# design 1

Fig. 1: design 1, local utilization
13 x 13 tiles, from white (low) to dark blue (high), 0 to 100% covered.
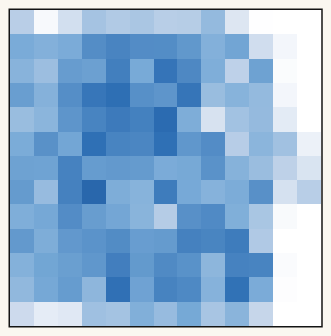

### config.mk
export PLATFORM = sky130hd
export DESIGN_NAME = cs_mix_layer
export DESIGN_NICKNAME = d
export VERILOG_FILES = /design/src/rtl/p_table_pkg.sv /design/src/rtl/cs_mix_pkg.sv /design/src/rtl/cs_m_func.sv /design/src/rtl/p_module.sv /design/src/rtl/cs_mix_layer.sv
export SDC_FILE = /design/constraint.sdc
export NUM_CORES = 1
export LEC_CHECK = 0
export CELL_PAD_IN_SITES_DETAIL_PLACEMENT = 1
export CELL_PAD_IN_SITES_GLOBAL_PLACEMENT = 1
export CORE_AREA = 2 2 128 130
export DETAILED_ROUTE_END_ITERATION = 8
export DIE_AREA = 0 0 130 132
export PLACE_DENSITY = 0.84
export SETUP_SLACK_MARGIN = 0.02
export SKIP_LAST_GASP = 1
export SLEW_MARGIN = 20
export SYNTH_ARGS = -nofsm -noshare
export SYNTH_HDL_FRONTEND = slang
export SYNTH_SLANG_ARGS = --single-unit
### constraint.sdc
create_clock -name clk -period 5.89 [get_ports clk]
set_input_delay 1.178 -clock clk [delete_from_list [all_inputs] [get_ports clk]]
set_output_delay 1.178 -clock clk [all_outputs]
set_load 0.1 [all_outputs]
### src/rtl/p_table_pkg.sv
// CS-Cipher nonlinear byte permutation P: a three-round nibble Feistel
// network built on the small functions f and g.
package p_table_pkg;

    // Nibble tables, entry 0 in the least significant nibble.
    localparam logic [63:0] F_TAB = 64'hFEDE_BADE_7757_BBDF;
    localparam logic [63:0] G_TAB = 64'h97CF_354D_81EB_206A;

    function automatic logic [3:0] p_f(input logic [3:0] x);
        return F_TAB[{x, 2'b00} +: 4];
    endfunction

    function automatic logic [3:0] p_g(input logic [3:0] x);
        return G_TAB[{x, 2'b00} +: 4];
    endfunction

    function automatic logic [7:0] p_lookup(input logic [7:0] x);
        logic [3:0] c;
        logic [3:0] d;
        logic [3:0] e;
        c = x[7:4] ^ p_f(x[3:0]);
        d = x[3:0] ^ p_g(c);
        e = c ^ p_f(d);
        return {e, d};
    endfunction

endpackage

### src/rtl/cs_mix_pkg.sv
// Shared types and helper functions for the CS-Cipher mixing layer.
package cs_mix_pkg;
    import p_table_pkg::*;

    typedef enum logic [1:0] {
        ST_IDLE = 2'd0,
        ST_RUN  = 2'd1,
        ST_DONE = 2'd2
    } mix_state_t;

    localparam logic [7:0] PHI_MASK = 8'h55;

    function automatic logic [7:0] rotl1(input logic [7:0] v);
        return {v[6:0], v[7]};
    endfunction

    function automatic logic [7:0] phi(input logic [7:0] v);
        return (rotl1(v) & PHI_MASK) ^ v;
    endfunction

    // Reference form of M, result packed as {yl, yr}.
    function automatic logic [15:0] m_lookup(input logic [7:0] xl, input logic [7:0] xr);
        return {p_lookup(phi(xl) ^ xr), p_lookup(rotl1(xl) ^ xr)};
    endfunction

endpackage

### src/rtl/cs_m_func.sv
// Combinational 16-bit mixing function M over one byte pair.
module cs_m_func
    import cs_mix_pkg::*;
(
    input  logic [7:0] xl,
    input  logic [7:0] xr,
    output logic [7:0] yl,
    output logic [7:0] yr
);

    logic [7:0] p_in_l;
    logic [7:0] p_in_r;

    assign p_in_l = phi(xl) ^ xr;
    assign p_in_r = rotl1(xl) ^ xr;

    p_module u_p_l (
        .x (p_in_l),
        .y (yl)
    );

    p_module u_p_r (
        .x (p_in_r),
        .y (yr)
    );

endmodule

### src/rtl/p_module.sv
// Combinational CS-Cipher byte permutation P.
module p_module
    import p_table_pkg::*;
(
    input  logic [7:0] x,
    output logic [7:0] y
);

    assign y = p_lookup(x);

endmodule

### src/rtl/cs_mix_layer.sv
// Sequential mixing layer: XOR key into the state, then apply M to one
// byte pair per cycle using a single time-shared M instance.
module cs_mix_layer
    import cs_mix_pkg::*;
#(
    parameter int NPAIRS = 4
) (
    input  logic                  clk,
    input  logic                  rst,
    input  logic                  in_valid,
    output logic                  in_ready,
    input  logic [16*NPAIRS-1:0]  in_data,
    input  logic [16*NPAIRS-1:0]  in_key,
    output logic                  out_valid,
    input  logic                  out_ready,
    output logic [16*NPAIRS-1:0]  out_data,
    output logic                  busy
);

    localparam int W  = 16 * NPAIRS;
    localparam int CW = (NPAIRS > 1) ? $clog2(NPAIRS) : 1;
    localparam logic [CW-1:0] LAST_CNT = CW'(NPAIRS - 1);

    mix_state_t    state_q, state_d;
    logic [CW-1:0] cnt_q, cnt_d;
    logic [W-1:0]  w_q, w_d;

    logic [15:0]   pair_w [NPAIRS];
    logic [15:0]   pair_sel;
    logic [7:0]    m_yl;
    logic [7:0]    m_yr;

    genvar gi;
    generate
        for (gi = 0; gi < NPAIRS; gi++) begin : g_pair
            assign pair_w[gi] = w_q[16*gi +: 16];
        end
    endgenerate

    assign pair_sel = pair_w[cnt_q];

    cs_m_func u_m (
        .xl (pair_sel[15:8]),
        .xr (pair_sel[7:0]),
        .yl (m_yl),
        .yr (m_yr)
    );

    always_comb begin
        state_d = state_q;
        cnt_d   = cnt_q;
        w_d     = w_q;
        case (state_q)
            ST_IDLE: begin
                if (in_valid) begin
                    w_d     = in_data ^ in_key;
                    cnt_d   = '0;
                    state_d = ST_RUN;
                end
            end
            ST_RUN: begin
                for (int i = 0; i < NPAIRS; i++) begin
                    if (cnt_q == i[CW-1:0]) begin
                        w_d[16*i +: 16] = {m_yl, m_yr};
                    end
                end
                cnt_d = cnt_q + 1'b1;
                if (cnt_q == LAST_CNT) begin
                    state_d = ST_DONE;
                end
            end
            ST_DONE: begin
                // Result held until the consumer takes it; no new accept on this edge.
                if (out_ready) begin
                    state_d = ST_IDLE;
                end
            end
            default: state_d = ST_IDLE;
        endcase
    end

    always_ff @(posedge clk) begin
        if (rst) begin
            state_q <= ST_IDLE;
            cnt_q   <= '0;
            w_q     <= '0;
        end else begin
            state_q <= state_d;
            cnt_q   <= cnt_d;
            w_q     <= w_d;
        end
    end

    assign in_ready  = (state_q == ST_IDLE);
    assign out_valid = (state_q == ST_DONE);
    assign busy      = (state_q != ST_IDLE);
    assign out_data  = w_q;

endmodule

# design 2

## src/rtl/aux_reg_bridge_pkg.sv

```systemverilog
// Shared opcode values, FSM state encoding and a state helper for aux_reg_bridge.
package aux_reg_bridge_pkg;

  localparam logic [7:0] AUX_CMD_WRITE = 8'h01;
  localparam logic [7:0] AUX_CMD_READ  = 8'h02;

  // Byte returned to the host when a read access times out.
  localparam logic [7:0] TIMEOUT_RDATA = 8'hFF;

  typedef enum logic [3:0] {
    ST_IDLE    = 4'd0,
    ST_CMD     = 4'd1,
    ST_ADDR    = 4'd2,
    ST_LEN     = 4'd3,
    ST_WR_WAIT = 4'd4,
    ST_WR_BUS  = 4'd5,
    ST_RD_BUS  = 4'd6,
    ST_RD_SEND = 4'd7,
    ST_DONE    = 4'd8
  } aux_state_t;

  // States in which a host byte may be taken from the aux stream.
  function automatic logic takes_host_byte(input aux_state_t s);
    return (s == ST_CMD) || (s == ST_ADDR) || (s == ST_LEN) || (s == ST_WR_WAIT);
  endfunction

endpackage

```

## src/rtl/aux_reg_bridge.sv

```systemverilog
// Bridges the bootloader aux opcode stream onto a byte-wide register bus.
// Packet: CMD, ADDR, LEN, then LEN write bytes (WRITE) or LEN returned bytes (READ).
module aux_reg_bridge
  import aux_reg_bridge_pkg::*;
#(
  parameter int ADDR_W      = 8,
  parameter int AUTO_INC    = 1,
  parameter int BUS_TIMEOUT = 255
) (
  input  logic              clk,
  input  logic              reset,
  input  logic              aux_active,
  output logic              aux_complete,
  input  logic [7:0]        aux_data_out,
  input  logic              aux_data_out_valid,
  output logic              aux_data_out_ready,
  output logic [7:0]        aux_data_in,
  output logic              aux_data_in_valid,
  input  logic              aux_data_in_ready,
  output logic [ADDR_W-1:0] bus_addr,
  output logic [7:0]        bus_wdata,
  output logic              bus_we,
  output logic              bus_re,
  input  logic [7:0]        bus_rdata,
  input  logic              bus_ack,
  output logic              bus_err
);

  localparam logic [15:0]       TMO       = 16'(BUS_TIMEOUT);
  localparam logic [ADDR_W-1:0] ADDR_STEP = ADDR_W'(AUTO_INC != 0);

  aux_state_t        state, state_d;
  logic              is_rd, is_rd_d;
  logic [ADDR_W-1:0] addr, addr_d;
  logic [8:0]        cnt, cnt_d;
  logic [7:0]        wdata, wdata_d;
  logic [7:0]        rbuf, rbuf_d;
  logic              we, we_d, re, re_d;
  logic              pend, pend_d;
  logic [15:0]       tmr, tmr_d;
  logic              err, err_d;
  logic              ready, ready_d;

  logic accept, bus_done, send;

  assign accept   = aux_data_out_valid && ready;
  // A pending access finishes on ack (including the strobe cycle) or on timeout.
  assign bus_done = pend && (bus_ack || (tmr == TMO));
  // The return strobe is suppressed the moment the session is abandoned.
  assign send     = (state == ST_RD_SEND) && aux_active && aux_data_in_ready;

  assign aux_complete       = (state == ST_DONE);
  assign aux_data_out_ready = ready;
  assign aux_data_in        = rbuf;
  assign aux_data_in_valid  = send;
  assign bus_addr           = addr;
  assign bus_wdata          = wdata;
  assign bus_we             = we;
  assign bus_re             = re;
  assign bus_err            = err;

  // Next-state, strobe and datapath-register computation.
  always_comb begin
    state_d = state;
    is_rd_d = is_rd;
    addr_d  = addr;
    cnt_d   = cnt;
    wdata_d = wdata;
    rbuf_d  = rbuf;
    we_d    = 1'b0;
    re_d    = 1'b0;
    pend_d  = pend;
    tmr_d   = tmr;
    err_d   = err;

    unique case (state)
      ST_IDLE: begin
        if (aux_active) begin
          state_d = ST_CMD;
          err_d   = 1'b0;
          pend_d  = 1'b0;
        end
      end
      ST_CMD: begin
        if (accept) begin
          if (aux_data_out == AUX_CMD_WRITE) begin
            is_rd_d = 1'b0;
            state_d = ST_ADDR;
          end else if (aux_data_out == AUX_CMD_READ) begin
            is_rd_d = 1'b1;
            state_d = ST_ADDR;
          end else begin
            state_d = ST_DONE;
          end
        end
      end
      ST_ADDR: begin
        if (accept) begin
          addr_d  = ADDR_W'(aux_data_out);
          state_d = ST_LEN;
        end
      end
      ST_LEN: begin
        if (accept) begin
          // A length byte of zero encodes a full 256-byte burst.
          cnt_d   = (aux_data_out == 8'd0) ? 9'd256 : {1'b0, aux_data_out};
          state_d = is_rd ? ST_RD_BUS : ST_WR_WAIT;
        end
      end
      ST_WR_WAIT: begin
        if (accept) begin
          wdata_d = aux_data_out;
          state_d = ST_WR_BUS;
        end
      end
      ST_WR_BUS: begin
        if (!pend) begin
          we_d   = 1'b1;
          pend_d = 1'b1;
          tmr_d  = 16'd0;
        end else if (bus_done) begin
          pend_d  = 1'b0;
          err_d   = err | ~bus_ack;
          cnt_d   = cnt - 9'd1;
          addr_d  = addr + ADDR_STEP;
          state_d = (cnt == 9'd1) ? ST_DONE : ST_WR_WAIT;
        end else begin
          tmr_d = tmr + 16'd1;
        end
      end
      ST_RD_BUS: begin
        if (!pend) begin
          re_d   = 1'b1;
          pend_d = 1'b1;
          tmr_d  = 16'd0;
        end else if (bus_done) begin
          pend_d  = 1'b0;
          err_d   = err | ~bus_ack;
          rbuf_d  = bus_ack ? bus_rdata : TIMEOUT_RDATA;
          state_d = ST_RD_SEND;
        end else begin
          tmr_d = tmr + 16'd1;
        end
      end
      ST_RD_SEND: begin
        if (send) begin
          cnt_d   = cnt - 9'd1;
          addr_d  = addr + ADDR_STEP;
          state_d = (cnt == 9'd1) ? ST_DONE : ST_RD_BUS;
        end
      end
      ST_DONE: begin
        if (!aux_active) state_d = ST_IDLE;
      end
      default: state_d = ST_IDLE;
    endcase

    // Host abandoned the session: stop issuing strobes and drop any pending work.
    if (!aux_active && (state != ST_IDLE) && (state != ST_DONE)) begin
      state_d = ST_IDLE;
      we_d    = 1'b0;
      re_d    = 1'b0;
      pend_d  = 1'b0;
    end

    // Ready is registered and falls for one cycle after every accepted byte.
    ready_d = takes_host_byte(state_d) && !accept;
  end

  // State and register update; every register clears on reset so all outputs read 0.
  always_ff @(posedge clk or negedge reset) begin
    if (!reset) begin
      state <= ST_IDLE;
      is_rd <= 1'b0;
      addr  <= '0;
      cnt   <= 9'd0;
      wdata <= 8'd0;
      rbuf  <= 8'd0;
      we    <= 1'b0;
      re    <= 1'b0;
      pend  <= 1'b0;
      tmr   <= 16'd0;
      err   <= 1'b0;
      ready <= 1'b0;
    end else begin
      state <= state_d;
      is_rd <= is_rd_d;
      addr  <= addr_d;
      cnt   <= cnt_d;
      wdata <= wdata_d;
      rbuf  <= rbuf_d;
      we    <= we_d;
      re    <= re_d;
      pend  <= pend_d;
      tmr   <= tmr_d;
      err   <= err_d;
      ready <= ready_d;
    end
  end

endmodule

```

## config.mk

```make
export PLATFORM = sky130hd
export DESIGN_NAME = aux_reg_bridge
export DESIGN_NICKNAME = d
export VERILOG_FILES = /design/src/rtl/aux_reg_bridge_pkg.sv /design/src/rtl/aux_reg_bridge.sv
export SDC_FILE = /design/constraint.sdc
export NUM_CORES = 1
export LEC_CHECK = 0
export ABC_AREA = 1
export CAP_MARGIN = 20
export CORE_MARGIN = 10
export CORE_UTILIZATION = 54
export DETAILED_ROUTE_END_ITERATION = 10
export MAX_ROUTING_LAYER = met4
export PLACE_DENSITY = 0.8
export SLEW_MARGIN = 10
export SYNTH_ARGS = -nofsm -noshare
export SYNTH_HDL_FRONTEND = slang
export SYNTH_SLANG_ARGS = --single-unit
```

## constraint.sdc

```tcl
create_clock -name clk -period 2 [get_ports clk]
set_input_delay 0.2 -clock clk [delete_from_list [all_inputs] [get_ports clk]]
set_output_delay 0.2 -clock clk [all_outputs]
set_load 0.02 [all_outputs]
```

Fig. 2: design 2, I/O pins on the die edge
Pins as bars across the die edge, other pins in grey.
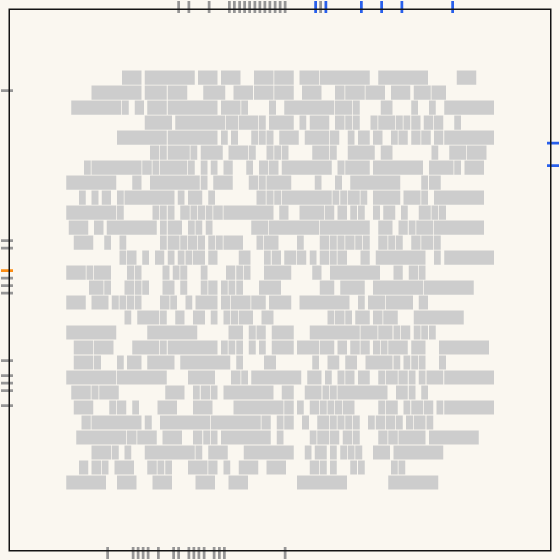
| port | colour | pins | direction | edge |
|---|---|---|---|---|
| aux_active | orange | 1 | input | left |
| bus_addr | blue | 8 | output | 6 top, 2 right |
all pins by edge: 22 top, 16 bottom, 12 left, 2 right
die outline height: 97.93 um
die boundary width: 97.93 um
I/O Buffers: 51

==> reports/qor.csv, design 2 <==
stage;metric;value;unit
status;result_of_the_run;completed;
power;cellPowerDensity;1019;nW/um2
routing;drc;0;
critical_path;cp_cell_sequence;ha_1, nand3_1, nor2_2, nand2_2, nand2_4, nand2_4, nand2_4, nand2_4, clkinv_2, nand3_1, o21a_1;
critical_path;crit_path_end;bus_addr[5];
power;sw_share;0.3711;
routing;met2WireLength;3830;um
final_layout;final_cell_area;4104;um2
critical_path;cpMostUsedCell;sky130_fd_sc_hd__nand2_4;
run;warnings;27;
logic_synthesis;muxShareOfSynthArea;0.01374;
floorplan;placement_rows;28;
final_timing;report.final.slew_viol_count;0;
global_route;antenna_found_initial;0;
power;finalPower;4.184;mW
critical_path;timing_worst_setup_path_type;reg -> reg;
power;pg_seq;1.79;mW
floorplan;floorplan.core_area;5921;um2
global_route;grt_use_total;0.1726;
critical_path;cp.arrival;2.05;ns
Fig. 3: design 1, cell outlines without signal wires
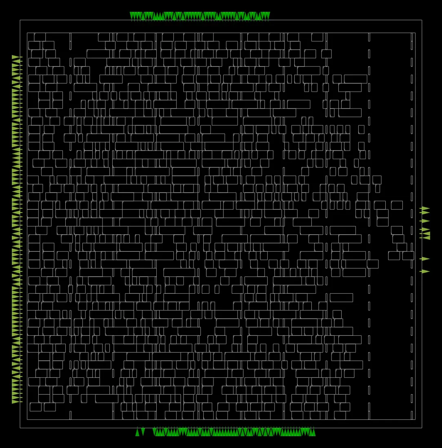
core area: 15710 um2
Seq/total area: 0.1745

About Fig. 1:
mean over tiles: 44%
emptiest ninth of the die: top right
tiles over 75% full: 1.2%
Pre-Place Util: 0.3454
Core Util, Final: 0.4968

==> reports/qor.csv, design 1 <==
stage;metric;value;unit
critical_path;critical_path_buf_inv_count;0;
final_layout;layout.buffer.nonclock.area_share;0.2590;
logic_synthesis;largest_area_cell;sky130_fd_sc_hd__dfxtp_1;
status;result_of_the_run;completed;
final_layout;largest_register_ffs;64;
routing;initial_drc_count;496;
min_path;min_delay_path_class;reg -> reg;
critical_path;worst_setup_path_start_kind;flip-flop;
critical_path;cell_family_with_the_largest_share_of_critical_path_delay;simple AND/OR/NAND/NOR gates;
clock_network;post-cts-setup-buffers;0;
final_timing;hold_violations;0;
clock_network;max-clock-path-buffers;2;
power;power_combinational;2.46;mW
global_route;groute.layer.met3.usage;0.05560;
logic_synthesis;synth_stat.cells;643;
global_route;met1_usage;0.3506;
logic_synthesis;synth-area-yosys;5426;um2
logic_synthesis;postSynthAreaPerCell;8.439;um2

# design 3

Fig. 4: design 3, I/O pins on the die edge
Pins as bars across the die edge, other pins in grey.
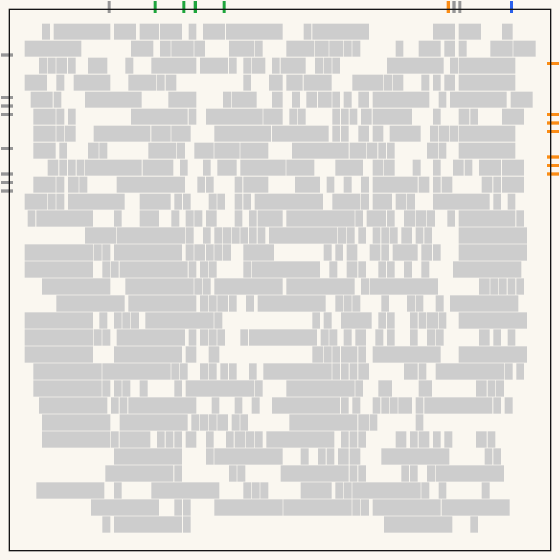

==> src/rtl/qam16_sym_pack.sv <==
// rtl/qam16_sym_pack.sv - packs 16-QAM symbol pairs into bytes and buffers them in an FWFT FIFO
// Optional pushed/dropped byte counters: define QAM16_PACK_CNT_EN
module qam16_sym_pack #(
  parameter int FIFO_DEPTH = 8,
  parameter int LVL_W      = 4
) (
  input  logic             CLK,
  input  logic             RST,
  input  logic             valid_x,
  input  logic [3:0]       x,
  input  logic             flush,
  output logic             valid_o,
  output logic [7:0]       data_o,
  input  logic             ready_i,
  output logic [LVL_W-1:0] level,
  output logic             half,
  output logic             ovf
`ifdef QAM16_PACK_CNT_EN
  ,
  output logic [15:0]      byte_cnt,
  output logic [7:0]       drop_cnt
`endif
);
  localparam int AW = LVL_W - 1;

  typedef enum logic {S_EMPTY, S_HOLD} state_t;

  state_t           state, state_nx;
  logic [3:0]       nib;
  logic [7:0]       mem [FIFO_DEPTH];
  logic [LVL_W-1:0] wr_ptr, rd_ptr, wr_nx, rd_nx, cnt_nx;
  logic             push_req, push, pop, full;
  logic [7:0]       push_byte;

  always_comb begin
    state_nx  = state;
    push_req  = 1'b0;
    push_byte = {nib, x};
    case (state)
      S_EMPTY: if (valid_x) state_nx = S_EMPTY == S_EMPTY ? S_HOLD : S_HOLD;
      S_HOLD: begin
        // valid_x has priority over flush; flush pads the low nibble with zeros
        if (valid_x) begin
          state_nx = S_EMPTY;
          push_req = 1'b1;
        end else if (flush) begin
          state_nx  = S_EMPTY;
          push_req  = 1'b1;
          push_byte = {nib, 4'h0};
        end
      end
      default: state_nx = S_EMPTY;
    endcase
  end

  always_ff @(posedge CLK or negedge RST) begin
    if (!RST) begin
      state <= S_EMPTY;
      nib   <= 4'h0;
    end else begin
      state <= state_nx;
      if (state == S_EMPTY && valid_x) nib <= x;
    end
  end

  assign full   = (wr_ptr[AW-1:0] == rd_ptr[AW-1:0]) && (wr_ptr[AW] != rd_ptr[AW]);
  assign pop    = valid_o && ready_i;
  assign push   = push_req && (!full || pop);
  assign wr_nx  = wr_ptr + {{AW{1'b0}}, push};
  assign rd_nx  = rd_ptr + {{AW{1'b0}}, pop};
  assign cnt_nx = wr_nx - rd_nx;
  assign level  = wr_ptr - rd_ptr;
  assign half   = (state == S_HOLD);

  always_ff @(posedge CLK) begin
    if (push) mem[wr_ptr[AW-1:0]] <= push_byte;
  end

  // The head register is loaded from the next read slot, or bypassed from the
  // incoming byte when that byte lands directly at the head.
  always_ff @(posedge CLK or negedge RST) begin
    if (!RST) begin
      wr_ptr  <= '0;
      rd_ptr  <= '0;
      valid_o <= 1'b0;
      data_o  <= 8'h00;
      ovf     <= 1'b0;
    end else begin
      wr_ptr  <= wr_nx;
      rd_ptr  <= rd_nx;
      valid_o <= (cnt_nx != '0);
      if (cnt_nx != '0) begin
        if (push && (wr_ptr[AW-1:0] == rd_nx[AW-1:0]))
          data_o <= push_byte;
        else
          data_o <= mem[rd_nx[AW-1:0]];
      end
      if (push_req && !push) ovf <= 1'b1;
    end
  end

`ifdef QAM16_PACK_CNT_EN
  always_ff @(posedge CLK or negedge RST) begin
    if (!RST) begin
      byte_cnt <= 16'h0000;
      drop_cnt <= 8'h00;
    end else begin
      byte_cnt <= byte_cnt + {15'd0, push};
      if (push_req && !push && drop_cnt != 8'hFF) drop_cnt <= drop_cnt + 8'h01;
    end
  end
`endif

endmodule

==> config.mk <==
export PLATFORM = sky130hd
export DESIGN_NAME = qam16_sym_pack
export DESIGN_NICKNAME = d
export VERILOG_FILES = /design/src/rtl/qam16_sym_pack.sv
export SDC_FILE = /design/constraint.sdc
export NUM_CORES = 1
export LEC_CHECK = 0
export ABC_AREA = 1
export CAP_MARGIN = 20
export CORE_MARGIN = 2
export CORE_UTILIZATION = 63
export DETAILED_ROUTE_END_ITERATION = 10
export PLACE_DENSITY_LB_ADDON = 0.05
export SETUP_SLACK_MARGIN = 0.02
export SLEW_MARGIN = 20
export SYNTH_ARGS = -nofsm -noshare
export SYNTH_HDL_FRONTEND = slang
export SYNTH_SLANG_ARGS = --single-unit
==> constraint.sdc <==
create_clock -name CLK -period 7.5 [get_ports CLK]
set_clock_uncertainty 0.2 [all_clocks]
set_input_delay 1.5 -clock CLK [delete_from_list [all_inputs] [get_ports CLK]]
set_output_delay 1.5 -clock CLK [all_outputs]
set_load 0.05 [all_outputs]
# design 4

===== src/rtl/dma_copy_engine.sv =====
// Memory-to-memory copy engine: bus master that streams LEN bytes from SRC to DST
// in 1/2-byte beats, with the read of the next beat overlapping the current write.
module dma_copy_engine #(
  parameter int ADDR_WIDTH = 16,
  parameter int LEN_WIDTH  = 16
) (
  input  logic                  clk,
  input  logic                  reset,
  input  logic                  start,
  input  logic                  abort,
  input  logic [ADDR_WIDTH-1:0] src,
  input  logic [ADDR_WIDTH-1:0] dst,
  input  logic [LEN_WIDTH-1:0]  len,
  output logic [ADDR_WIDTH-1:0] dread_addr,
  input  logic [15:0]           dread_data,
  output logic [ADDR_WIDTH-1:0] dwrite_addr,
  output logic [15:0]           dwrite_data,
  output logic [1:0]            dwrite_en,
  output logic                  busy,
  output logic                  done,
  output logic [LEN_WIDTH-1:0]  remaining
);

  typedef enum logic [1:0] {IDLE, FIRST, STREAM, FINISH} state_t;

  state_t                  state_reg, state_next;
  logic [ADDR_WIDTH-1:0]   rd_ptr_reg, rd_ptr_next;
  logic [ADDR_WIDTH-1:0]   wr_ptr_reg, wr_ptr_next;
  logic [LEN_WIDTH-1:0]    rd_rem_reg, rd_rem_next;
  logic [LEN_WIDTH-1:0]    wr_rem_reg, wr_rem_next;
  logic [LEN_WIDTH-1:0]    rem_reg, rem_next;
  logic                    pend_two_reg, pend_two_next;
  logic [ADDR_WIDTH-1:0]   last_rd_addr_reg;

  logic                    rd_two;
  logic [ADDR_WIDTH-1:0]   rd_step_a, wr_step_a;
  logic [LEN_WIDTH-1:0]    rd_step_l, wr_step_l, wr_left;

  assign rd_two    = (rd_rem_reg > LEN_WIDTH'(1));
  assign rd_step_a = rd_two ? ADDR_WIDTH'(2) : ADDR_WIDTH'(1);
  assign rd_step_l = rd_two ? LEN_WIDTH'(2) : LEN_WIDTH'(1);
  assign wr_step_a = pend_two_reg ? ADDR_WIDTH'(2) : ADDR_WIDTH'(1);
  assign wr_step_l = pend_two_reg ? LEN_WIDTH'(2) : LEN_WIDTH'(1);
  assign wr_left   = wr_rem_reg - wr_step_l;
  assign remaining = rem_reg;

  always_ff @(posedge clk or negedge reset) begin
    if (!reset) begin
      state_reg        <= IDLE;
      rd_ptr_reg       <= '0;
      wr_ptr_reg       <= '0;
      rd_rem_reg       <= '0;
      wr_rem_reg       <= '0;
      rem_reg          <= '0;
      pend_two_reg     <= 1'b0;
      last_rd_addr_reg <= '0;
    end else begin
      state_reg        <= state_next;
      rd_ptr_reg       <= rd_ptr_next;
      wr_ptr_reg       <= wr_ptr_next;
      rd_rem_reg       <= rd_rem_next;
      wr_rem_reg       <= wr_rem_next;
      rem_reg          <= rem_next;
      pend_two_reg     <= pend_two_next;
      last_rd_addr_reg <= dread_addr;
    end
  end

  always_comb begin
    state_next    = state_reg;
    rd_ptr_next   = rd_ptr_reg;
    wr_ptr_next   = wr_ptr_reg;
    rd_rem_next   = rd_rem_reg;
    wr_rem_next   = wr_rem_reg;
    rem_next      = rem_reg;
    pend_two_next = pend_two_reg;
    dread_addr    = last_rd_addr_reg;
    dwrite_addr   = '0;
    dwrite_data   = '0;
    dwrite_en     = 2'b00;
    busy          = 1'b0;
    done          = 1'b0;

    case (state_reg)
      IDLE: begin
        if (start) begin
          rd_ptr_next = src;
          wr_ptr_next = dst;
          rd_rem_next = len;
          wr_rem_next = len;
          rem_next    = len;
          state_next  = (len == '0) ? FINISH : FIRST;
        end
      end
      FIRST: begin
        busy = 1'b1;
        if (abort) begin
          state_next = IDLE;
        end else begin
          dread_addr    = rd_ptr_reg;
          pend_two_next = rd_two;
          rd_ptr_next   = rd_ptr_reg + rd_step_a;
          rd_rem_next   = rd_rem_reg - rd_step_l;
          state_next    = STREAM;
        end
      end
      STREAM: begin
        busy        = 1'b1;
        dwrite_addr = wr_ptr_reg;
        dwrite_data = dread_data;
        if (abort) begin
          // Unwritten bytes stay visible in remaining after the abort.
          state_next = IDLE;
        end else begin
          dwrite_en   = pend_two_reg ? 2'b11 : 2'b01;
          wr_ptr_next = wr_ptr_reg + wr_step_a;
          wr_rem_next = wr_left;
          rem_next    = rem_reg - wr_step_l;
          if (rd_rem_reg != '0) begin
            dread_addr    = rd_ptr_reg;
            pend_two_next = rd_two;
            rd_ptr_next   = rd_ptr_reg + rd_step_a;
            rd_rem_next   = rd_rem_reg - rd_step_l;
          end
          state_next = (wr_left == '0) ? FINISH : STREAM;
        end
      end
      FINISH: begin
        done       = 1'b1;
        state_next = IDLE;
      end
      default: state_next = IDLE;
    endcase
  end

endmodule


===== config.mk =====
export PLATFORM = sky130hd
export DESIGN_NAME = dma_copy_engine
export DESIGN_NICKNAME = d
export VERILOG_FILES = /design/src/rtl/dma_copy_engine.sv
export SDC_FILE = /design/constraint.sdc
export NUM_CORES = 1
export LEC_CHECK = 0
export CAP_MARGIN = 20
export CELL_PAD_IN_SITES_DETAIL_PLACEMENT = 1
export CELL_PAD_IN_SITES_GLOBAL_PLACEMENT = 1
export CORE_UTILIZATION = 41
export DETAILED_ROUTE_END_ITERATION = 12
export PLACE_DENSITY = 0.91
export REMOVE_ABC_BUFFERS = 1
export SETUP_SLACK_MARGIN = 0.4
export SYNTH_ARGS = -nofsm -noshare
export SYNTH_HDL_FRONTEND = slang
export SYNTH_SLANG_ARGS = --single-unit

===== constraint.sdc =====
create_clock -name clk -period 7.1 [get_ports clk]
set_clock_uncertainty 0.05 [all_clocks]
set_input_delay 0.71 -clock clk [delete_from_list [all_inputs] [get_ports clk]]
set_output_delay 0.71 -clock clk [all_outputs]
set_load 0.05 [all_outputs]

Fig. 5: design 3, local utilization
9 x 9 tiles, from white (low) to dark blue (high), 0 to 100% covered.
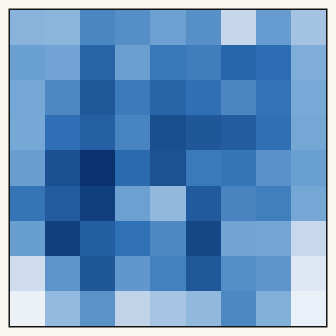
tiles over 75% full: 26%
mean over tiles: 62%
fullest tile: 99%
emptiest ninth of the die: bottom right
core area: 6681 um2
Core Util, Final: 0.7052

About Fig. 4:
| port | colour | pins | direction | edge |
|---|---|---|---|---|
| RST | blue | 1 | input | top |
| data_o | orange | 8 | output | 7 right, 1 top |
| level | green | 4 | output | top |
all pins by edge: 9 top, 8 left, 7 right

==> reports/qor.csv, design 3 <==
stage;metric;value;unit
min_path;hold_path_end;ovf;
floorplan;pin_count;24;
final_layout;layout-area-overhead-vs-synth;10.08;%
place;dpl.hpwl;5781;um
final_layout;layout.buffer.nonclock.area_share;0.04939;
critical_path;cell_family_with_the_largest_share_of_critical_path_delay;adder cells;
logic_synthesis;synth_stat.cells;461;
final_timing;timing.final.crit_share;0.6003;
floorplan;die_width;86.43;um
final_layout;mostFrequentLayoutCell;sky130_fd_sc_hd__nand2_1;
logic_synthesis;post_synth_main_area_contributors;sky130_fd_sc_hd__edfxtp_1, sky130_fd_sc_hd__nand2_1, sky130_fd_sc_hd__dfrtp_1;
final_timing;max_slew_margin;0.3960;
final_layout;seq_share;0.5300;
min_path;hp-start;ovf;
routing;vias_per_cell;5.216;
status;result_of_the_run;completed;
Fig. 6: design 4, metal 3
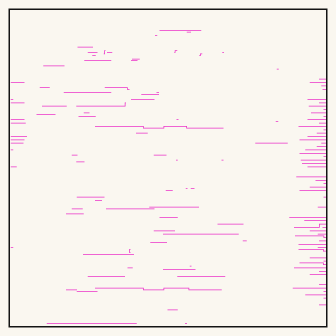
main direction: horizontal
share of all routed wire: 4.2%
wire length on this layer: 908 um
nets with wire on the layer: 107

Fig. 7: design 4, local utilization
13 x 13 tiles, from white (low) to dark blue (high), 0 to 100% covered.
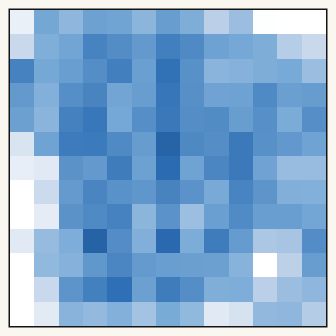
nearly empty tiles: 5.3%
fullest tile: 80%
mean over tiles: 49%
tiles over 75% full: 2.4%

==> reports/qor.csv, design 4 <==
stage;metric;value;unit
global_route;pin_count_of_the_biggest_net_entering_global_routing;82;
final_layout;layout.cells.non_filler;1095;
logic_synthesis;largest_area_cell;sky130_fd_sc_hd__dfrtp_1;
final_layout;n_sequential_cell;99;
min_path;min_delay_path_class;in -> async;
logic_synthesis;edf_count;0;
logic_synthesis;top_cell;sky130_fd_sc_hd__dfrtp_1;
global_route;antenna_found_initial;0;
global_route;grt_pass1_vias;6840;
routing;finalWirelength;21400;um
floorplan;placement_rows;45;
global_route;use_met2;0.4693;
logic_synthesis;postSynthAreaPerCell;8.320;um2
routing;top_layer;met4;
final_layout;num-nonclk-buffers;141;
clock_network;worstSkewPairLatency;0.37;ns
logic_synthesis;synth-adder-area-share;0.04451;
final_layout;seq_share;0.2997;
logic_synthesis;synth.cellmix.simpleShare;0.2456;
final_layout;final-clk-cell-share;0.04239;
status;result_of_the_run;completed;
final_layout;antenna_cells_inserted;0;
final_timing;totalNegativeSetupSlack;0;ns
critical_path;critical_path_cell_count;9;
clock_network;clkSlewWorstSetupHoldPaths;0.07;ns

# design 5

Fig. 8: design 5, I/O pins on the die edge
Pins as bars across the die edge, other pins in grey.
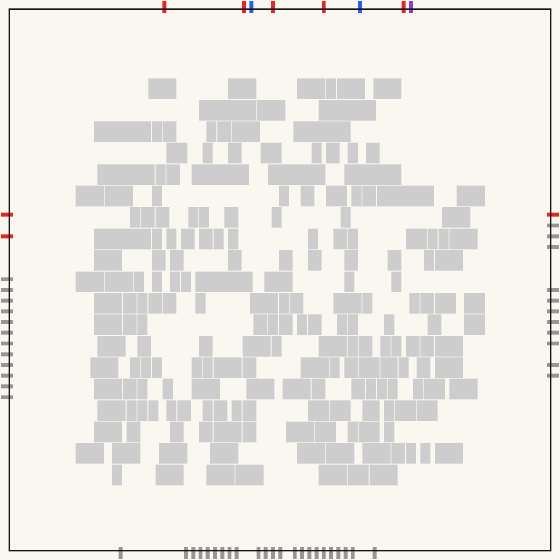

## config.mk

```make
export PLATFORM = sky130hd
export DESIGN_NAME = stream_mux_rr
export DESIGN_NICKNAME = d
export VERILOG_FILES = /design/src/rtl/stream_mux_rr.sv
export SDC_FILE = /design/constraint.sdc
export NUM_CORES = 1
export LEC_CHECK = 0
export ABC_AREA = 1
export CAP_MARGIN = 0
export CORE_MARGIN = 8
export CORE_UTILIZATION = 30
export DETAILED_ROUTE_END_ITERATION = 10
export PLACE_DENSITY_LB_ADDON = 0.15
export RECOVER_POWER = 50
export SYNTH_ARGS = -nofsm -noshare
export SYNTH_HDL_FRONTEND = slang
export SYNTH_SLANG_ARGS = --single-unit
```

## constraint.sdc

```tcl
create_clock -name clk -period 3.1 [get_ports clk]
set_clock_uncertainty 0.15 [all_clocks]
set_input_delay 0.62 -clock clk [delete_from_list [all_inputs] [get_ports clk]]
set_output_delay 0.62 -clock clk [all_outputs]
set_load 0.03 [all_outputs]
```

## src/rtl/stream_mux_rr.sv

```systemverilog
`timescale 1ns/1ps
`default_nettype none
// ============================================================================
// Module      : stream_mux_rr
// Description : N-channel, W-bit valid/ready stream multiplexer with a single
//               registered output stage (1-cycle latency, 1 beat/cycle).
//               MODE=0 picks the channel named by Sel; MODE=1 arbitrates
//               round-robin starting at an internal pointer.
// Ports       : clk      - rising-edge clock
//               rst_n    - synchronous active-low reset
//               A        - flattened input data, channel i at [i*W +: W]
//               A_valid  - per-channel valid
//               A_ready  - per-channel ready (one-hot or zero, combinational)
//               Sel      - channel select (MODE=0 only)
//               S        - registered output data
//               S_valid  - registered output valid
//               S_ready  - downstream ready
//               S_ch     - channel index that produced S
//               sel_err  - sticky out-of-range Sel flag (MODE=0)
// Revision    : 1.0 - initial release
// ============================================================================
module stream_mux_rr #(
    parameter int W      = 8,
    parameter int NUM_CH = 4,
    parameter int SEL_W  = 2,
    parameter int MODE   = 0
) (
    input  logic                clk,
    input  logic                rst_n,
    input  logic [NUM_CH*W-1:0] A,
    input  logic [NUM_CH-1:0]   A_valid,
    output logic [NUM_CH-1:0]   A_ready,
    input  logic [SEL_W-1:0]    Sel,
    output logic [W-1:0]        S,
    output logic                S_valid,
    input  logic                S_ready,
    output logic [SEL_W-1:0]    S_ch,
    output logic                sel_err
);

    // One extra bit so NUM_CH itself is representable when it is a power of 2.
    localparam logic [SEL_W:0]   c_num_ch = (SEL_W+1)'(NUM_CH);
    localparam logic [SEL_W-1:0] c_last   = SEL_W'(NUM_CH-1);

    logic [W-1:0]     r_s;
    logic             r_s_valid;
    logic [SEL_W-1:0] r_s_ch;
    logic             r_sel_err;

    logic             w_load;
    logic             w_grant;
    logic [SEL_W-1:0] w_gnt_idx;
    logic [W-1:0]     w_data;
    logic             w_sel_oor;

    // The output register can take a beat when empty or draining this edge.
    assign w_load    = !r_s_valid || S_ready;
    assign w_sel_oor = (MODE == 0) && ({1'b0, Sel} >= c_num_ch);

    generate
        if (MODE == 0) begin : g_mode_sel
            // Loop over legal channels only, so an out-of-range Sel simply
            // matches nothing and the grant index never leaves [0, NUM_CH).
            always_comb begin
                w_grant   = 1'b0;
                w_gnt_idx = '0;
                for (int i = 0; i < NUM_CH; i++) begin
                    if (Sel == SEL_W'(i)) begin
                        w_grant   = A_valid[i];
                        w_gnt_idx = SEL_W'(i);
                    end
                end
            end
        end else begin : g_mode_rr
            logic [SEL_W-1:0] r_ptr;

            // Scan NUM_CH positions starting at the pointer; first valid wins.
            always_comb begin
                int j;
                j         = 0;
                w_grant   = 1'b0;
                w_gnt_idx = '0;
                for (int k = 0; k < NUM_CH; k++) begin
                    j = int'(r_ptr) + k;
                    if (j >= NUM_CH) begin
                        j = j - NUM_CH;
                    end
                    if (!w_grant && A_valid[j]) begin
                        w_grant   = 1'b1;
                        w_gnt_idx = SEL_W'(j);
                    end
                end
            end

            // Pointer only moves on an accepted beat, to just past the winner.
            always_ff @(posedge clk) begin
                if (!rst_n) begin
                    r_ptr <= '0;
                end else if (w_load && w_grant) begin
                    r_ptr <= (w_gnt_idx == c_last) ? '0 : w_gnt_idx + 1'b1;
                end
            end
        end
    endgenerate

    assign w_data = A[int'(w_gnt_idx)*W +: W];

    always_comb begin
        A_ready = '0;
        if (rst_n && w_load && w_grant) begin
            A_ready[w_gnt_idx] = 1'b1;
        end
    end

    always_ff @(posedge clk) begin
        if (!rst_n) begin
            r_s       <= '0;
            r_s_valid <= 1'b0;
            r_s_ch    <= '0;
            r_sel_err <= 1'b0;
        end else begin
            if (w_sel_oor) begin
                r_sel_err <= 1'b1;
            end
            if (w_load) begin
                if (w_grant) begin
                    r_s       <= w_data;
                    r_s_ch    <= w_gnt_idx;
                    r_s_valid <= 1'b1;
                end else begin
                    // Data and channel hold; they are meaningless while invalid.
                    r_s_valid <= 1'b0;
                end
            end
        end
    end

    assign S       = r_s;
    assign S_valid = r_s_valid;
    assign S_ch    = r_s_ch;
    assign sel_err = r_sel_err;

endmodule
`default_nettype wire

```

# design 6

==> src/rtl/pos_pkg.sv <==
// Shared types and helpers for the player position tracker.
package pos_pkg;

    typedef enum logic [1:0] {
        DOWN  = 2'd0,
        UP    = 2'd1,
        LEFT  = 2'd2,
        RIGHT = 2'd3
    } dir_t;

    typedef enum logic [2:0] {
        ST_IDLE,
        ST_QUERY,
        ST_STEP,
        ST_COMMIT,
        ST_BUMP
    } trk_state_t;

    localparam logic [3:0] GAME_STATE_MAIN = 4'd3;

    typedef struct packed {
        logic       off_map;
        logic [5:0] tx;
        logic [5:0] ty;
    } nbr_t;

    // Neighbour tile one step along dir; off_map set (and tile unchanged) at the map edge.
    function automatic nbr_t neighbour(input logic [5:0] tx, input logic [5:0] ty,
                                       input dir_t dir,
                                       input logic [5:0] max_x, input logic [5:0] max_y);
        nbr_t n;
        n.off_map = 1'b0;
        n.tx      = tx;
        n.ty      = ty;
        case (dir)
            DOWN:  if (ty == max_y) n.off_map = 1'b1; else n.ty = ty + 6'd1;
            UP:    if (ty == 6'd0)  n.off_map = 1'b1; else n.ty = ty - 6'd1;
            LEFT:  if (tx == 6'd0)  n.off_map = 1'b1; else n.tx = tx - 6'd1;
            RIGHT: if (tx == max_x) n.off_map = 1'b1; else n.tx = tx + 6'd1;
        endcase
        return n;
    endfunction

endpackage

==> src/rtl/vsync_tick.sv <==
// Brings VGA_VS into the Clk domain and turns its rising edge into a one-Clk frame_tick.
module vsync_tick (
    input  logic Clk,
    input  logic Reset,
    input  logic VGA_VS,
    output logic frame_tick
);

    logic sync1;
    logic sync2;
    logic sync3;

    // Two-flop synchroniser followed by a history flop for edge detection.
    always_ff @(posedge Clk or posedge Reset) begin
        if (Reset) begin
            sync1 <= 1'b0;
            sync2 <= 1'b0;
            sync3 <= 1'b0;
        end else begin
            sync1 <= VGA_VS;
            sync2 <= sync1;
            sync3 <= sync2;
        end
    end

    assign frame_tick = sync2 & ~sync3;

endmodule

==> src/rtl/player_position_tracker.sv <==
// Player world position: walkability query, pixel-by-pixel stepping, tile commit.
//
// state     | meaning
// ST_IDLE   | waiting for a frame tick with a walk request in the main game state
// ST_QUERY  | blk_req high, waiting for the walkability answer or timeout
// ST_STEP   | walking; offset moves one pixel every FRAMES_PER_PX frames
// ST_COMMIT | tile takes the target value, offset cleared
// ST_BUMP   | walk refused, one-Clk bump pulse
module player_position_tracker
    import pos_pkg::*;
#(
    parameter int MAP_W         = 64,
    parameter int MAP_H         = 64,
    parameter int TILE_PX       = 16,
    parameter int FRAMES_PER_PX = 2,
    parameter int START_X       = 10,
    parameter int START_Y       = 12,
    parameter int ACK_TIMEOUT   = 15
) (
    input  logic        Clk,
    input  logic        Reset,
    input  logic        VGA_VS,
    input  logic [3:0]  state_num,
    input  logic        charIsMoving,
    input  logic [1:0]  direction,
    output logic        blk_req,
    output logic [5:0]  blk_tx,
    output logic [5:0]  blk_ty,
    input  logic        blk_ack,
    input  logic        blk_blocked,
    output logic [5:0]  tileX,
    output logic [5:0]  tileY,
    output logic [10:0] posX,
    output logic [10:0] posY,
    output logic        walking,
    output logic        bump
);

    localparam int TSH   = $clog2(TILE_PX);
    localparam int OFS_W = TSH + 2;
    localparam int DIV_W = (FRAMES_PER_PX > 1) ? $clog2(FRAMES_PER_PX) : 1;
    localparam int ACK_W = $clog2(ACK_TIMEOUT + 1);

    localparam logic signed [OFS_W-1:0] OFS_MAX = OFS_W'(TILE_PX);
    localparam logic signed [OFS_W-1:0] OFS_MIN = -OFS_MAX;

    trk_state_t              state;
    trk_state_t              state_nxt;
    dir_t                    dir_q;
    logic [5:0]              tile_x;
    logic [5:0]              tile_y;
    logic [5:0]              tgt_x;
    logic [5:0]              tgt_y;
    logic signed [OFS_W-1:0] offset;
    logic [DIV_W-1:0]        frame_div;
    logic [ACK_W-1:0]        ack_cnt;
    logic [10:0]             pos_x;
    logic [10:0]             pos_y;
    logic                    frame_tick;
    logic                    in_game;
    logic                    walk_start;
    logic                    ofs_full;
    logic [10:0]             ofs_ext;
    nbr_t                    nbr;

    vsync_tick u_vsync_tick (
        .Clk        (Clk),
        .Reset      (Reset),
        .VGA_VS     (VGA_VS),
        .frame_tick (frame_tick)
    );

    assign in_game    = (state_num == GAME_STATE_MAIN);
    assign walk_start = frame_tick & in_game & charIsMoving;
    assign ofs_full   = (offset == OFS_MAX) || (offset == OFS_MIN);
    assign ofs_ext    = {{(11-OFS_W){offset[OFS_W-1]}}, offset};
    assign nbr        = neighbour(tile_x, tile_y, dir_t'(direction),
                                  6'(MAP_W - 1), 6'(MAP_H - 1));

    // State register.
    always_ff @(posedge Clk or posedge Reset) begin
        if (Reset) state <= ST_IDLE;
        else       state <= state_nxt;
    end

    // Next-state and strobe decode; strobes come straight from the state so reset clears them at once.
    always_comb begin
        state_nxt = state;
        blk_req   = 1'b0;
        walking   = 1'b0;
        bump      = 1'b0;
        case (state)
            ST_IDLE: begin
                if (walk_start) state_nxt = nbr.off_map ? ST_BUMP : ST_QUERY;
            end
            ST_QUERY: begin
                blk_req = 1'b1;
                if (blk_ack)             state_nxt = blk_blocked ? ST_BUMP : ST_STEP;
                else if (ack_cnt == '0)  state_nxt = ST_BUMP;
            end
            ST_STEP: begin
                walking = 1'b1;
                if (ofs_full) state_nxt = ST_COMMIT;
            end
            ST_COMMIT: state_nxt = ST_IDLE;
            ST_BUMP: begin
                bump      = 1'b1;
                state_nxt = ST_IDLE;
            end
            default: state_nxt = ST_IDLE;
        endcase
    end

    // Walk datapath: latch request, count down ack timeout and frame divider, move and commit.
    always_ff @(posedge Clk or posedge Reset) begin
        if (Reset) begin
            dir_q     <= DOWN;
            tile_x    <= 6'(START_X);
            tile_y    <= 6'(START_Y);
            tgt_x     <= 6'(START_X);
            tgt_y     <= 6'(START_Y);
            offset    <= '0;
            frame_div <= '0;
            ack_cnt   <= '0;
        end else begin
            case (state)
                ST_IDLE: begin
                    if (walk_start) begin
                        dir_q     <= dir_t'(direction);
                        tgt_x     <= nbr.tx;
                        tgt_y     <= nbr.ty;
                        ack_cnt   <= ACK_W'(ACK_TIMEOUT - 1);
                        frame_div <= DIV_W'(FRAMES_PER_PX - 1);
                    end
                end
                ST_QUERY: begin
                    if (!blk_ack && ack_cnt != '0) ack_cnt <= ack_cnt - 1'b1;
                end
                ST_STEP: begin
                    // Frozen outside the main game state so a paused walk resumes where it stopped.
                    if (frame_tick && in_game && !ofs_full) begin
                        if (frame_div == '0) begin
                            frame_div <= DIV_W'(FRAMES_PER_PX - 1);
                            if (dir_q == DOWN || dir_q == RIGHT) offset <= offset + OFS_W'(1);
                            else                                 offset <= offset - OFS_W'(1);
                        end else begin
                            frame_div <= frame_div - 1'b1;
                        end
                    end
                end
                ST_COMMIT: begin
                    tile_x <= tgt_x;
                    tile_y <= tgt_y;
                    offset <= '0;
                end
                default: ;
            endcase
        end
    end

    // Registered world pixel position; the offset applies only on the axis being walked.
    always_ff @(posedge Clk or posedge Reset) begin
        if (Reset) begin
            pos_x <= 11'(START_X * TILE_PX);
            pos_y <= 11'(START_Y * TILE_PX);
        end else begin
            pos_x <= (11'(tile_x) << TSH) + (dir_q[1]  ? ofs_ext : 11'd0);
            pos_y <= (11'(tile_y) << TSH) + (!dir_q[1] ? ofs_ext : 11'd0);
        end
    end

    assign blk_tx = tgt_x;
    assign blk_ty = tgt_y;
    assign tileX  = tile_x;
    assign tileY  = tile_y;
    assign posX   = pos_x;
    assign posY   = pos_y;

endmodule

==> config.mk <==
export PLATFORM = sky130hd
export DESIGN_NAME = player_position_tracker
export DESIGN_NICKNAME = d
export VERILOG_FILES = /design/src/rtl/pos_pkg.sv /design/src/rtl/vsync_tick.sv /design/src/rtl/player_position_tracker.sv
export SDC_FILE = /design/constraint.sdc
export NUM_CORES = 1
export LEC_CHECK = 0
export CAP_MARGIN = 20
export CORE_ASPECT_RATIO = 1.1
export CORE_MARGIN = 4
export CORE_UTILIZATION = 32
export DETAILED_ROUTE_END_ITERATION = 16
export GPL_TIMING_DRIVEN = 0
export PLACE_DENSITY_LB_ADDON = 0.3
export REMOVE_ABC_BUFFERS = 1
export SLEW_MARGIN = 10
export SYNTH_ARGS = -nofsm -noshare
export SYNTH_HDL_FRONTEND = slang
export SYNTH_SLANG_ARGS = --single-unit
==> constraint.sdc <==
create_clock -name Clk -period 2.2 [get_ports Clk]
set_input_delay 0.44 -clock Clk [delete_from_list [all_inputs] [get_ports Clk]]
set_output_delay 0.44 -clock Clk [all_outputs]
set_load 0.05 [all_outputs]
# design 7

File: src/rtl/program_loader.sv
// program_loader: assembles big-endian bytes from a serial receiver into
// 32-bit instruction words, writes them sequentially into instruction memory
// and holds the pipeline disabled (cpu_enable=0) until the load completes.
// Optional feature macro: LOADER_CHECKSUM_EN adds a trailing XOR checksum byte
// after the terminator word (CHK state); undefined, the terminator ends the load.
module program_loader #(
    parameter int unsigned ADDR_W   = 8,
    parameter logic [31:0] END_WORD = 32'hFFFF_FFFF
) (
    input  logic              clk,
    input  logic              rst_n,
    input  logic              start,
    input  logic              rx_valid,
    input  logic [7:0]        rx_data,
    output logic              rx_ready,
    output logic              imem_we,
    output logic [ADDR_W-1:0] imem_addr,
    output logic [31:0]       imem_wdata,
    output logic [ADDR_W:0]   word_count,
    output logic              busy,
    output logic              done,
    output logic              error,
    output logic              cpu_enable
);

    localparam int unsigned BYTE_W = 8;
    localparam int unsigned WORD_W = 32;
    localparam int unsigned IDX_W  = 2;
    localparam int unsigned CNT_W  = ADDR_W + 1;

    localparam logic [ADDR_W-1:0] ADDR_LAST = '1;
    localparam logic [IDX_W-1:0]  IDX_LAST  = IDX_W'(3);

`ifdef LOADER_CHECKSUM_EN
    typedef enum logic [2:0] {
        S_IDLE,
        S_RECV,
        S_WRITE,
        S_CHK,
        S_DONE,
        S_ERROR
    } state_t;

    localparam state_t S_AFTER_TERM = S_CHK;
`else
    typedef enum logic [2:0] {
        S_IDLE,
        S_RECV,
        S_WRITE,
        S_DONE,
        S_ERROR
    } state_t;

    localparam state_t S_AFTER_TERM = S_DONE;
`endif

    state_t             state_q;
    state_t             state_d;
    logic [IDX_W-1:0]   byte_idx_q;
    logic [WORD_W-1:0]  word_shift_c;
    logic               term_c;
    logic               load_c;
    logic               accept_c;

    logic               rx_ready_d;
    logic               imem_we_d;
    logic               busy_d;
    logic               done_d;
    logic               error_d;

`ifdef LOADER_CHECKSUM_EN
    logic [BYTE_W-1:0]  csum_q;
    logic [BYTE_W-1:0]  word_xor_c;
`endif

    // Candidate word if the byte on rx_data is shifted in (big-endian order)
    assign word_shift_c = {imem_wdata[WORD_W-BYTE_W-1:0], rx_data};
    assign term_c       = (word_shift_c == END_WORD);

`ifdef LOADER_CHECKSUM_EN
    // XOR of the four bytes of the word currently being written
    assign word_xor_c = imem_wdata[31:24] ^ imem_wdata[23:16]
                      ^ imem_wdata[15:8]  ^ imem_wdata[7:0];
`endif

    // State register
    always_ff @(posedge clk or negedge rst_n) begin
        if (!rst_n) begin
            state_q <= S_IDLE;
        end else begin
            state_q <= state_d;
        end
    end

    // Next-state logic plus load/accept strobes for the datapath
    always_comb begin
        state_d  = state_q;
        load_c   = 1'b0;
        accept_c = 1'b0;
        case (state_q)
            S_IDLE, S_DONE, S_ERROR: begin
                if (start) begin
                    state_d = S_RECV;
                    load_c  = 1'b1;
                end
            end
            S_RECV: begin
                if (rx_valid) begin
                    accept_c = 1'b1;
                    if (byte_idx_q == IDX_LAST) begin
                        state_d = term_c ? S_AFTER_TERM : S_WRITE;
                    end
                end
            end
            S_WRITE: begin
                state_d = (imem_addr == ADDR_LAST) ? S_ERROR : S_RECV;
            end
`ifdef LOADER_CHECKSUM_EN
            S_CHK: begin
                if (rx_valid) begin
                    state_d = (rx_data == csum_q) ? S_DONE : S_ERROR;
                end
            end
`endif
            default: begin
                state_d = S_IDLE;
            end
        endcase
    end

    // Decode of the status outputs for the state being entered
    always_comb begin
        rx_ready_d = 1'b0;
        imem_we_d  = 1'b0;
        busy_d     = 1'b0;
        done_d     = 1'b0;
        error_d    = 1'b0;
        case (state_d)
            S_RECV: begin
                rx_ready_d = 1'b1;
                busy_d     = 1'b1;
            end
            S_WRITE: begin
                imem_we_d = 1'b1;
                busy_d    = 1'b1;
            end
`ifdef LOADER_CHECKSUM_EN
            S_CHK: begin
                rx_ready_d = 1'b1;
                busy_d     = 1'b1;
            end
`endif
            S_DONE: begin
                done_d = 1'b1;
            end
            S_ERROR: begin
                error_d = 1'b1;
            end
            default: begin
                busy_d = 1'b0;
            end
        endcase
    end

    // Registered status outputs; cpu_enable mirrors done
    always_ff @(posedge clk or negedge rst_n) begin
        if (!rst_n) begin
            rx_ready   <= 1'b0;
            imem_we    <= 1'b0;
            busy       <= 1'b0;
            done       <= 1'b0;
            error      <= 1'b0;
            cpu_enable <= 1'b0;
        end else begin
            rx_ready   <= rx_ready_d;
            imem_we    <= imem_we_d;
            busy       <= busy_d;
            done       <= done_d;
            error      <= error_d;
            cpu_enable <= done_d;
        end
    end

    // Word assembly, write address and written-word counter
    always_ff @(posedge clk or negedge rst_n) begin
        if (!rst_n) begin
            byte_idx_q <= '0;
            imem_wdata <= '0;
            imem_addr  <= '0;
            word_count <= '0;
        end else begin
            if (load_c) begin
                byte_idx_q <= '0;
                imem_addr  <= '0;
                word_count <= '0;
            end else if (state_q == S_WRITE) begin
                word_count <= word_count + CNT_W'(1);
                // Address saturates on the last slot; the FSM goes to ERROR there
                if (imem_addr != ADDR_LAST) begin
                    imem_addr <= imem_addr + ADDR_W'(1);
                end
            end
            if (accept_c) begin
                imem_wdata <= word_shift_c;
                byte_idx_q <= byte_idx_q + IDX_W'(1);
            end
        end
    end

`ifdef LOADER_CHECKSUM_EN
    // Running XOR over every byte of every written word
    always_ff @(posedge clk or negedge rst_n) begin
        if (!rst_n) begin
            csum_q <= '0;
        end else if (load_c) begin
            csum_q <= '0;
        end else if (state_q == S_WRITE) begin
            csum_q <= csum_q ^ word_xor_c;
        end
    end
`endif

endmodule

File: config.mk
export PLATFORM = sky130hd
export DESIGN_NAME = program_loader
export DESIGN_NICKNAME = d
export VERILOG_FILES = /design/src/rtl/program_loader.sv
export SDC_FILE = /design/constraint.sdc
export NUM_CORES = 1
export LEC_CHECK = 0
export ABC_CLOCK_PERIOD_IN_PS = 2100
export CAP_MARGIN = 20
export CORE_MARGIN = 2
export CORE_UTILIZATION = 48
export CTS_CLUSTER_DIAMETER = 120
export DETAILED_ROUTE_END_ITERATION = 6
export GPL_TIMING_DRIVEN = 0
export PLACE_DENSITY_LB_ADDON = 0.05
export SLEW_MARGIN = 20
export SYNTH_ARGS = -nofsm -noshare
export SYNTH_HDL_FRONTEND = slang
export SYNTH_SLANG_ARGS = --single-unit
File: constraint.sdc
create_clock -name clk -period 2.1 [get_ports clk]
set_clock_uncertainty 0.2 [all_clocks]
set_input_delay 0.21 -clock clk [delete_from_list [all_inputs] [get_ports clk]]
set_output_delay 0.21 -clock clk [all_outputs]
set_load 0.05 [all_outputs]
# design 8

===== src/rtl/packet_switch_igr_pkt_arb.sv =====
// Packet-granular ingress arbiter: merges NUM_SRC AXI-Stream sources into one
// registered egress stream, holding each grant from first beat through tlast.
module packet_switch_igr_pkt_arb #(
  parameter int NUM_SRC    = 4,
  parameter int DATA_WIDTH = 64,
  parameter int USER_WIDTH = 8
) (
  input  logic                                     clk,
  input  logic                                     rst,
  input  logic [NUM_SRC-1:0]                       s_tvalid,
  output logic [NUM_SRC-1:0]                       s_tready,
  input  logic [NUM_SRC-1:0][DATA_WIDTH-1:0]       s_tdata,
  input  logic [NUM_SRC-1:0][DATA_WIDTH/8-1:0]     s_tkeep,
  input  logic [NUM_SRC-1:0][USER_WIDTH-1:0]       s_tuser,
  input  logic [NUM_SRC-1:0]                       s_tlast,
  output logic                                     m_tvalid,
  input  logic                                     m_tready,
  output logic [DATA_WIDTH-1:0]                    m_tdata,
  output logic [DATA_WIDTH/8-1:0]                  m_tkeep,
  output logic [USER_WIDTH-1:0]                    m_tuser,
  output logic                                     m_tlast,
  input  logic                                     hi_prio_en,
  output logic [NUM_SRC-1:0]                       grant_onehot,
  output logic [NUM_SRC-1:0]                       grant_pulse,
  output logic                                     arb_busy
);

  localparam int IW = (NUM_SRC > 1) ? $clog2(NUM_SRC) : 1;

  typedef enum logic {ST_IDLE, ST_OWN} state_t;

  state_t                  r_state;
  state_t                  w_state_nxt;
  logic [IW-1:0]           r_gnt_idx;
  logic [IW-1:0]           r_rr_ptr;
  logic [NUM_SRC-1:0]      r_grant;
  logic                    r_pulse;
  logic [IW-1:0]           w_win_idx;
  logic [IW-1:0]           w_cand;
  logic                    w_found;
  logic                    w_take;
  logic                    w_egr_free;
  logic                    w_acc;
  logic                    w_acc_last;

  logic                    r_m_tvalid;
  logic [DATA_WIDTH-1:0]   r_m_tdata;
  logic [DATA_WIDTH/8-1:0] r_m_tkeep;
  logic [USER_WIDTH-1:0]   r_m_tuser;
  logic                    r_m_tlast;

  // Arbitration: source 0 pre-empts only at grant time; otherwise rotate from rr_ptr+1.
  always_comb begin
    w_win_idx = r_rr_ptr;
    w_cand    = '0;
    w_found   = 1'b0;
    for (int i = 1; i <= NUM_SRC; i++) begin
      w_cand = IW'((int'(r_rr_ptr) + i) % NUM_SRC);
      if (!w_found && s_tvalid[w_cand]) begin
        w_win_idx = w_cand;
        w_found   = 1'b1;
      end
    end
    if (hi_prio_en && s_tvalid[0]) begin
      w_win_idx = '0;
    end
  end

  assign w_take     = (r_state == ST_IDLE) && (|s_tvalid);
  assign w_egr_free = !r_m_tvalid || m_tready;
  assign w_acc      = (r_state == ST_OWN) && s_tvalid[r_gnt_idx] && w_egr_free;
  assign w_acc_last = w_acc && s_tlast[r_gnt_idx];

  always_comb begin
    w_state_nxt = r_state;
    case (r_state)
      ST_IDLE: if (|s_tvalid)  w_state_nxt = ST_OWN;
      ST_OWN:  if (w_acc_last) w_state_nxt = ST_IDLE;
    endcase
  end

  // Stage p0 -> p1: grant/state registers
  always_ff @(posedge clk) begin
    if (rst) begin
      r_state   <= ST_IDLE;
      r_rr_ptr  <= IW'(NUM_SRC - 1);
      r_gnt_idx <= '0;
      r_grant   <= '0;
      r_pulse   <= 1'b0;
    end else begin
      r_state <= w_state_nxt;
      r_pulse <= w_take;
      if (w_take) begin
        r_gnt_idx <= w_win_idx;
        r_rr_ptr  <= w_win_idx;
        r_grant   <= {{(NUM_SRC-1){1'b0}}, 1'b1} << w_win_idx;
      end else if (w_acc_last) begin
        r_grant <= '0;
      end
    end
  end

  // Stage p1 -> p2: single egress register, no skid buffer
  always_ff @(posedge clk) begin
    if (rst) begin
      r_m_tvalid <= 1'b0;
      r_m_tdata  <= '0;
      r_m_tkeep  <= '0;
      r_m_tuser  <= '0;
      r_m_tlast  <= 1'b0;
    end else if (w_acc) begin
      r_m_tvalid <= 1'b1;
      r_m_tdata  <= s_tdata[r_gnt_idx];
      r_m_tkeep  <= s_tkeep[r_gnt_idx];
      r_m_tuser  <= s_tuser[r_gnt_idx];
      r_m_tlast  <= s_tlast[r_gnt_idx];
    end else if (m_tready) begin
      r_m_tvalid <= 1'b0;
    end
  end

  assign s_tready     = ((r_state == ST_OWN) && w_egr_free) ? r_grant : '0;
  assign m_tvalid     = r_m_tvalid;
  assign m_tdata      = r_m_tdata;
  assign m_tkeep      = r_m_tkeep;
  assign m_tuser      = r_m_tuser;
  assign m_tlast      = r_m_tlast;
  assign grant_onehot = r_grant;
  assign grant_pulse  = r_pulse ? r_grant : '0;
  assign arb_busy     = (r_state == ST_OWN);

endmodule


===== config.mk =====
export PLATFORM = sky130hd
export DESIGN_NAME = packet_switch_igr_pkt_arb
export DESIGN_NICKNAME = d
export VERILOG_FILES = /design/src/rtl/packet_switch_igr_pkt_arb.sv
export SDC_FILE = /design/constraint.sdc
export NUM_CORES = 1
export LEC_CHECK = 0
export CORE_AREA = 8 8 158 160
export DETAILED_ROUTE_END_ITERATION = 8
export DIE_AREA = 0 0 166 168
export PLACE_DENSITY_LB_ADDON = 0.12
export SLEW_MARGIN = 20
export SYNTH_ARGS = -nofsm -noshare
export SYNTH_HDL_FRONTEND = slang
export SYNTH_SLANG_ARGS = --single-unit

===== constraint.sdc =====
create_clock -name clk -period 3.95 [get_ports clk]
set_input_delay 0.79 -clock clk [delete_from_list [all_inputs] [get_ports clk]]
set_output_delay 0.79 -clock clk [all_outputs]
set_load 0.05 [all_outputs]

Fig. 9: design 7, metal 3
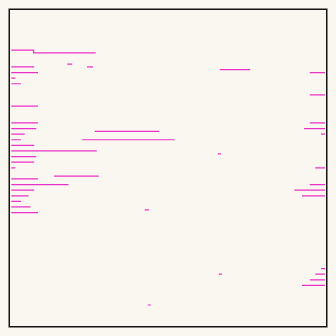
main direction: horizontal
wire length on this layer: 241 um
met3 usage in global routing: 0.04471
wire length after detailed routing: 5256 um
vias post-DR: 1791

==> reports/qor.csv, design 7 <==
stage;metric;value;unit
critical_path;crit_path_start;imem_addr[2];
place;dp_worst_setup_slack;0.05262;ns
logic_synthesis;synth.cellmix.simpleShare;0.1449;
logic_synthesis;largest_area_cell;sky130_fd_sc_hd__dfrtp_1;
final_layout;layout.cells.most_common_list;sky130_fd_sc_hd__clkdlybuf4s50_1, sky130_fd_sc_hd__dfrtp_1, sky130_fd_sc_hd__mux2_2, sky130_fd_sc_hd__nor2_1, sky130_fd_sc_hd__clkbuf_8;
place;dpl.hpwl;3647;um
routing;route.layer.met1.wl;2435;um
global_route;grt_use_total;0.1965;
routing;drt-pass1-iter-count;4;
run;cap_viol_max_count;0;
logic_synthesis;ys_top_logic_family;multiplexers;
final_timing;final_period_minus_worst_setup_slack;2.023;ns
global_route;top_usage_layer;met2;
final_timing;finalWorstSetupSlack;0.07656;ns
final_layout;num-fill-cells;390;
final_timing;rsz0062_at_grt;false;
logic_synthesis;post_synth_main_area_contributors;sky130_fd_sc_hd__dfrtp_1, sky130_fd_sc_hd__mux2_2, sky130_fd_sc_hd__nor2_1;
final_layout;num-nonclk-buffers;76;
logic_synthesis;muxShareOfSynthArea;0.1621;
final_layout;clkbuf_count;13;
final_layout;layout-drive-gt1-share;0.2007;
final_layout;final-clk-cell-share;0.06907;
place;io_buffer_count;66;
floorplan;placement_rows;26;
status;result_of_the_run;completed;
run;warnings;26;
global_route;antenna_found_initial;0;
final_layout;comb_area_frac;0.2809;
routing;detail_routed_net_length_per_standard_cell;14.85;um
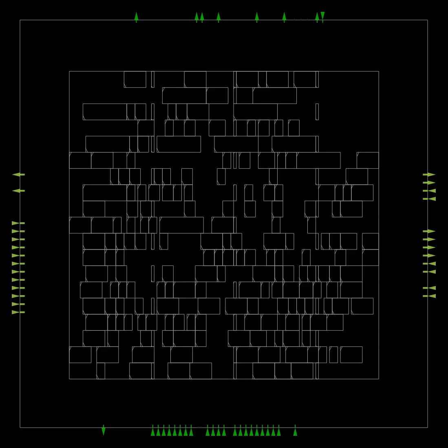
Fig. 10. Cell outlines without signal wires (design 5).
inserted tap cell count: 31
Core Util, Final: 0.5268
Site Rows: 19
flop count: 11
Seq/total area: 0.1556

Fig. 11: design 5, local utilization
7 x 7 tiles, from white (low) to dark blue (high), 0 to 100% covered.
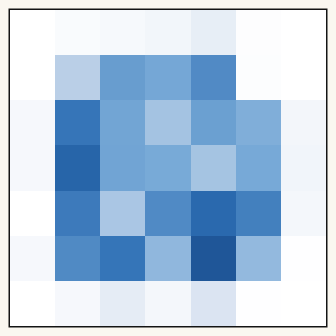
fullest tile: 85%
emptiest ninth of the die: top right
mean over tiles: 29%

## Picture notes: Fig. 8
| port | colour | pins | direction | edge |
|---|---|---|---|---|
| clk | purple | 1 | input | top |
| S | red | 8 | output | 5 top, 2 left, 1 right |
| S_ch | blue | 2 | output | top |
I/O Buffers: 55
die boundary width: 68.47 um
die outline height: 68.47 um

==> reports/qor.csv, design 5 <==
stage;metric;value;unit
logic_synthesis;floorplan.nets;186;
final_layout;mostFrequentLayoutCell;sky130_fd_sc_hd__nand2_1;
critical_path;critical_path.slowest_cell;sky130_fd_sc_hd__clkdlybuf4s50_1;
routing;drc;0;
logic_synthesis;ys_sh_aoi;0.06667;
logic_synthesis;edf_count;0;
routing;initial_drc_count;60;
global_route;global_route.overflow_total;0;
final_layout;num-fill-cells;277;
logic_synthesis;muxShareOfSynthArea;0;
min_path;min_delay_path_class;reg -> reg;
min_path;min_path_cells;2;
logic_synthesis;post_synth_xor_area_fraction;0;
status;result_of_the_run;completed;
floorplan;initial_core_util;0.3074;
Fig. 12: design 6, metal 3
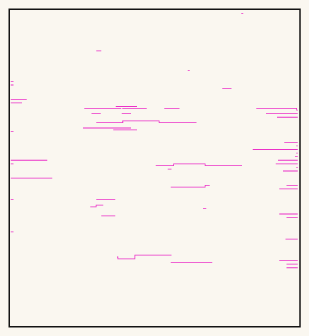
longest straight run: 17.9 um
nets with wire on the layer: 41
main direction: horizontal
share of all routed wire: 4.4%
wire length on this layer: 382 um
vias post-DR: 3048
met3 usage in global routing: 0.03819
wire length after detailed routing: 8777 um

Fig. 13: design 6, clock wires, drivers and flops
The bar under the picture is 20 um long.
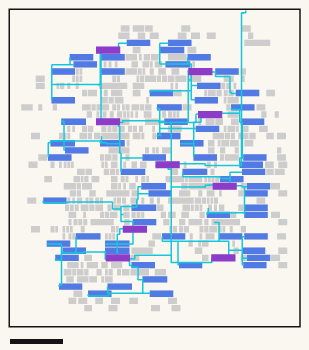
[flip-flops] blue | count: 65
[clock-net drivers] purple | count: 9
[clock wires] cyan | length: 958 um
flops lie: spread over the die

==> reports/qor.csv, design 6 <==
stage;metric;value;unit
critical_path;critical-path-max-stage-delay;0.56;ns
clock_network;post-cts-setup-buffers;6;
clock_network;clock-sinks;65;
final_layout;num-nonclk-buffers;77;
place;place_inst;585;
status;result_of_the_run;completed;
final_layout;fin_util;0.4489;
power;maxPowerGroup;combinational logic;
critical_path;cell_family_with_the_largest_share_of_critical_path_delay;simple AND/OR/NAND/NOR gates;
global_route;use_met2;0.2263;
routing;drc;0;
floorplan;floorplan.tapcells;147;
floorplan;floorplan.die.height;119.9;um
routing;detailroute.wirelength.met3;381;um
min_path;min_path_cells;0;
logic_synthesis;ys.flop_type;sky130_fd_sc_hd__dfrtp_1;
global_route;antenna_found_initial;0;
Fig. 14: design 8, cell outlines without signal wires
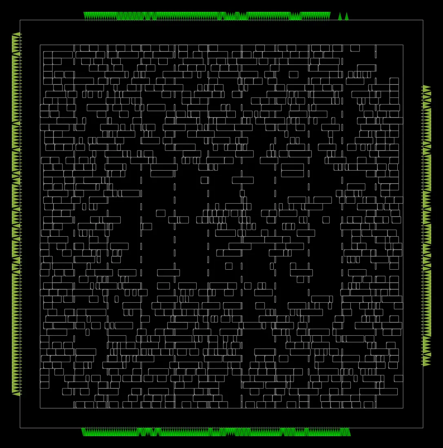
Site Rows: 55
Seq/total area: 0.1839
Fillers: 2139

==> reports/qor.csv, design 8 <==
stage;metric;value;unit
power;leakage;3.382;nW
critical_path;crit_path_end;s_tready[2];
global_route;met1_usage;0.1820;
floorplan;die_width;166;um
status;result_of_the_run;completed;
final_layout;layout-drive-gt1-share;0.1196;
power;p_sw;990.3;uW
global_route;use_met2;0.3084;
final_layout;final-clk-cell-share;0.03322;
routing;detailroute.wirelength.met3;1940;um
routing;drc;0;
clock_network;post-cts-setup-buffers;0;
place;dp_worst_setup_slack;0.6656;ns
global_route;antenna_found_initial;4;
routing;initial_drc_count;159;
routing;top_layer;met5;

# design 9

Fig. 15: design 9, I/O pins on the die edge
Pins as bars across the die edge, other pins in grey.
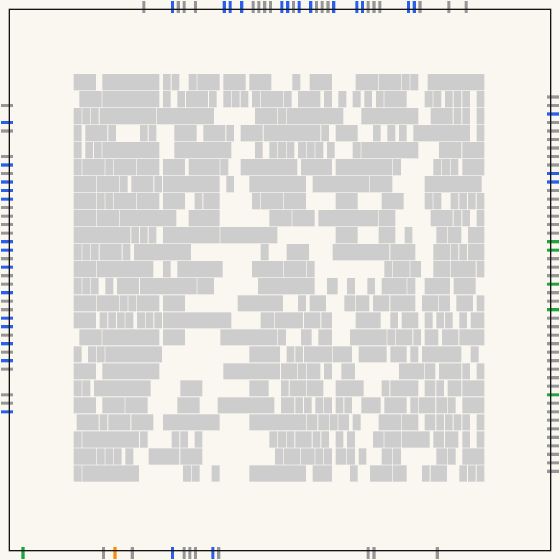

### config.mk
export PLATFORM = sky130hd
export DESIGN_NAME = pipe_stall_ctrl
export DESIGN_NICKNAME = d
export VERILOG_FILES = /design/src/rtl/cpu_ctrl_pkg.sv /design/src/rtl/stall_prio_mask.sv /design/src/rtl/pipe_stall_ctrl.sv
export SDC_FILE = /design/constraint.sdc
export NUM_CORES = 1
export LEC_CHECK = 0
export ABC_AREA = 1
export CORE_MARGIN = 10
export CORE_UTILIZATION = 50
export CTS_CLUSTER_DIAMETER = 100
export DETAILED_ROUTE_END_ITERATION = 6
export DONT_BUFFER_PORTS = 1
export GPL_TIMING_DRIVEN = 1
export HOLD_SLACK_MARGIN = 0.15
export PLACE_DENSITY = 0.68
export SLEW_MARGIN = 20
export SYNTH_ARGS = -nofsm -noshare
export SYNTH_HDL_FRONTEND = slang
export SYNTH_SLANG_ARGS = --single-unit
export TNS_END_PERCENT = 100
### constraint.sdc
create_clock -name clk -period 1.4 [get_ports clk]
set_clock_uncertainty 0.15 [all_clocks]
set_input_delay 0.14 -clock clk [delete_from_list [all_inputs] [get_ports clk]]
set_output_delay 0.14 -clock clk [all_outputs]
set_load 0.02 [all_outputs]
### src/rtl/cpu_ctrl_pkg.sv
// Shared pipeline-control definitions: controller FSM states and stage indices.
package cpu_ctrl_pkg;

  typedef enum logic [1:0] {
    IDLE    = 2'd0,
    MC_BUSY = 2'd1,
    FLUSH   = 2'd2
  } ctrl_state_e;

  localparam int STG_PC  = 0;
  localparam int STG_IF  = 1;
  localparam int STG_ID  = 2;
  localparam int STG_EX  = 3;
  localparam int STG_MEM = 4;
  localparam int STG_WB  = 5;

  localparam int DEFAULT_NUM_STAGES = 6;

endpackage

### src/rtl/stall_prio_mask.sv
// Highest-set-bit to thermometer mask: every stage at or below the highest
// requesting stage is held, so younger stages never run into an older held one.
module stall_prio_mask #(
  parameter int NUM_STAGES = 6
) (
  input  logic [NUM_STAGES-1:0] req,
  output logic [NUM_STAGES-1:0] mask
);

  logic acc_s;

  // Running OR from the oldest stage downward.
  always_comb begin
    acc_s = 1'b0;
    mask  = '0;
    for (int k = NUM_STAGES - 1; k >= 0; k--) begin
      acc_s   = acc_s | req[k];
      mask[k] = acc_s;
    end
  end

endmodule

### src/rtl/pipe_stall_ctrl.sv
// Pipeline stall/flush controller: per-stage stall merge, counted multi-cycle
// stall and registered flush/redirect. Optional macro: STALL_PERF_CNT_EN.
module pipe_stall_ctrl
  import cpu_ctrl_pkg::*;
#(
  parameter int NUM_STAGES = DEFAULT_NUM_STAGES,
  parameter int MC_STAGE   = STG_EX,
  parameter int CNT_W      = 6,
  parameter int PC_W       = 32
) (
  input  logic                  clk,
  input  logic                  rst,
  input  logic [NUM_STAGES-1:0] stall_req,
  input  logic                  mc_start,
  input  logic [CNT_W-1:0]      mc_cycles,
  input  logic                  flush_req,
  input  logic [PC_W-1:0]       flush_pc_in,
  output logic [NUM_STAGES-1:0] stall,
  output logic                  flush,
  output logic [PC_W-1:0]       flush_pc,
  output logic                  mc_busy,
  output logic                  mc_done,
  output logic [31:0]           perf_stall_cnt
);

  ctrl_state_e           state_q, state_d;
  logic [CNT_W-1:0]      cnt_q, cnt_d;
  logic [PC_W-1:0]       flush_pc_q, flush_pc_d;
  logic                  start_ok_s;
  logic                  mc_active_s;
  logic [NUM_STAGES-1:0] req_s;
  logic [NUM_STAGES-1:0] mask_s;

  // A zero-length request is ignored; the start cycle itself already stalls.
  assign start_ok_s  = (state_q == IDLE) && mc_start && (mc_cycles != {CNT_W{1'b0}});
  assign mc_active_s = start_ok_s || (state_q == MC_BUSY);

  // Fold the multi-cycle stall into the request vector; bit 0 is never a requester.
  always_comb begin
    req_s    = stall_req;
    req_s[0] = 1'b0;
    if (mc_active_s) begin
      req_s[MC_STAGE] = 1'b1;
    end else begin
      req_s[MC_STAGE] = stall_req[MC_STAGE];
    end
  end

  stall_prio_mask #(.NUM_STAGES(NUM_STAGES)) u_mask (
    .req  (req_s),
    .mask (mask_s)
  );

  // Combinational outputs; counter value 1 in MC_BUSY marks the last stalled cycle.
  always_comb begin
    stall   = {NUM_STAGES{1'b0}};
    mc_done = 1'b0;
    if (rst && (state_q != FLUSH)) begin
      stall = mask_s;
    end else begin
      stall = {NUM_STAGES{1'b0}};
    end
    if (rst && !flush_req) begin
      if ((state_q == MC_BUSY) && (cnt_q == CNT_W'(1))) begin
        mc_done = 1'b1;
      end else if (start_ok_s && (mc_cycles == CNT_W'(1))) begin
        mc_done = 1'b1;
      end else begin
        mc_done = 1'b0;
      end
    end else begin
      mc_done = 1'b0;
    end
  end

  assign mc_busy  = (state_q == MC_BUSY);
  assign flush    = (state_q == FLUSH);
  assign flush_pc = flush_pc_q;

  // Next state: a flush request overrides everything and aborts a multi-cycle stall.
  always_comb begin
    state_d    = state_q;
    cnt_d      = cnt_q;
    flush_pc_d = flush_pc_q;
    if (flush_req) begin
      state_d    = FLUSH;
      cnt_d      = {CNT_W{1'b0}};
      flush_pc_d = flush_pc_in;
    end else begin
      case (state_q)
        IDLE: begin
          if (start_ok_s && (mc_cycles != CNT_W'(1))) begin
            state_d = MC_BUSY;
            cnt_d   = mc_cycles - CNT_W'(1);
          end else begin
            state_d = IDLE;
          end
        end
        MC_BUSY: begin
          if (cnt_q == CNT_W'(1)) begin
            state_d = IDLE;
            cnt_d   = {CNT_W{1'b0}};
          end else begin
            cnt_d = cnt_q - CNT_W'(1);
          end
        end
        FLUSH:   state_d = IDLE;
        default: begin
          state_d = IDLE;
          cnt_d   = {CNT_W{1'b0}};
        end
      endcase
    end
  end

  // Controller state registers.
  always_ff @(posedge clk or negedge rst) begin
    if (!rst) begin
      state_q    <= IDLE;
      cnt_q      <= {CNT_W{1'b0}};
      flush_pc_q <= {PC_W{1'b0}};
    end else begin
      state_q    <= state_d;
      cnt_q      <= cnt_d;
      flush_pc_q <= flush_pc_d;
    end
  end

`ifdef STALL_PERF_CNT_EN
  logic [31:0] perf_q, perf_d;

  // Saturating count of cycles in which the PC is held.
  always_comb begin
    perf_d = perf_q;
    if (stall[0] && (perf_q != 32'hFFFF_FFFF)) begin
      perf_d = perf_q + 32'd1;
    end else begin
      perf_d = perf_q;
    end
  end

  // Performance counter register, cleared only by reset.
  always_ff @(posedge clk or negedge rst) begin
    if (!rst) begin
      perf_q <= 32'd0;
    end else begin
      perf_q <= perf_d;
    end
  end

  assign perf_stall_cnt = perf_q;
`else
  assign perf_stall_cnt = 32'd0;
`endif

endmodule

# design 10

### src/rtl/uart_tx_queue.sv
// Byte queue that feeds the UART transmitter's start/data/done handshake from a circular buffer.
// Optional macro UART_TXQ_OVF_COUNT_EN adds a saturating counter of dropped writes on ovf_count.
module uart_tx_queue #(
   parameter int ADDR_W = 4
) (
   input  logic              clk,
   input  logic              rst_n,
   input  logic              wr_en,
   input  logic [7:0]        wr_data,
   output logic              full,
   output logic              empty,
   output logic [ADDR_W:0]   level,
   output logic              overflow,
   output logic              tx_start,
   output logic [7:0]        tx_data,
   input  logic              tx_done,
   output logic              busy,
   output logic [7:0]        ovf_count
);

   localparam int DEPTH = 2 ** ADDR_W;
   localparam logic [ADDR_W:0] FULL_LEVEL = {1'b1, {ADDR_W{1'b0}}};

   typedef enum logic [1:0] {
      IDLE,
      LAUNCH,
      WAIT,
      GAP
   } state_t;

   state_t            state;
   logic [7:0]        mem [DEPTH];
   logic [ADDR_W-1:0] wr_ptr;
   logic [ADDR_W-1:0] rd_ptr;
   logic [ADDR_W:0]   level_next;
   logic              accept;
   logic              drop;
   logic              pop;

   // Full is sampled as registered at the start of the cycle, so a pop cannot make room for a same-cycle write.
   assign accept = wr_en && !full;
   assign drop   = wr_en && full;
   assign pop    = (state == IDLE) && !empty;

   always_comb begin
      level_next = level;
      if (accept && !pop) begin
         level_next = level + 1'b1;
      end else if (pop && !accept) begin
         level_next = level - 1'b1;
      end
   end

   always_ff @(posedge clk) begin
      if (accept) begin
         mem[wr_ptr] <= wr_data;
      end
   end

   // Status flags are registered from the next level so they always agree with level.
   always_ff @(posedge clk or negedge rst_n) begin
      if (!rst_n) begin
         wr_ptr   <= '0;
         rd_ptr   <= '0;
         level    <= '0;
         full     <= 1'b0;
         empty    <= 1'b1;
         overflow <= 1'b0;
      end else begin
         if (accept) begin
            wr_ptr <= wr_ptr + 1'b1;
         end
         if (pop) begin
            rd_ptr <= rd_ptr + 1'b1;
         end
         level    <= level_next;
         full     <= (level_next == FULL_LEVEL);
         empty    <= (level_next == '0);
         overflow <= drop;
      end
   end

   // GAP guarantees at least one idle cycle between tx_done and the next launch.
   always_ff @(posedge clk or negedge rst_n) begin
      if (!rst_n) begin
         state    <= IDLE;
         tx_start <= 1'b0;
         tx_data  <= 8'h00;
         busy     <= 1'b0;
      end else begin
         tx_start <= 1'b0;
         case (state)
            IDLE: begin
               if (!empty) begin
                  tx_data  <= mem[rd_ptr];
                  tx_start <= 1'b1;
                  busy     <= 1'b1;
                  state    <= LAUNCH;
               end
            end
            LAUNCH: begin
               state <= WAIT;
            end
            WAIT: begin
               if (tx_done) begin
                  busy  <= 1'b0;
                  state <= GAP;
               end
            end
            GAP: begin
               state <= IDLE;
            end
            default: begin
               busy  <= 1'b0;
               state <= IDLE;
            end
         endcase
      end
   end

`ifdef UART_TXQ_OVF_COUNT_EN
   logic [7:0] ovf_cnt;

   always_ff @(posedge clk or negedge rst_n) begin
      if (!rst_n) begin
         ovf_cnt <= 8'h00;
      end else if (drop && (ovf_cnt != 8'hFF)) begin
         ovf_cnt <= ovf_cnt + 8'd1;
      end
   end

   assign ovf_count = ovf_cnt;
`else
   assign ovf_count = 8'h00;
`endif

endmodule

### config.mk
export PLATFORM = sky130hd
export DESIGN_NAME = uart_tx_queue
export DESIGN_NICKNAME = d
export VERILOG_FILES = /design/src/rtl/uart_tx_queue.sv
export SDC_FILE = /design/constraint.sdc
export NUM_CORES = 1
export LEC_CHECK = 0
export CAP_MARGIN = 20
export CORE_MARGIN = 1.5
export CORE_UTILIZATION = 53
export DETAILED_ROUTE_END_ITERATION = 8
export PLACE_DENSITY = 0.86
export REMOVE_ABC_BUFFERS = 1
export SKIP_LAST_GASP = 1
export SLEW_MARGIN = 20
export SYNTH_ARGS = -nofsm -noshare
export SYNTH_HDL_FRONTEND = slang
export SYNTH_SLANG_ARGS = --single-unit
### constraint.sdc
create_clock -name clk -period 1.8 [get_ports clk]
set_input_delay 0.36 -clock clk [delete_from_list [all_inputs] [get_ports clk]]
set_output_delay 0.36 -clock clk [all_outputs]
set_load 0.005 [all_outputs]

==> layout pictures side by side <==
Metal 3.
(a)
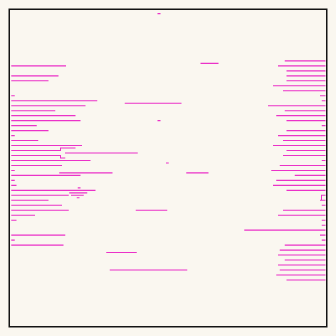
(b)
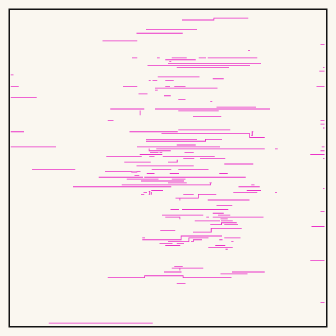
For design 10, see (b).
For design 9, see (a).

Key to (a):
longest straight run: 23.2 um
main direction: horizontal
wire length on this layer: 903 um
share of all routed wire: 14%
nets with wire on the layer: 84

Fig. 16: design 10, clock wires, drivers and flops
The bar under the picture is 20 um long.
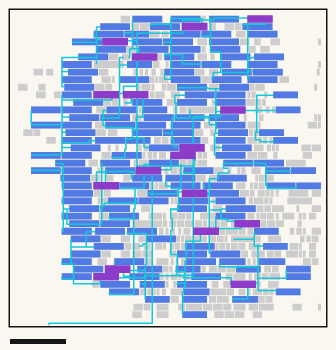
[clock-net drivers] purple | count: 17
[clock wires] cyan | length: 1690 um
[flip-flops] blue | count: 156
flops lie: spread over the die

==> reports/qor.csv, design 10 <==
stage;metric;value;unit
power;cellPowerDensity;1667;nW/um2
status;result_of_the_run;complete, but fails checks;
place;io_buffer_count;29;
final_timing;setup_violations;1;
status;failing_checks;setup timing;
logic_synthesis;synth_flops;156;
routing;drt-pass1-iter-count;5;
logic_synthesis;synth-area-yosys;6460;um2
routing;met2WireLength;7307;um
logic_synthesis;ys_seq_share;0.7037;
final_timing;finalWorstSetupSlack;-0.01418;ns
routing;route.layer.met1.wl;5659;um
global_route;grt_pass1_vias;4047;
final_layout;mostFrequentLayoutCell;sky130_fd_sc_hd__edfxtp_1;
global_route;top_usage_layer;met2;
final_timing;rsz0062_at_grt;true;
logic_synthesis;synthCells;434;
logic_synthesis;synth-adder-area-share;0.01937;
power;p_sw;4.260;mW
power;pwr-share-clk;0.279;
critical_path;regToRegSetupSlack;-0.01;ns
Fig. 17: design 9, local utilization
9 x 9 tiles, from white (low) to dark blue (high), 0 to 100% covered.
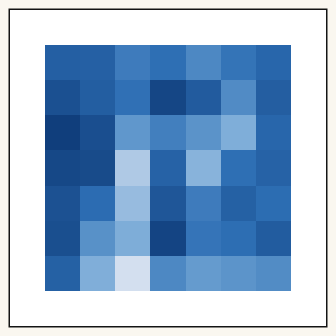
tiles over 75% full: 31%
mean over tiles: 43%
fullest tile: 94%
Pre-Place Util: 0.5122
core area: 4294 um2
Core Util, Final: 0.7625

## Picture notes: Fig. 15
| port | colour | pins | direction | edge |
|---|---|---|---|---|
| stall_req | green | 6 | input | 5 right, 1 bottom |
| flush_pc | blue | 32 | output | 14 left, 13 top, 3 right, 2 bottom |
| rst | orange | 1 | input | bottom |
all pins by edge: 45 right, 32 left, 31 top, 13 bottom

==> reports/qor.csv, design 9 <==
stage;metric;value;unit
logic_synthesis;synthCells;286;
critical_path;endpoint_kind;primary output;
place;place_inst;349;
status;failing_checks;setup timing;
power;sw_share;0.3091;
routing;initial_drc_count;116;
final_layout;layout-area-overhead-vs-synth;48.86;%
logic_synthesis;ys_seq_share;0.4551;
clock_network;cts_buffers;5;
final_timing;finalWorstSetupSlack;-0.3610;ns
status;result_of_the_run;complete, but fails checks;
final_timing;setup_violations;15;
routing;vias_per_cell;4.768;
final_layout;layout.cells.non_filler;439;
routing;ant_nets;0;
floorplan;dieArea;7452;um2
routing;top_layer;met4;

# design 11

Fig. 18: design 11, I/O pins on the die edge
Pins as bars across the die edge, other pins in grey.
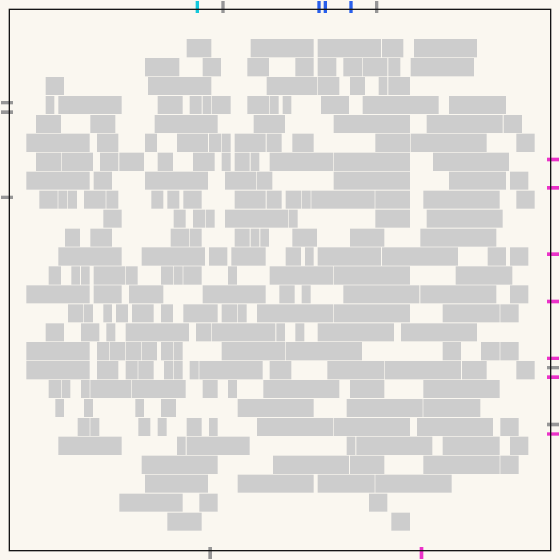

$ cat config.mk
export PLATFORM = sky130hd
export DESIGN_NAME = ringbuf_rx_deser
export DESIGN_NICKNAME = d
export VERILOG_FILES = /design/src/rtl/ringbuf_rx_deser.sv
export SDC_FILE = /design/constraint.sdc
export NUM_CORES = 1
export LEC_CHECK = 0
export ABC_AREA = 0
export CAP_MARGIN = 15
export CORE_MARGIN = 2
export CORE_UTILIZATION = 50
export DETAILED_ROUTE_END_ITERATION = 10
export PLACE_DENSITY = 0.7
export SLEW_MARGIN = 20
export SYNTH_ARGS = -nofsm -noshare
export SYNTH_HDL_FRONTEND = slang
export SYNTH_SLANG_ARGS = --single-unit
$ cat constraint.sdc
create_clock -name clock -period 3.2 [get_ports clock]
set_clock_uncertainty 0.05 [all_clocks]
set_input_delay 0.64 -clock clock [delete_from_list [all_inputs] [get_ports clock]]
set_output_delay 0.64 -clock clock [all_outputs]
set_load 0.1 [all_outputs]
$ cat src/rtl/ringbuf_rx_deser.sv
// Purpose: hunts a serial stream for a sync word, deserializes a fixed-length frame into a small output FIFO.
// Latency: 1 clock from the last bit of a word to data_valid; data_out is combinational from FIFO storage.
// Backpressure: data_valid/data_ready handshake; a word completing on a full FIFO without a pop is dropped (sticky overflow).
//
// Ports:
//   clock, reset            - rising-edge clock, asynchronous active-high reset
//   rxda, outstrobe         - serial bit (MSB first) and its per-cycle qualifier
//   data_out, data_valid    - FIFO head word and non-empty flag
//   data_ready              - downstream accepts the head word
//   locked, frame_done      - in-frame status, one-cycle end-of-frame pulse
//   overflow, fifo_level    - sticky drop flag, exact FIFO occupancy
module ringbuf_rx_deser #(
    parameter int                    WORD_WIDTH  = 8,
    parameter int                    FIFO_DEPTH  = 4,
    parameter logic [WORD_WIDTH-1:0] SYNC_WORD   = WORD_WIDTH'(8'hA5),
    parameter int                    FRAME_WORDS = 4
) (
    input  logic                            clock,
    input  logic                            reset,
    input  logic                            rxda,
    input  logic                            outstrobe,
    output logic [WORD_WIDTH-1:0]           data_out,
    output logic                            data_valid,
    input  logic                            data_ready,
    output logic                            locked,
    output logic                            frame_done,
    output logic                            overflow,
    output logic [$clog2(FIFO_DEPTH):0]     fifo_level
);

    localparam int PW = $clog2(FIFO_DEPTH);
    localparam int LW = PW + 1;
    localparam int BW = $clog2(WORD_WIDTH) + 1;

    localparam logic [0:0]    HUNT      = 1'b0;
    localparam logic [0:0]    LOCKED    = 1'b1;
    localparam logic [BW-1:0] LAST_BIT  = BW'(WORD_WIDTH - 1);
    localparam logic [7:0]    LAST_WORD = 8'(FRAME_WORDS);
    localparam logic [LW-1:0] FULL      = LW'(FIFO_DEPTH);

    logic [0:0]            state;
    logic [WORD_WIDTH-1:0] sr;
    logic [WORD_WIDTH-1:0] sr_nxt;
    logic [BW-1:0]         bit_cnt;
    logic [7:0]            word_cnt;
    logic [7:0]            word_cnt_nxt;

    logic [WORD_WIDTH-1:0] mem [FIFO_DEPTH];
    logic [PW-1:0]         wr_ptr;
    logic [PW-1:0]         rd_ptr;
    logic [LW-1:0]         level;

    logic word_done;
    logic pop;
    logic full;
    logic push_ok;
    logic drop;

    assign sr_nxt       = {sr[WORD_WIDTH-2:0], rxda};
    assign word_cnt_nxt = word_cnt + 8'd1;
    assign word_done    = outstrobe && (state == LOCKED) && (bit_cnt == LAST_BIT);

    assign pop     = (level != '0) && data_ready;
    assign full    = (level == FULL);
    // A pop on the same edge frees the slot, so a full FIFO still accepts the word.
    assign push_ok = word_done && (!full || pop);
    assign drop    = word_done && full && !pop;

    assign data_valid = (level != '0);
    assign data_out   = data_valid ? mem[rd_ptr] : '0;
    assign locked     = (state == LOCKED);
    assign fifo_level = level;

    // Framing: sync hunt, bit/word counting, end-of-frame handling.
    always_ff @(posedge clock or posedge reset) begin
        if (reset) begin
            state      <= HUNT;
            sr         <= '0;
            bit_cnt    <= '0;
            word_cnt   <= '0;
            frame_done <= 1'b0;
        end else begin
            frame_done <= 1'b0;
            if (outstrobe) begin
                sr <= sr_nxt;
                if (state == HUNT) begin
                    if (sr_nxt == SYNC_WORD) begin
                        state    <= LOCKED;
                        bit_cnt  <= '0;
                        word_cnt <= '0;
                    end
                end else if (bit_cnt == LAST_BIT) begin
                    bit_cnt  <= '0;
                    word_cnt <= word_cnt_nxt;
                    // Dropped words still count, so the frame length stays fixed.
                    if (word_cnt_nxt == LAST_WORD) begin
                        state      <= HUNT;
                        sr         <= '0;
                        frame_done <= 1'b1;
                    end
                end else begin
                    bit_cnt <= bit_cnt + BW'(1);
                end
            end
        end
    end

    // FIFO control: pointers, exact occupancy, sticky overflow.
    always_ff @(posedge clock or posedge reset) begin
        if (reset) begin
            wr_ptr   <= '0;
            rd_ptr   <= '0;
            level    <= '0;
            overflow <= 1'b0;
        end else begin
            if (push_ok) wr_ptr <= wr_ptr + PW'(1);
            if (pop)     rd_ptr <= rd_ptr + PW'(1);
            if (push_ok && !pop)      level <= level + LW'(1);
            else if (pop && !push_ok) level <= level - LW'(1);
            if (drop) overflow <= 1'b1;
        end
    end

    // Storage needs no reset: data_out is masked while the FIFO is empty.
    always_ff @(posedge clock) begin
        if (push_ok) mem[wr_ptr] <= sr_nxt;
    end

endmodule

# design 12

File: src/rtl/timer_sched.sv
// Round-robin owner of one shared countdown timer: arbitrates levelled requests, loads the timer and gates beats into it.
// Optional build macro TIMER_SCHED_ABORT_EN: an owner that drops req during LOAD/RUN releases the timer without an ack.
module timer_sched #(
    parameter int N_REQ = 4,
    parameter int WIDTH = 4
) (
    input  logic                     clk,
    input  logic                     rst,
    input  logic                     beat,
    input  logic [N_REQ-1:0]         req,
    input  logic [N_REQ*WIDTH-1:0]   req_val,
    output logic [N_REQ-1:0]         grant,
    output logic [N_REQ-1:0]         ack,
    output logic                     busy,
    output logic                     tmr_load,
    output logic [WIDTH-1:0]         tmr_load_val,
    output logic                     tmr_count_en,
    input  logic                     tmr_done
);

    localparam int IDX_W = (N_REQ > 1) ? $clog2(N_REQ) : 1;

    typedef enum logic [1:0] {
        IDLE = 2'd0,
        LOAD = 2'd1,
        RUN  = 2'd2,
        ACK  = 2'd3
    } state_t;

    state_t             r_state;
    state_t             w_state_next;
    logic [IDX_W-1:0]   r_ptr;
    logic [IDX_W-1:0]   w_ptr_next;
    logic [IDX_W-1:0]   r_owner;
    logic [IDX_W-1:0]   w_owner_next;
    logic [IDX_W-1:0]   w_owner_inc;
    logic [IDX_W-1:0]   w_pick;
    logic               w_found;
    logic               w_owner_req;
    logic [WIDTH-1:0]   r_val_q;
    logic [WIDTH-1:0]   w_val_next;
    logic [WIDTH-1:0]   w_pick_val;
    logic [N_REQ-1:0]   w_owner_onehot;
    logic [N_REQ-1:0]   r_grant;
    logic [N_REQ-1:0]   w_grant_next;
    logic [N_REQ-1:0]   r_ack;
    logic [N_REQ-1:0]   w_ack_next;
    logic               r_busy;
    logic               r_tmr_load;

    // Index arithmetic modulo N_REQ, valid for non-power-of-two requester counts.
    function automatic logic [IDX_W-1:0] wrap_add(input logic [IDX_W-1:0] base, input int off);
        int s;
        s = int'(base) + off;
        if (s >= N_REQ) begin
            s = s - N_REQ;
        end
        return IDX_W'(s);
    endfunction

    // Scan downward so the lowest offset from the pointer is the one that sticks.
    always_comb begin
        w_found = 1'b0;
        w_pick  = '0;
        for (int k = N_REQ - 1; k >= 0; k--) begin
            if (req[wrap_add(r_ptr, k)]) begin
                w_found = 1'b1;
                w_pick  = wrap_add(r_ptr, k);
            end
        end
    end

    assign w_pick_val  = req_val[w_pick*WIDTH +: WIDTH];
    assign w_owner_inc = wrap_add(r_owner, 1);
    assign w_owner_req = req[r_owner];

    always_comb begin
        w_state_next = r_state;
        w_ptr_next   = r_ptr;
        w_owner_next = r_owner;
        w_val_next   = r_val_q;
        case (r_state)
            IDLE: begin
                if (w_found) begin
                    w_owner_next = w_pick;
                    w_val_next   = w_pick_val;
                    w_state_next = (w_pick_val == '0) ? ACK : LOAD;
                end
            end
            LOAD: w_state_next = RUN;
            RUN: begin
                if (tmr_done) begin
                    w_state_next = ACK;
                end
            end
            ACK: begin
                w_ptr_next   = w_owner_inc;
                w_state_next = IDLE;
            end
            default: w_state_next = IDLE;
        endcase
`ifdef TIMER_SCHED_ABORT_EN
        if (((r_state == LOAD) || (r_state == RUN)) && !w_owner_req) begin
            w_ptr_next   = w_owner_inc;
            w_state_next = IDLE;
        end
`endif
    end

    generate
        for (genvar gi = 0; gi < N_REQ; gi++) begin : g_onehot
            localparam logic [IDX_W-1:0] GI_IDX = IDX_W'(gi);
            assign w_owner_onehot[gi] = (w_owner_next == GI_IDX);
        end
    endgenerate

    // Outputs are decoded from the next state so they appear registered in the cycle the state is entered.
    assign w_grant_next = (w_state_next != IDLE) ? w_owner_onehot : '0;
    assign w_ack_next   = (w_state_next == ACK)  ? w_owner_onehot : '0;

    always_ff @(posedge clk or negedge rst) begin
        if (!rst) begin
            r_state    <= IDLE;
            r_ptr      <= '0;
            r_owner    <= '0;
            r_val_q    <= '0;
            r_grant    <= '0;
            r_ack      <= '0;
            r_busy     <= 1'b0;
            r_tmr_load <= 1'b0;
        end else begin
            r_state    <= w_state_next;
            r_ptr      <= w_ptr_next;
            r_owner    <= w_owner_next;
            r_val_q    <= w_val_next;
            r_grant    <= w_grant_next;
            r_ack      <= w_ack_next;
            r_busy     <= (w_state_next != IDLE);
            r_tmr_load <= (w_state_next == LOAD);
        end
    end

    assign grant        = r_grant;
    assign ack          = r_ack;
    assign busy         = r_busy;
    assign tmr_load     = r_tmr_load;
    assign tmr_load_val = r_val_q;
    assign tmr_count_en = beat & (r_state == RUN);

endmodule

File: config.mk
export PLATFORM = sky130hd
export DESIGN_NAME = timer_sched
export DESIGN_NICKNAME = d
export VERILOG_FILES = /design/src/rtl/timer_sched.sv
export SDC_FILE = /design/constraint.sdc
export NUM_CORES = 1
export LEC_CHECK = 0
export CORE_MARGIN = 5
export CORE_UTILIZATION = 45
export CTS_CLUSTER_SIZE = 12
export DETAILED_ROUTE_END_ITERATION = 8
export PLACE_DENSITY = 0.82
export REMOVE_ABC_BUFFERS = 1
export SYNTH_ARGS = -nofsm -noshare
export SYNTH_HDL_FRONTEND = slang
export SYNTH_SLANG_ARGS = --single-unit
File: constraint.sdc
create_clock -name clk -period 3.4 [get_ports clk]
set_clock_uncertainty 0.1 [all_clocks]
set_input_delay 0.68 -clock clk [delete_from_list [all_inputs] [get_ports clk]]
set_output_delay 0.68 -clock clk [all_outputs]
set_load 0.005 [all_outputs]
# design 13

`src/rtl/operand_fetch.sv`:
```
// Streams 64-bit operand pairs (SRAM_A upper, SRAM_B lower) over an address range onto a valid/ready port.
// Start-to-first-valid 3 cycles, 1 pair/cycle; a 2-entry skid FIFO absorbs the read latency so reads stall only when it would overflow.
module operand_fetch #(
  parameter int ADDR_W     = 9,
  parameter int DATA_W     = 32,
  parameter int FIFO_DEPTH = 2
) (
  input  logic              clk_i,
  input  logic              rst_i,
  input  logic              start_i,
  input  logic [ADDR_W-1:0] read_start_addr,
  input  logic [ADDR_W-1:0] read_end_addr,
  output logic              csb1_o,
  output logic [ADDR_W-1:0] addr1_o,
  input  logic [DATA_W-1:0] r_data_a_i,
  input  logic [DATA_W-1:0] r_data_b_i,
  output logic              op_valid_o,
  input  logic              op_ready_i,
  output logic [DATA_W-1:0] op_a_o,
  output logic [DATA_W-1:0] op_b_o,
  output logic [ADDR_W-1:0] op_addr_o,
  output logic              busy_o,
  output logic              done_o
);

  typedef enum logic [1:0] {IDLE, FETCH, DRAIN, DONE} state_e;

  state_e                      state_q;
  logic [ADDR_W-1:0]           cur_q;
  logic [ADDR_W:0]             rem_q;
  logic [ADDR_W-1:0]           addr1_q;
  logic                        inflight_q;
  logic [ADDR_W-1:0]           inflight_addr_q;
  logic [1:0]                  count_q;
  logic                        rd_ptr_q;
  logic                        wr_ptr_q;
  logic [1:0][DATA_W-1:0]      fa_q;
  logic [1:0][DATA_W-1:0]      fb_q;
  logic [1:0][ADDR_W-1:0]      fadr_q;

  logic       pop;
  logic       issue;
  logic       drained;
  logic [2:0] occ;

  // occ is what the FIFO will hold once everything outstanding lands, net of this cycle's pop
  assign pop     = (count_q != 2'd0) & op_ready_i;
  assign occ     = {1'b0, count_q} + {2'b00, inflight_q} - {2'b00, pop};
  assign issue   = (state_q == FETCH) & (rem_q != '0) & (occ < 3'(FIFO_DEPTH));
  assign drained = ~inflight_q & ((count_q == 2'd0) | ((count_q == 2'd1) & pop));

  assign csb1_o     = ~issue;
  assign addr1_o    = issue ? cur_q : addr1_q;
  assign op_valid_o = (count_q != 2'd0);
  assign op_a_o     = fa_q[rd_ptr_q];
  assign op_b_o     = fb_q[rd_ptr_q];
  assign op_addr_o  = fadr_q[rd_ptr_q];
  assign busy_o     = (state_q != IDLE);
  assign done_o     = (state_q == DONE);

  always_ff @(posedge clk_i or negedge rst_i) begin
    if (!rst_i) begin
      state_q         <= IDLE;
      cur_q           <= '0;
      rem_q           <= '0;
      addr1_q         <= '0;
      inflight_q      <= 1'b0;
      inflight_addr_q <= '0;
      count_q         <= 2'd0;
      rd_ptr_q        <= 1'b0;
      wr_ptr_q        <= 1'b0;
      fa_q            <= '0;
      fb_q            <= '0;
      fadr_q          <= '0;
    end else begin
      addr1_q    <= addr1_o;
      inflight_q <= issue;
      if (issue) inflight_addr_q <= cur_q;

      if (inflight_q) begin
        fa_q[wr_ptr_q]   <= r_data_a_i;
        fb_q[wr_ptr_q]   <= r_data_b_i;
        fadr_q[wr_ptr_q] <= inflight_addr_q;
        wr_ptr_q         <= ~wr_ptr_q;
      end
      if (pop) rd_ptr_q <= ~rd_ptr_q;
      count_q <= count_q + {1'b0, inflight_q} - {1'b0, pop};

      case (state_q)
        IDLE: begin
          if (start_i) begin
            cur_q   <= read_start_addr;
            rem_q   <= {1'b0, read_end_addr - read_start_addr} + (ADDR_W+1)'(1);
            state_q <= FETCH;
          end
        end
        FETCH: begin
          if (issue) begin
            cur_q <= cur_q + ADDR_W'(1);
            rem_q <= rem_q - (ADDR_W+1)'(1);
            if (rem_q == (ADDR_W+1)'(1)) state_q <= DRAIN;
          end
        end
        DRAIN: begin
          if (drained) state_q <= DONE;
        end
        default: state_q <= IDLE;
      endcase
    end
  end

endmodule

```
`config.mk`:
```
export PLATFORM = sky130hd
export DESIGN_NAME = operand_fetch
export DESIGN_NICKNAME = d
export VERILOG_FILES = /design/src/rtl/operand_fetch.sv
export SDC_FILE = /design/constraint.sdc
export NUM_CORES = 1
export LEC_CHECK = 0
export CAP_MARGIN = 5
export CORE_MARGIN = 4
export CORE_UTILIZATION = 53
export CTS_CLUSTER_SIZE = 28
export DETAILED_ROUTE_END_ITERATION = 6
export GPL_TIMING_DRIVEN = 1
export PLACE_DENSITY = 0.91
export SYNTH_ARGS = -nofsm -noshare
export SYNTH_HDL_FRONTEND = slang
export SYNTH_SLANG_ARGS = --single-unit
```
`constraint.sdc`:
```
create_clock -name clk_i -period 4.3 [get_ports clk_i]
set_input_delay 0.43 -clock clk_i [delete_from_list [all_inputs] [get_ports clk_i]]
set_output_delay 0.43 -clock clk_i [all_outputs]
set_load 0.02 [all_outputs]
```
# design 14

<file path="src/rtl/calc_pkg.sv">
// Shared types and glyph helpers for the calculator display path.
// Segments are active-low, seg[0] = a ... seg[6] = g.
package calc_pkg;

  typedef enum logic [1:0] {
    IDLE   = 2'd0,
    OP1    = 2'd1,
    OP2    = 2'd2,
    RESULT = 2'd3
  } phase_t;

  localparam logic [6:0] SEG_BLANK = 7'h7F;
  localparam logic [6:0] SEG_DASH  = 7'h3F;
  localparam logic [6:0] SEG_ONE   = 7'h79;
  localparam logic [6:0] SEG_TWO   = 7'h24;

  function automatic logic [6:0] hex2seg(input logic [3:0] h);
    case (h)
      4'h0:    hex2seg = 7'h40;
      4'h1:    hex2seg = 7'h79;
      4'h2:    hex2seg = 7'h24;
      4'h3:    hex2seg = 7'h30;
      4'h4:    hex2seg = 7'h19;
      4'h5:    hex2seg = 7'h12;
      4'h6:    hex2seg = 7'h02;
      4'h7:    hex2seg = 7'h78;
      4'h8:    hex2seg = 7'h00;
      4'h9:    hex2seg = 7'h10;
      4'hA:    hex2seg = 7'h08;
      4'hB:    hex2seg = 7'h03;
      4'hC:    hex2seg = 7'h46;
      4'hD:    hex2seg = 7'h21;
      4'hE:    hex2seg = 7'h06;
      default: hex2seg = 7'h0E;
    endcase
  endfunction

endpackage

</file>
<file path="src/rtl/bin2bcd_seq.sv">
// Sequential double-dabble: W cycles per conversion, restartable, abortable.
// bcd only changes on the done cycle so consumers never see partial values.
module bin2bcd_seq #(
  parameter int W = 8
) (
  input  logic         clk,
  input  logic         rst_n,
  input  logic         start,
  input  logic         abort,
  input  logic [W-1:0] bin,
  output logic         busy,
  output logic         done,
  output logic [11:0]  bcd
);
  localparam int CW = $clog2(W + 1);

  logic [11+W:0] sh_q, sh_d, sh_adj, sh_next;
  logic [CW-1:0] cnt_q, cnt_d;
  logic          busy_q, busy_d;
  logic [11:0]   bcd_q, bcd_d;

  always_comb begin
    sh_adj = sh_q;
    for (int i = 0; i < 3; i++) begin
      if (sh_q[W+4*i +: 4] >= 4'd5) sh_adj[W+4*i +: 4] = sh_q[W+4*i +: 4] + 4'd3;
    end
    sh_next = {sh_adj[10+W:0], 1'b0};
  end

  // abort beats start, start beats an in-flight shift (latest value wins)
  assign done = busy_q && !abort && !start && (cnt_q == CW'(1));

  always_comb begin
    sh_d   = sh_q;
    cnt_d  = cnt_q;
    busy_d = busy_q;
    bcd_d  = bcd_q;
    if (abort) begin
      busy_d = 1'b0;
      cnt_d  = '0;
    end else if (start) begin
      sh_d   = {12'd0, bin};
      cnt_d  = CW'(W);
      busy_d = 1'b1;
    end else if (busy_q) begin
      sh_d  = sh_next;
      cnt_d = cnt_q - 1'b1;
      if (cnt_q == CW'(1)) begin
        busy_d = 1'b0;
        bcd_d  = sh_next[11+W:W];
      end
    end
  end

  always_ff @(posedge clk or negedge rst_n) begin
    if (!rst_n) begin
      sh_q   <= '0;
      cnt_q  <= '0;
      busy_q <= 1'b0;
      bcd_q  <= '0;
    end else begin
      sh_q   <= sh_d;
      cnt_q  <= cnt_d;
      busy_q <= busy_d;
      bcd_q  <= bcd_d;
    end
  end

  assign busy = busy_q;
  assign bcd  = bcd_q;

endmodule

</file>
<file path="src/rtl/calc_display_driver.sv">
// Calculator display driver: phase FSM, BCD conversion of the result and a
// 4-digit multiplexed seven-segment scan with registered seg/an outputs.
module calc_display_driver
  import calc_pkg::*;
#(
  parameter int REFRESH_DIV = 100000,
  parameter int RES_W       = 8
) (
  input  logic             clk,
  input  logic             rst_n,
  input  logic             clear,
  input  logic [3:0]       operand1,
  input  logic [3:0]       operand2,
  input  logic             confirmed_operand1,
  input  logic             confirmed_operand2,
  input  logic [RES_W-1:0] result,
  input  logic             result_neg,
  input  logic             result_valid,
  output logic [6:0]       seg,
  output logic [3:0]       an,
  output logic             dp,
  output logic             busy
);
  localparam int RW = (REFRESH_DIV > 1) ? $clog2(REFRESH_DIV) : 1;

  phase_t        phase_q, phase_d;
  logic [RW-1:0] ref_q, ref_d;
  logic [1:0]    dig_q, dig_d;
  logic          neg_q, neg_d;
  logic          disp_neg_q, disp_neg_d;
  logic [6:0]    seg_q, seg_d;
  logic [3:0]    an_q, an_d;
  logic          conv_done;
  logic [11:0]   bcd;
  logic          wrap;
  logic [3:0][6:0] glyph;

  bin2bcd_seq #(.W(RES_W)) u_bcd (
    .clk   (clk),
    .rst_n (rst_n),
    .start (result_valid && !clear),
    .abort (clear),
    .bin   (result),
    .busy  (busy),
    .done  (conv_done),
    .bcd   (bcd)
  );

  always_comb begin
    phase_d = phase_q;
    if (clear) begin
      phase_d = IDLE;
    end else if (conv_done && (phase_q == OP1 || phase_q == OP2)) begin
      phase_d = RESULT;
    end else begin
      case (phase_q)
        IDLE:    if (confirmed_operand1) phase_d = OP1;
        OP1:     if (confirmed_operand2) phase_d = OP2;
        default: phase_d = phase_q;
      endcase
    end
  end

  // sign follows its own conversion so the dash appears together with the digits
  always_comb begin
    neg_d      = (result_valid && !clear) ? result_neg : neg_q;
    disp_neg_d = conv_done ? neg_q : disp_neg_q;
  end

  assign wrap  = (ref_q == RW'(REFRESH_DIV - 1));
  assign ref_d = wrap ? '0 : ref_q + 1'b1;
  assign dig_d = wrap ? dig_q + 2'd1 : dig_q;

  always_comb begin
    glyph = {4{SEG_BLANK}};
    case (phase_q)
      IDLE: glyph = {4{SEG_DASH}};
      OP1: begin
        glyph[3] = SEG_ONE;
        glyph[0] = hex2seg(operand1);
      end
      OP2: begin
        glyph[3] = SEG_TWO;
        glyph[0] = hex2seg(operand2);
      end
      default: begin
        glyph[3] = (disp_neg_q && bcd != 12'd0) ? SEG_DASH : SEG_BLANK;
        glyph[2] = (bcd[11:8] != 4'd0) ? hex2seg(bcd[11:8]) : SEG_BLANK;
        glyph[1] = (bcd[11:4] != 8'd0) ? hex2seg(bcd[7:4]) : SEG_BLANK;
        glyph[0] = hex2seg(bcd[3:0]);
      end
    endcase
    seg_d = glyph[dig_q];
    an_d  = ~(4'b0001 << dig_q);
  end

  always_ff @(posedge clk or negedge rst_n) begin
    if (!rst_n) begin
      phase_q    <= IDLE;
      ref_q      <= '0;
      dig_q      <= 2'd0;
      neg_q      <= 1'b0;
      disp_neg_q <= 1'b0;
      seg_q      <= SEG_BLANK;
      an_q       <= 4'hF;
    end else begin
      phase_q    <= phase_d;
      ref_q      <= ref_d;
      dig_q      <= dig_d;
      neg_q      <= neg_d;
      disp_neg_q <= disp_neg_d;
      seg_q      <= seg_d;
      an_q       <= an_d;
    end
  end

  assign seg = seg_q;
  assign an  = an_q;
  assign dp  = 1'b1;

endmodule

</file>
<file path="config.mk">
export PLATFORM = sky130hd
export DESIGN_NAME = calc_display_driver
export DESIGN_NICKNAME = d
export VERILOG_FILES = /design/src/rtl/calc_pkg.sv /design/src/rtl/bin2bcd_seq.sv /design/src/rtl/calc_display_driver.sv
export SDC_FILE = /design/constraint.sdc
export NUM_CORES = 1
export LEC_CHECK = 0
export ABC_AREA = 1
export CORE_UTILIZATION = 55
export DETAILED_ROUTE_END_ITERATION = 7
export PLACE_DENSITY = 0.75
export SLEW_MARGIN = 15
export SYNTH_ARGS = -nofsm -noshare
export SYNTH_HDL_FRONTEND = slang
export SYNTH_SLANG_ARGS = --single-unit
</file>
<file path="constraint.sdc">
create_clock -name clk -period 3.5 [get_ports clk]
set_input_delay 0.7 -clock clk [delete_from_list [all_inputs] [get_ports clk]]
set_output_delay 0.7 -clock clk [all_outputs]
set_load 0.01 [all_outputs]
</file>
Fig. 19: design 11, metal 3
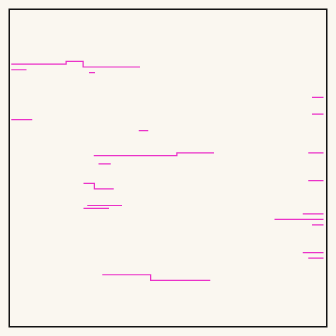
nets with wire on the layer: 16
wire length on this layer: 167 um
main direction: horizontal
longest straight run: 20.2 um
met3 usage in global routing: 0.05000
vias post-DR: 1577
wire length after detailed routing: 4432 um

Notes on Fig. 18 above:
| port | colour | pins | direction | edge |
|---|---|---|---|---|
| outstrobe | cyan | 1 | input | top |
| data_out | magenta | 8 | output | 7 right, 1 bottom |
| fifo_level | blue | 3 | output | top |
all pins by edge: 9 right, 6 top, 3 left, 2 bottom
die boundary width: 77.57 um
I/O Buffers: 19

==> reports/qor.csv, design 11 <==
stage;metric;value;unit
power;sw_share;0.4284;
final_layout;largest_register_ffs;32;
floorplan;floorplan.core_area;5172;um2
critical_path;cp_cell_sequence;mux4_2, and2_2, buf_4;
final_timing;rsz0062_at_grt;false;
power;cellPowerDensity;890.0;nW/um2
floorplan;dieArea;6017;um2
final_layout;mostFrequentLayoutCell;sky130_fd_sc_hd__edfxtp_1;
status;result_of_the_run;completed;
clock_network;h-tree-depth;3;
global_route;met1_usage;0.2201;
logic_synthesis;post_synth_main_area_contributors;sky130_fd_sc_hd__edfxtp_1, sky130_fd_sc_hd__dfrtp_1, sky130_fd_sc_hd__mux4_2;
logic_synthesis;ys.flop_type;sky130_fd_sc_hd__edfxtp_1;
logic_synthesis;synth.cellmix.simpleShare;0.1410;
floorplan;pin_count;20;
clock_network;root_buffer;sky130_fd_sc_hd__clkbuf_8;
critical_path;timing_worst_setup_path_type;reg -> out;
final_layout;comb_area_frac;0.3028;
final_timing;final_period_minus_worst_setup_slack;2.736;ns
clock_network;clock-sinks;61;
routing;route.layer.met1.wl;2041;um
critical_path;crit_path_start;rd_ptr[0];
logic_synthesis;syn-cell-area;2706;um2
logic_synthesis;synth-adder-area-share;0.03976;
logic_synthesis;largest_area_cell;sky130_fd_sc_hd__edfxtp_1;
power;internal_power;1.606;mW
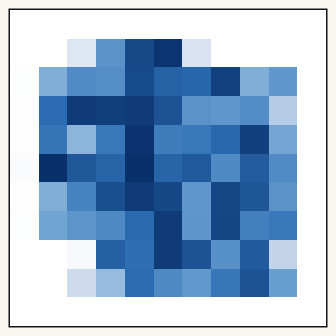
Fig. 20. Local utilization (design 12).
11 x 11 tiles, from white (low) to dark blue (high), 0 to 100% covered.
nearly empty tiles: 37%
fullest tile: 100%
mean over tiles: 43%
densest ninth of the die: middle
tiles over 75% full: 29%
emptiest ninth of the die: bottom left

==> reports/qor.csv, design 12 <==
stage;metric;value;unit
power;pwr-share-seq;0.359;
global_route;grt_pass1_wl;4002;um
final_layout;layout-drive-gt1-share;0.1077;
power;pg_seq;409;uW
logic_synthesis;netlist_top_cells_count;sky130_fd_sc_hd__dfrtp_1, sky130_fd_sc_hd__mux2i_1, sky130_fd_sc_hd__nand2_1, sky130_fd_sc_hd__nor2_1, sky130_fd_sc_hd__a21oi_1;
logic_synthesis;synth-area-yosys;992.2;um2
final_layout;num-nonclk-buffers;39;
min_path;hp-start;r_owner[0];
final_layout;n_sequential_cell;20;
critical_path;rr_worst_depth;7;
status;result_of_the_run;completed;
critical_path;critical_path.max_fanout;9;
global_route;top_usage_layer;met2;
final_layout;antenna_cells_inserted;0;
min_path;min_delay_path_class;reg -> reg;
floorplan;floorplan.core_area;2148;um2
routing;drc;0;
global_route;grt_use_total;0.1575;
logic_synthesis;async_reset_ff_frac;1.000;
final_layout;dominant_cells;sequential cells;
clock_network;clkSlewWorstSetupHoldPaths;0.11;ns
floorplan;placement_rows;17;
final_timing;report.final.slew_viol_count;0;
final_layout;mostFrequentLayoutCell;sky130_fd_sc_hd__clkdlybuf4s50_1;
critical_path;critical_path_cell_count;7;
clock_network;post-cts-setup-buffers;0;
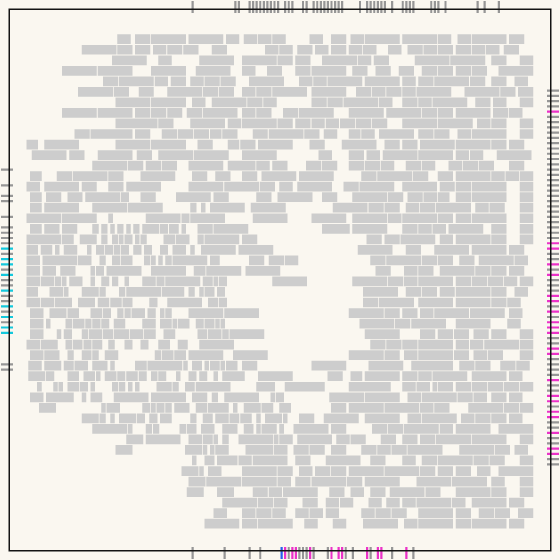
Fig. 21. I/O pins on the die edge (design 13).
Pins as bars across the die edge, other pins in grey.
| port | colour | pins | direction | edge |
|---|---|---|---|---|
| r_data_a_i | magenta | 32 | input | 21 right, 11 bottom |
| read_start_addr | cyan | 9 | input | left |
| op_ready_i | blue | 1 | input | bottom |

==> reports/qor.csv, design 13 <==
stage;metric;value;unit
routing;initial_drc_count;281;
clock_network;clock-sinks;190;
logic_synthesis;synth_flops;190;
critical_path;crit_path_start;count_q[1];
final_timing;timing.hold.ws;0.1820;ns
routing;route.layer.met1.wl;8882;um
status;result_of_the_run;completed;
logic_synthesis;ys.flop_type;sky130_fd_sc_hd__dfrtp_1;
logic_synthesis;post_synth_xor_area_fraction;0.01339;
clock_network;clkSlewWorstSetupHoldPaths;0.08;ns
final_layout;layout.buffer.nonclock.area_share;0.1519;
clock_network;max-clock-path-buffers;2;
clock_network;cts_tree;done;
final_timing;final.setup_skew;0.01361;ns
logic_synthesis;yosysUniqueCellTypes;66;
routing;vias_per_cell;5.579;
routing;detail_routed_net_length_per_standard_cell;18.99;um
Fig. 22: design 14, cell outlines without signal wires
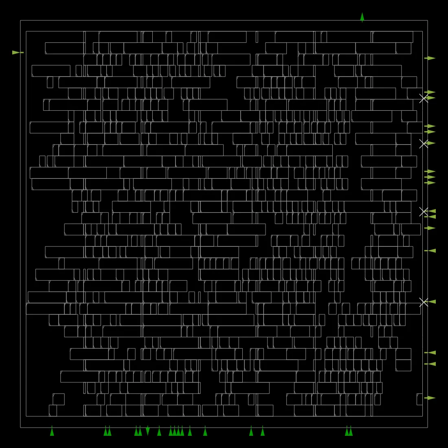
Seq/total area: 0.3167
Core Util, Final: 0.6419
Final Non-Filler Cells: 821
inserted tap cell count: 108
Fillers: 791

Fig. 23: design 14, local utilization
10 x 10 tiles, from white (low) to dark blue (high), 0 to 100% covered.
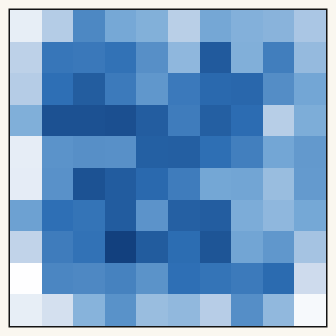
fullest tile: 94%
nearly empty tiles: 1.0%
mean over tiles: 58%
tiles over 75% full: 23%
densest ninth of the die: middle

==> reports/qor.csv, design 14 <==
stage;metric;value;unit
final_timing;setup_violations;0;
power;pwr-share-clk;0.289;
critical_path;endpoint_kind;flip-flop;
clock_network;clkSlewWorstSetupHoldPaths;0.07;ns
power;leakage;2.726;nW
critical_path;critical_path.max_fanout;21;
status;result_of_the_run;complete, but fails checks;
place;placed_area;5431;um2
routing;drc;8;
critical_path;reg2reg_start;phase_q[0];
clock_network;cts_repair_resize_count;0;
global_route;grt_use_total;0.2379;
min_path;hp-start;u_bcd.sh_q[7];
final_layout;antenna_cells_inserted;0;
logic_synthesis;post_synth_main_area_contributors;sky130_fd_sc_hd__dfrtp_1, sky130_fd_sc_hd__ha_1, sky130_fd_sc_hd__nand2_1;
floorplan;floorplan.core_area;8806;um2
logic_synthesis;top_cell;sky130_fd_sc_hd__nand2_1;
critical_path;critical-path-max-stage-delay;0.59;ns
final_timing;totalNegativeSetupSlack;0;ns
global_route;groute.layer.met3.usage;0.02792;
logic_synthesis;synth-area-yosys;5050;um2
floorplan;placement_rows;34;
status;failing_checks;DRC;
clock_network;worstSkewPairLatency;0.35;ns


==> screenshots <==
Metal 3.
image #1
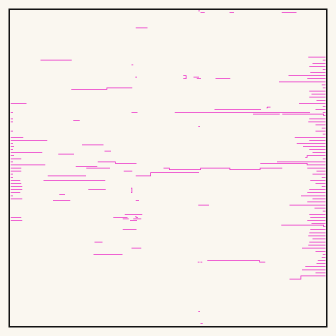
image #2
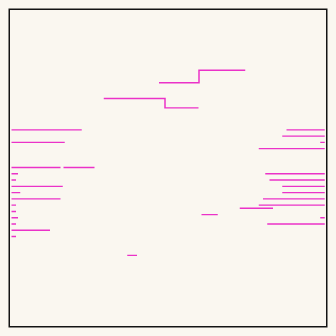
image #3
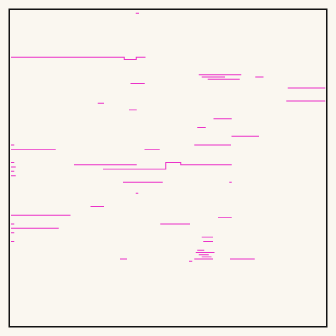
image #4
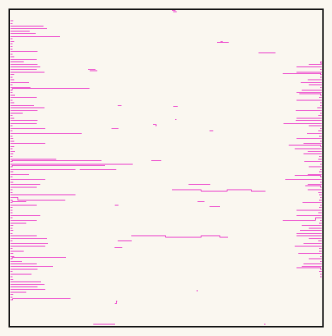
image #5
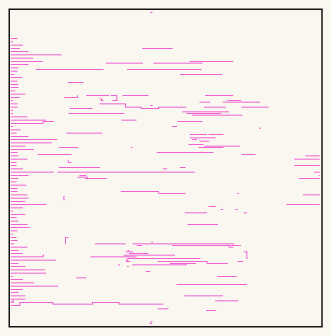
image #6
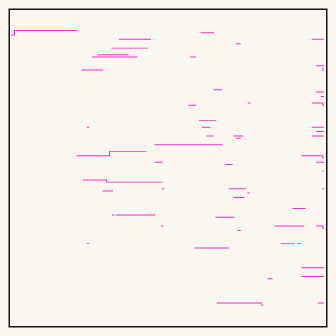
For design 8, see image #4.
For design 5, see image #2.
For design 13, see image #1.
For design 14, see image #6.
For design 1, see image #5.
For design 2, see image #3.

Key to image #1:
wire length on this layer: 1080 um
nets with wire on the layer: 128
main direction: horizontal
longest straight run: 59.3 um


## Gallery

Cell outlines without signal wires.
shot_01.png
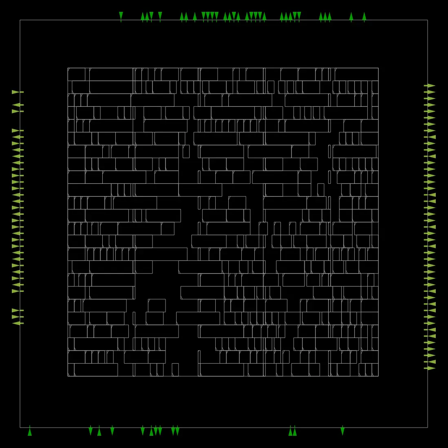
shot_02.png
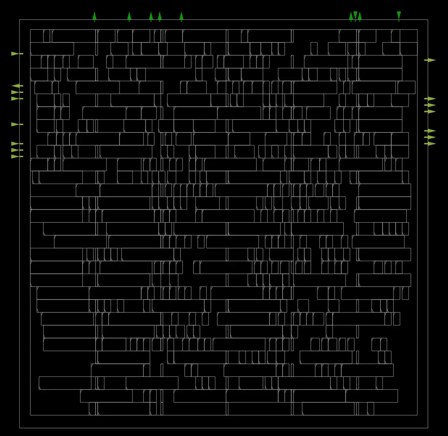
shot_03.png
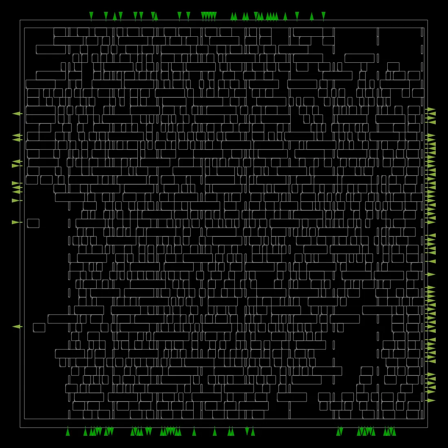
shot_04.png
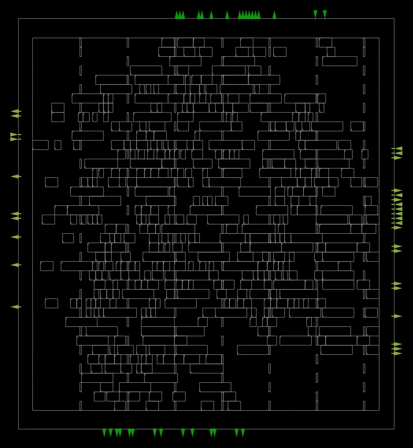
shot_05.png
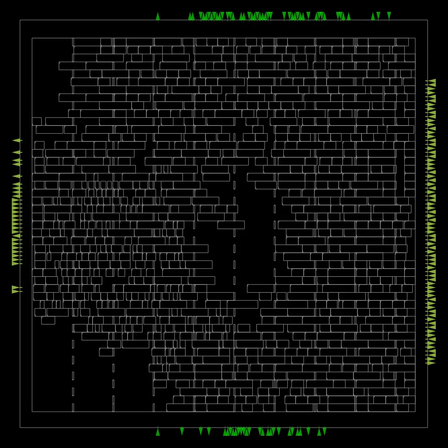
shot_06.png
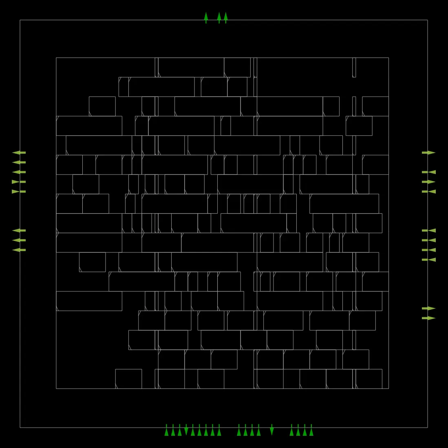
Of these, lowest utilization: shot_04.png
Of these, most sequential cells: shot_05.png
shot_05.png is design 13.
shot_01.png is design 9.
shot_04.png is design 6.
shot_02.png is design 3.
shot_03.png is design 4.
shot_06.png is design 12.

No activity file was given, so power comes from the tool's default toggle rates.
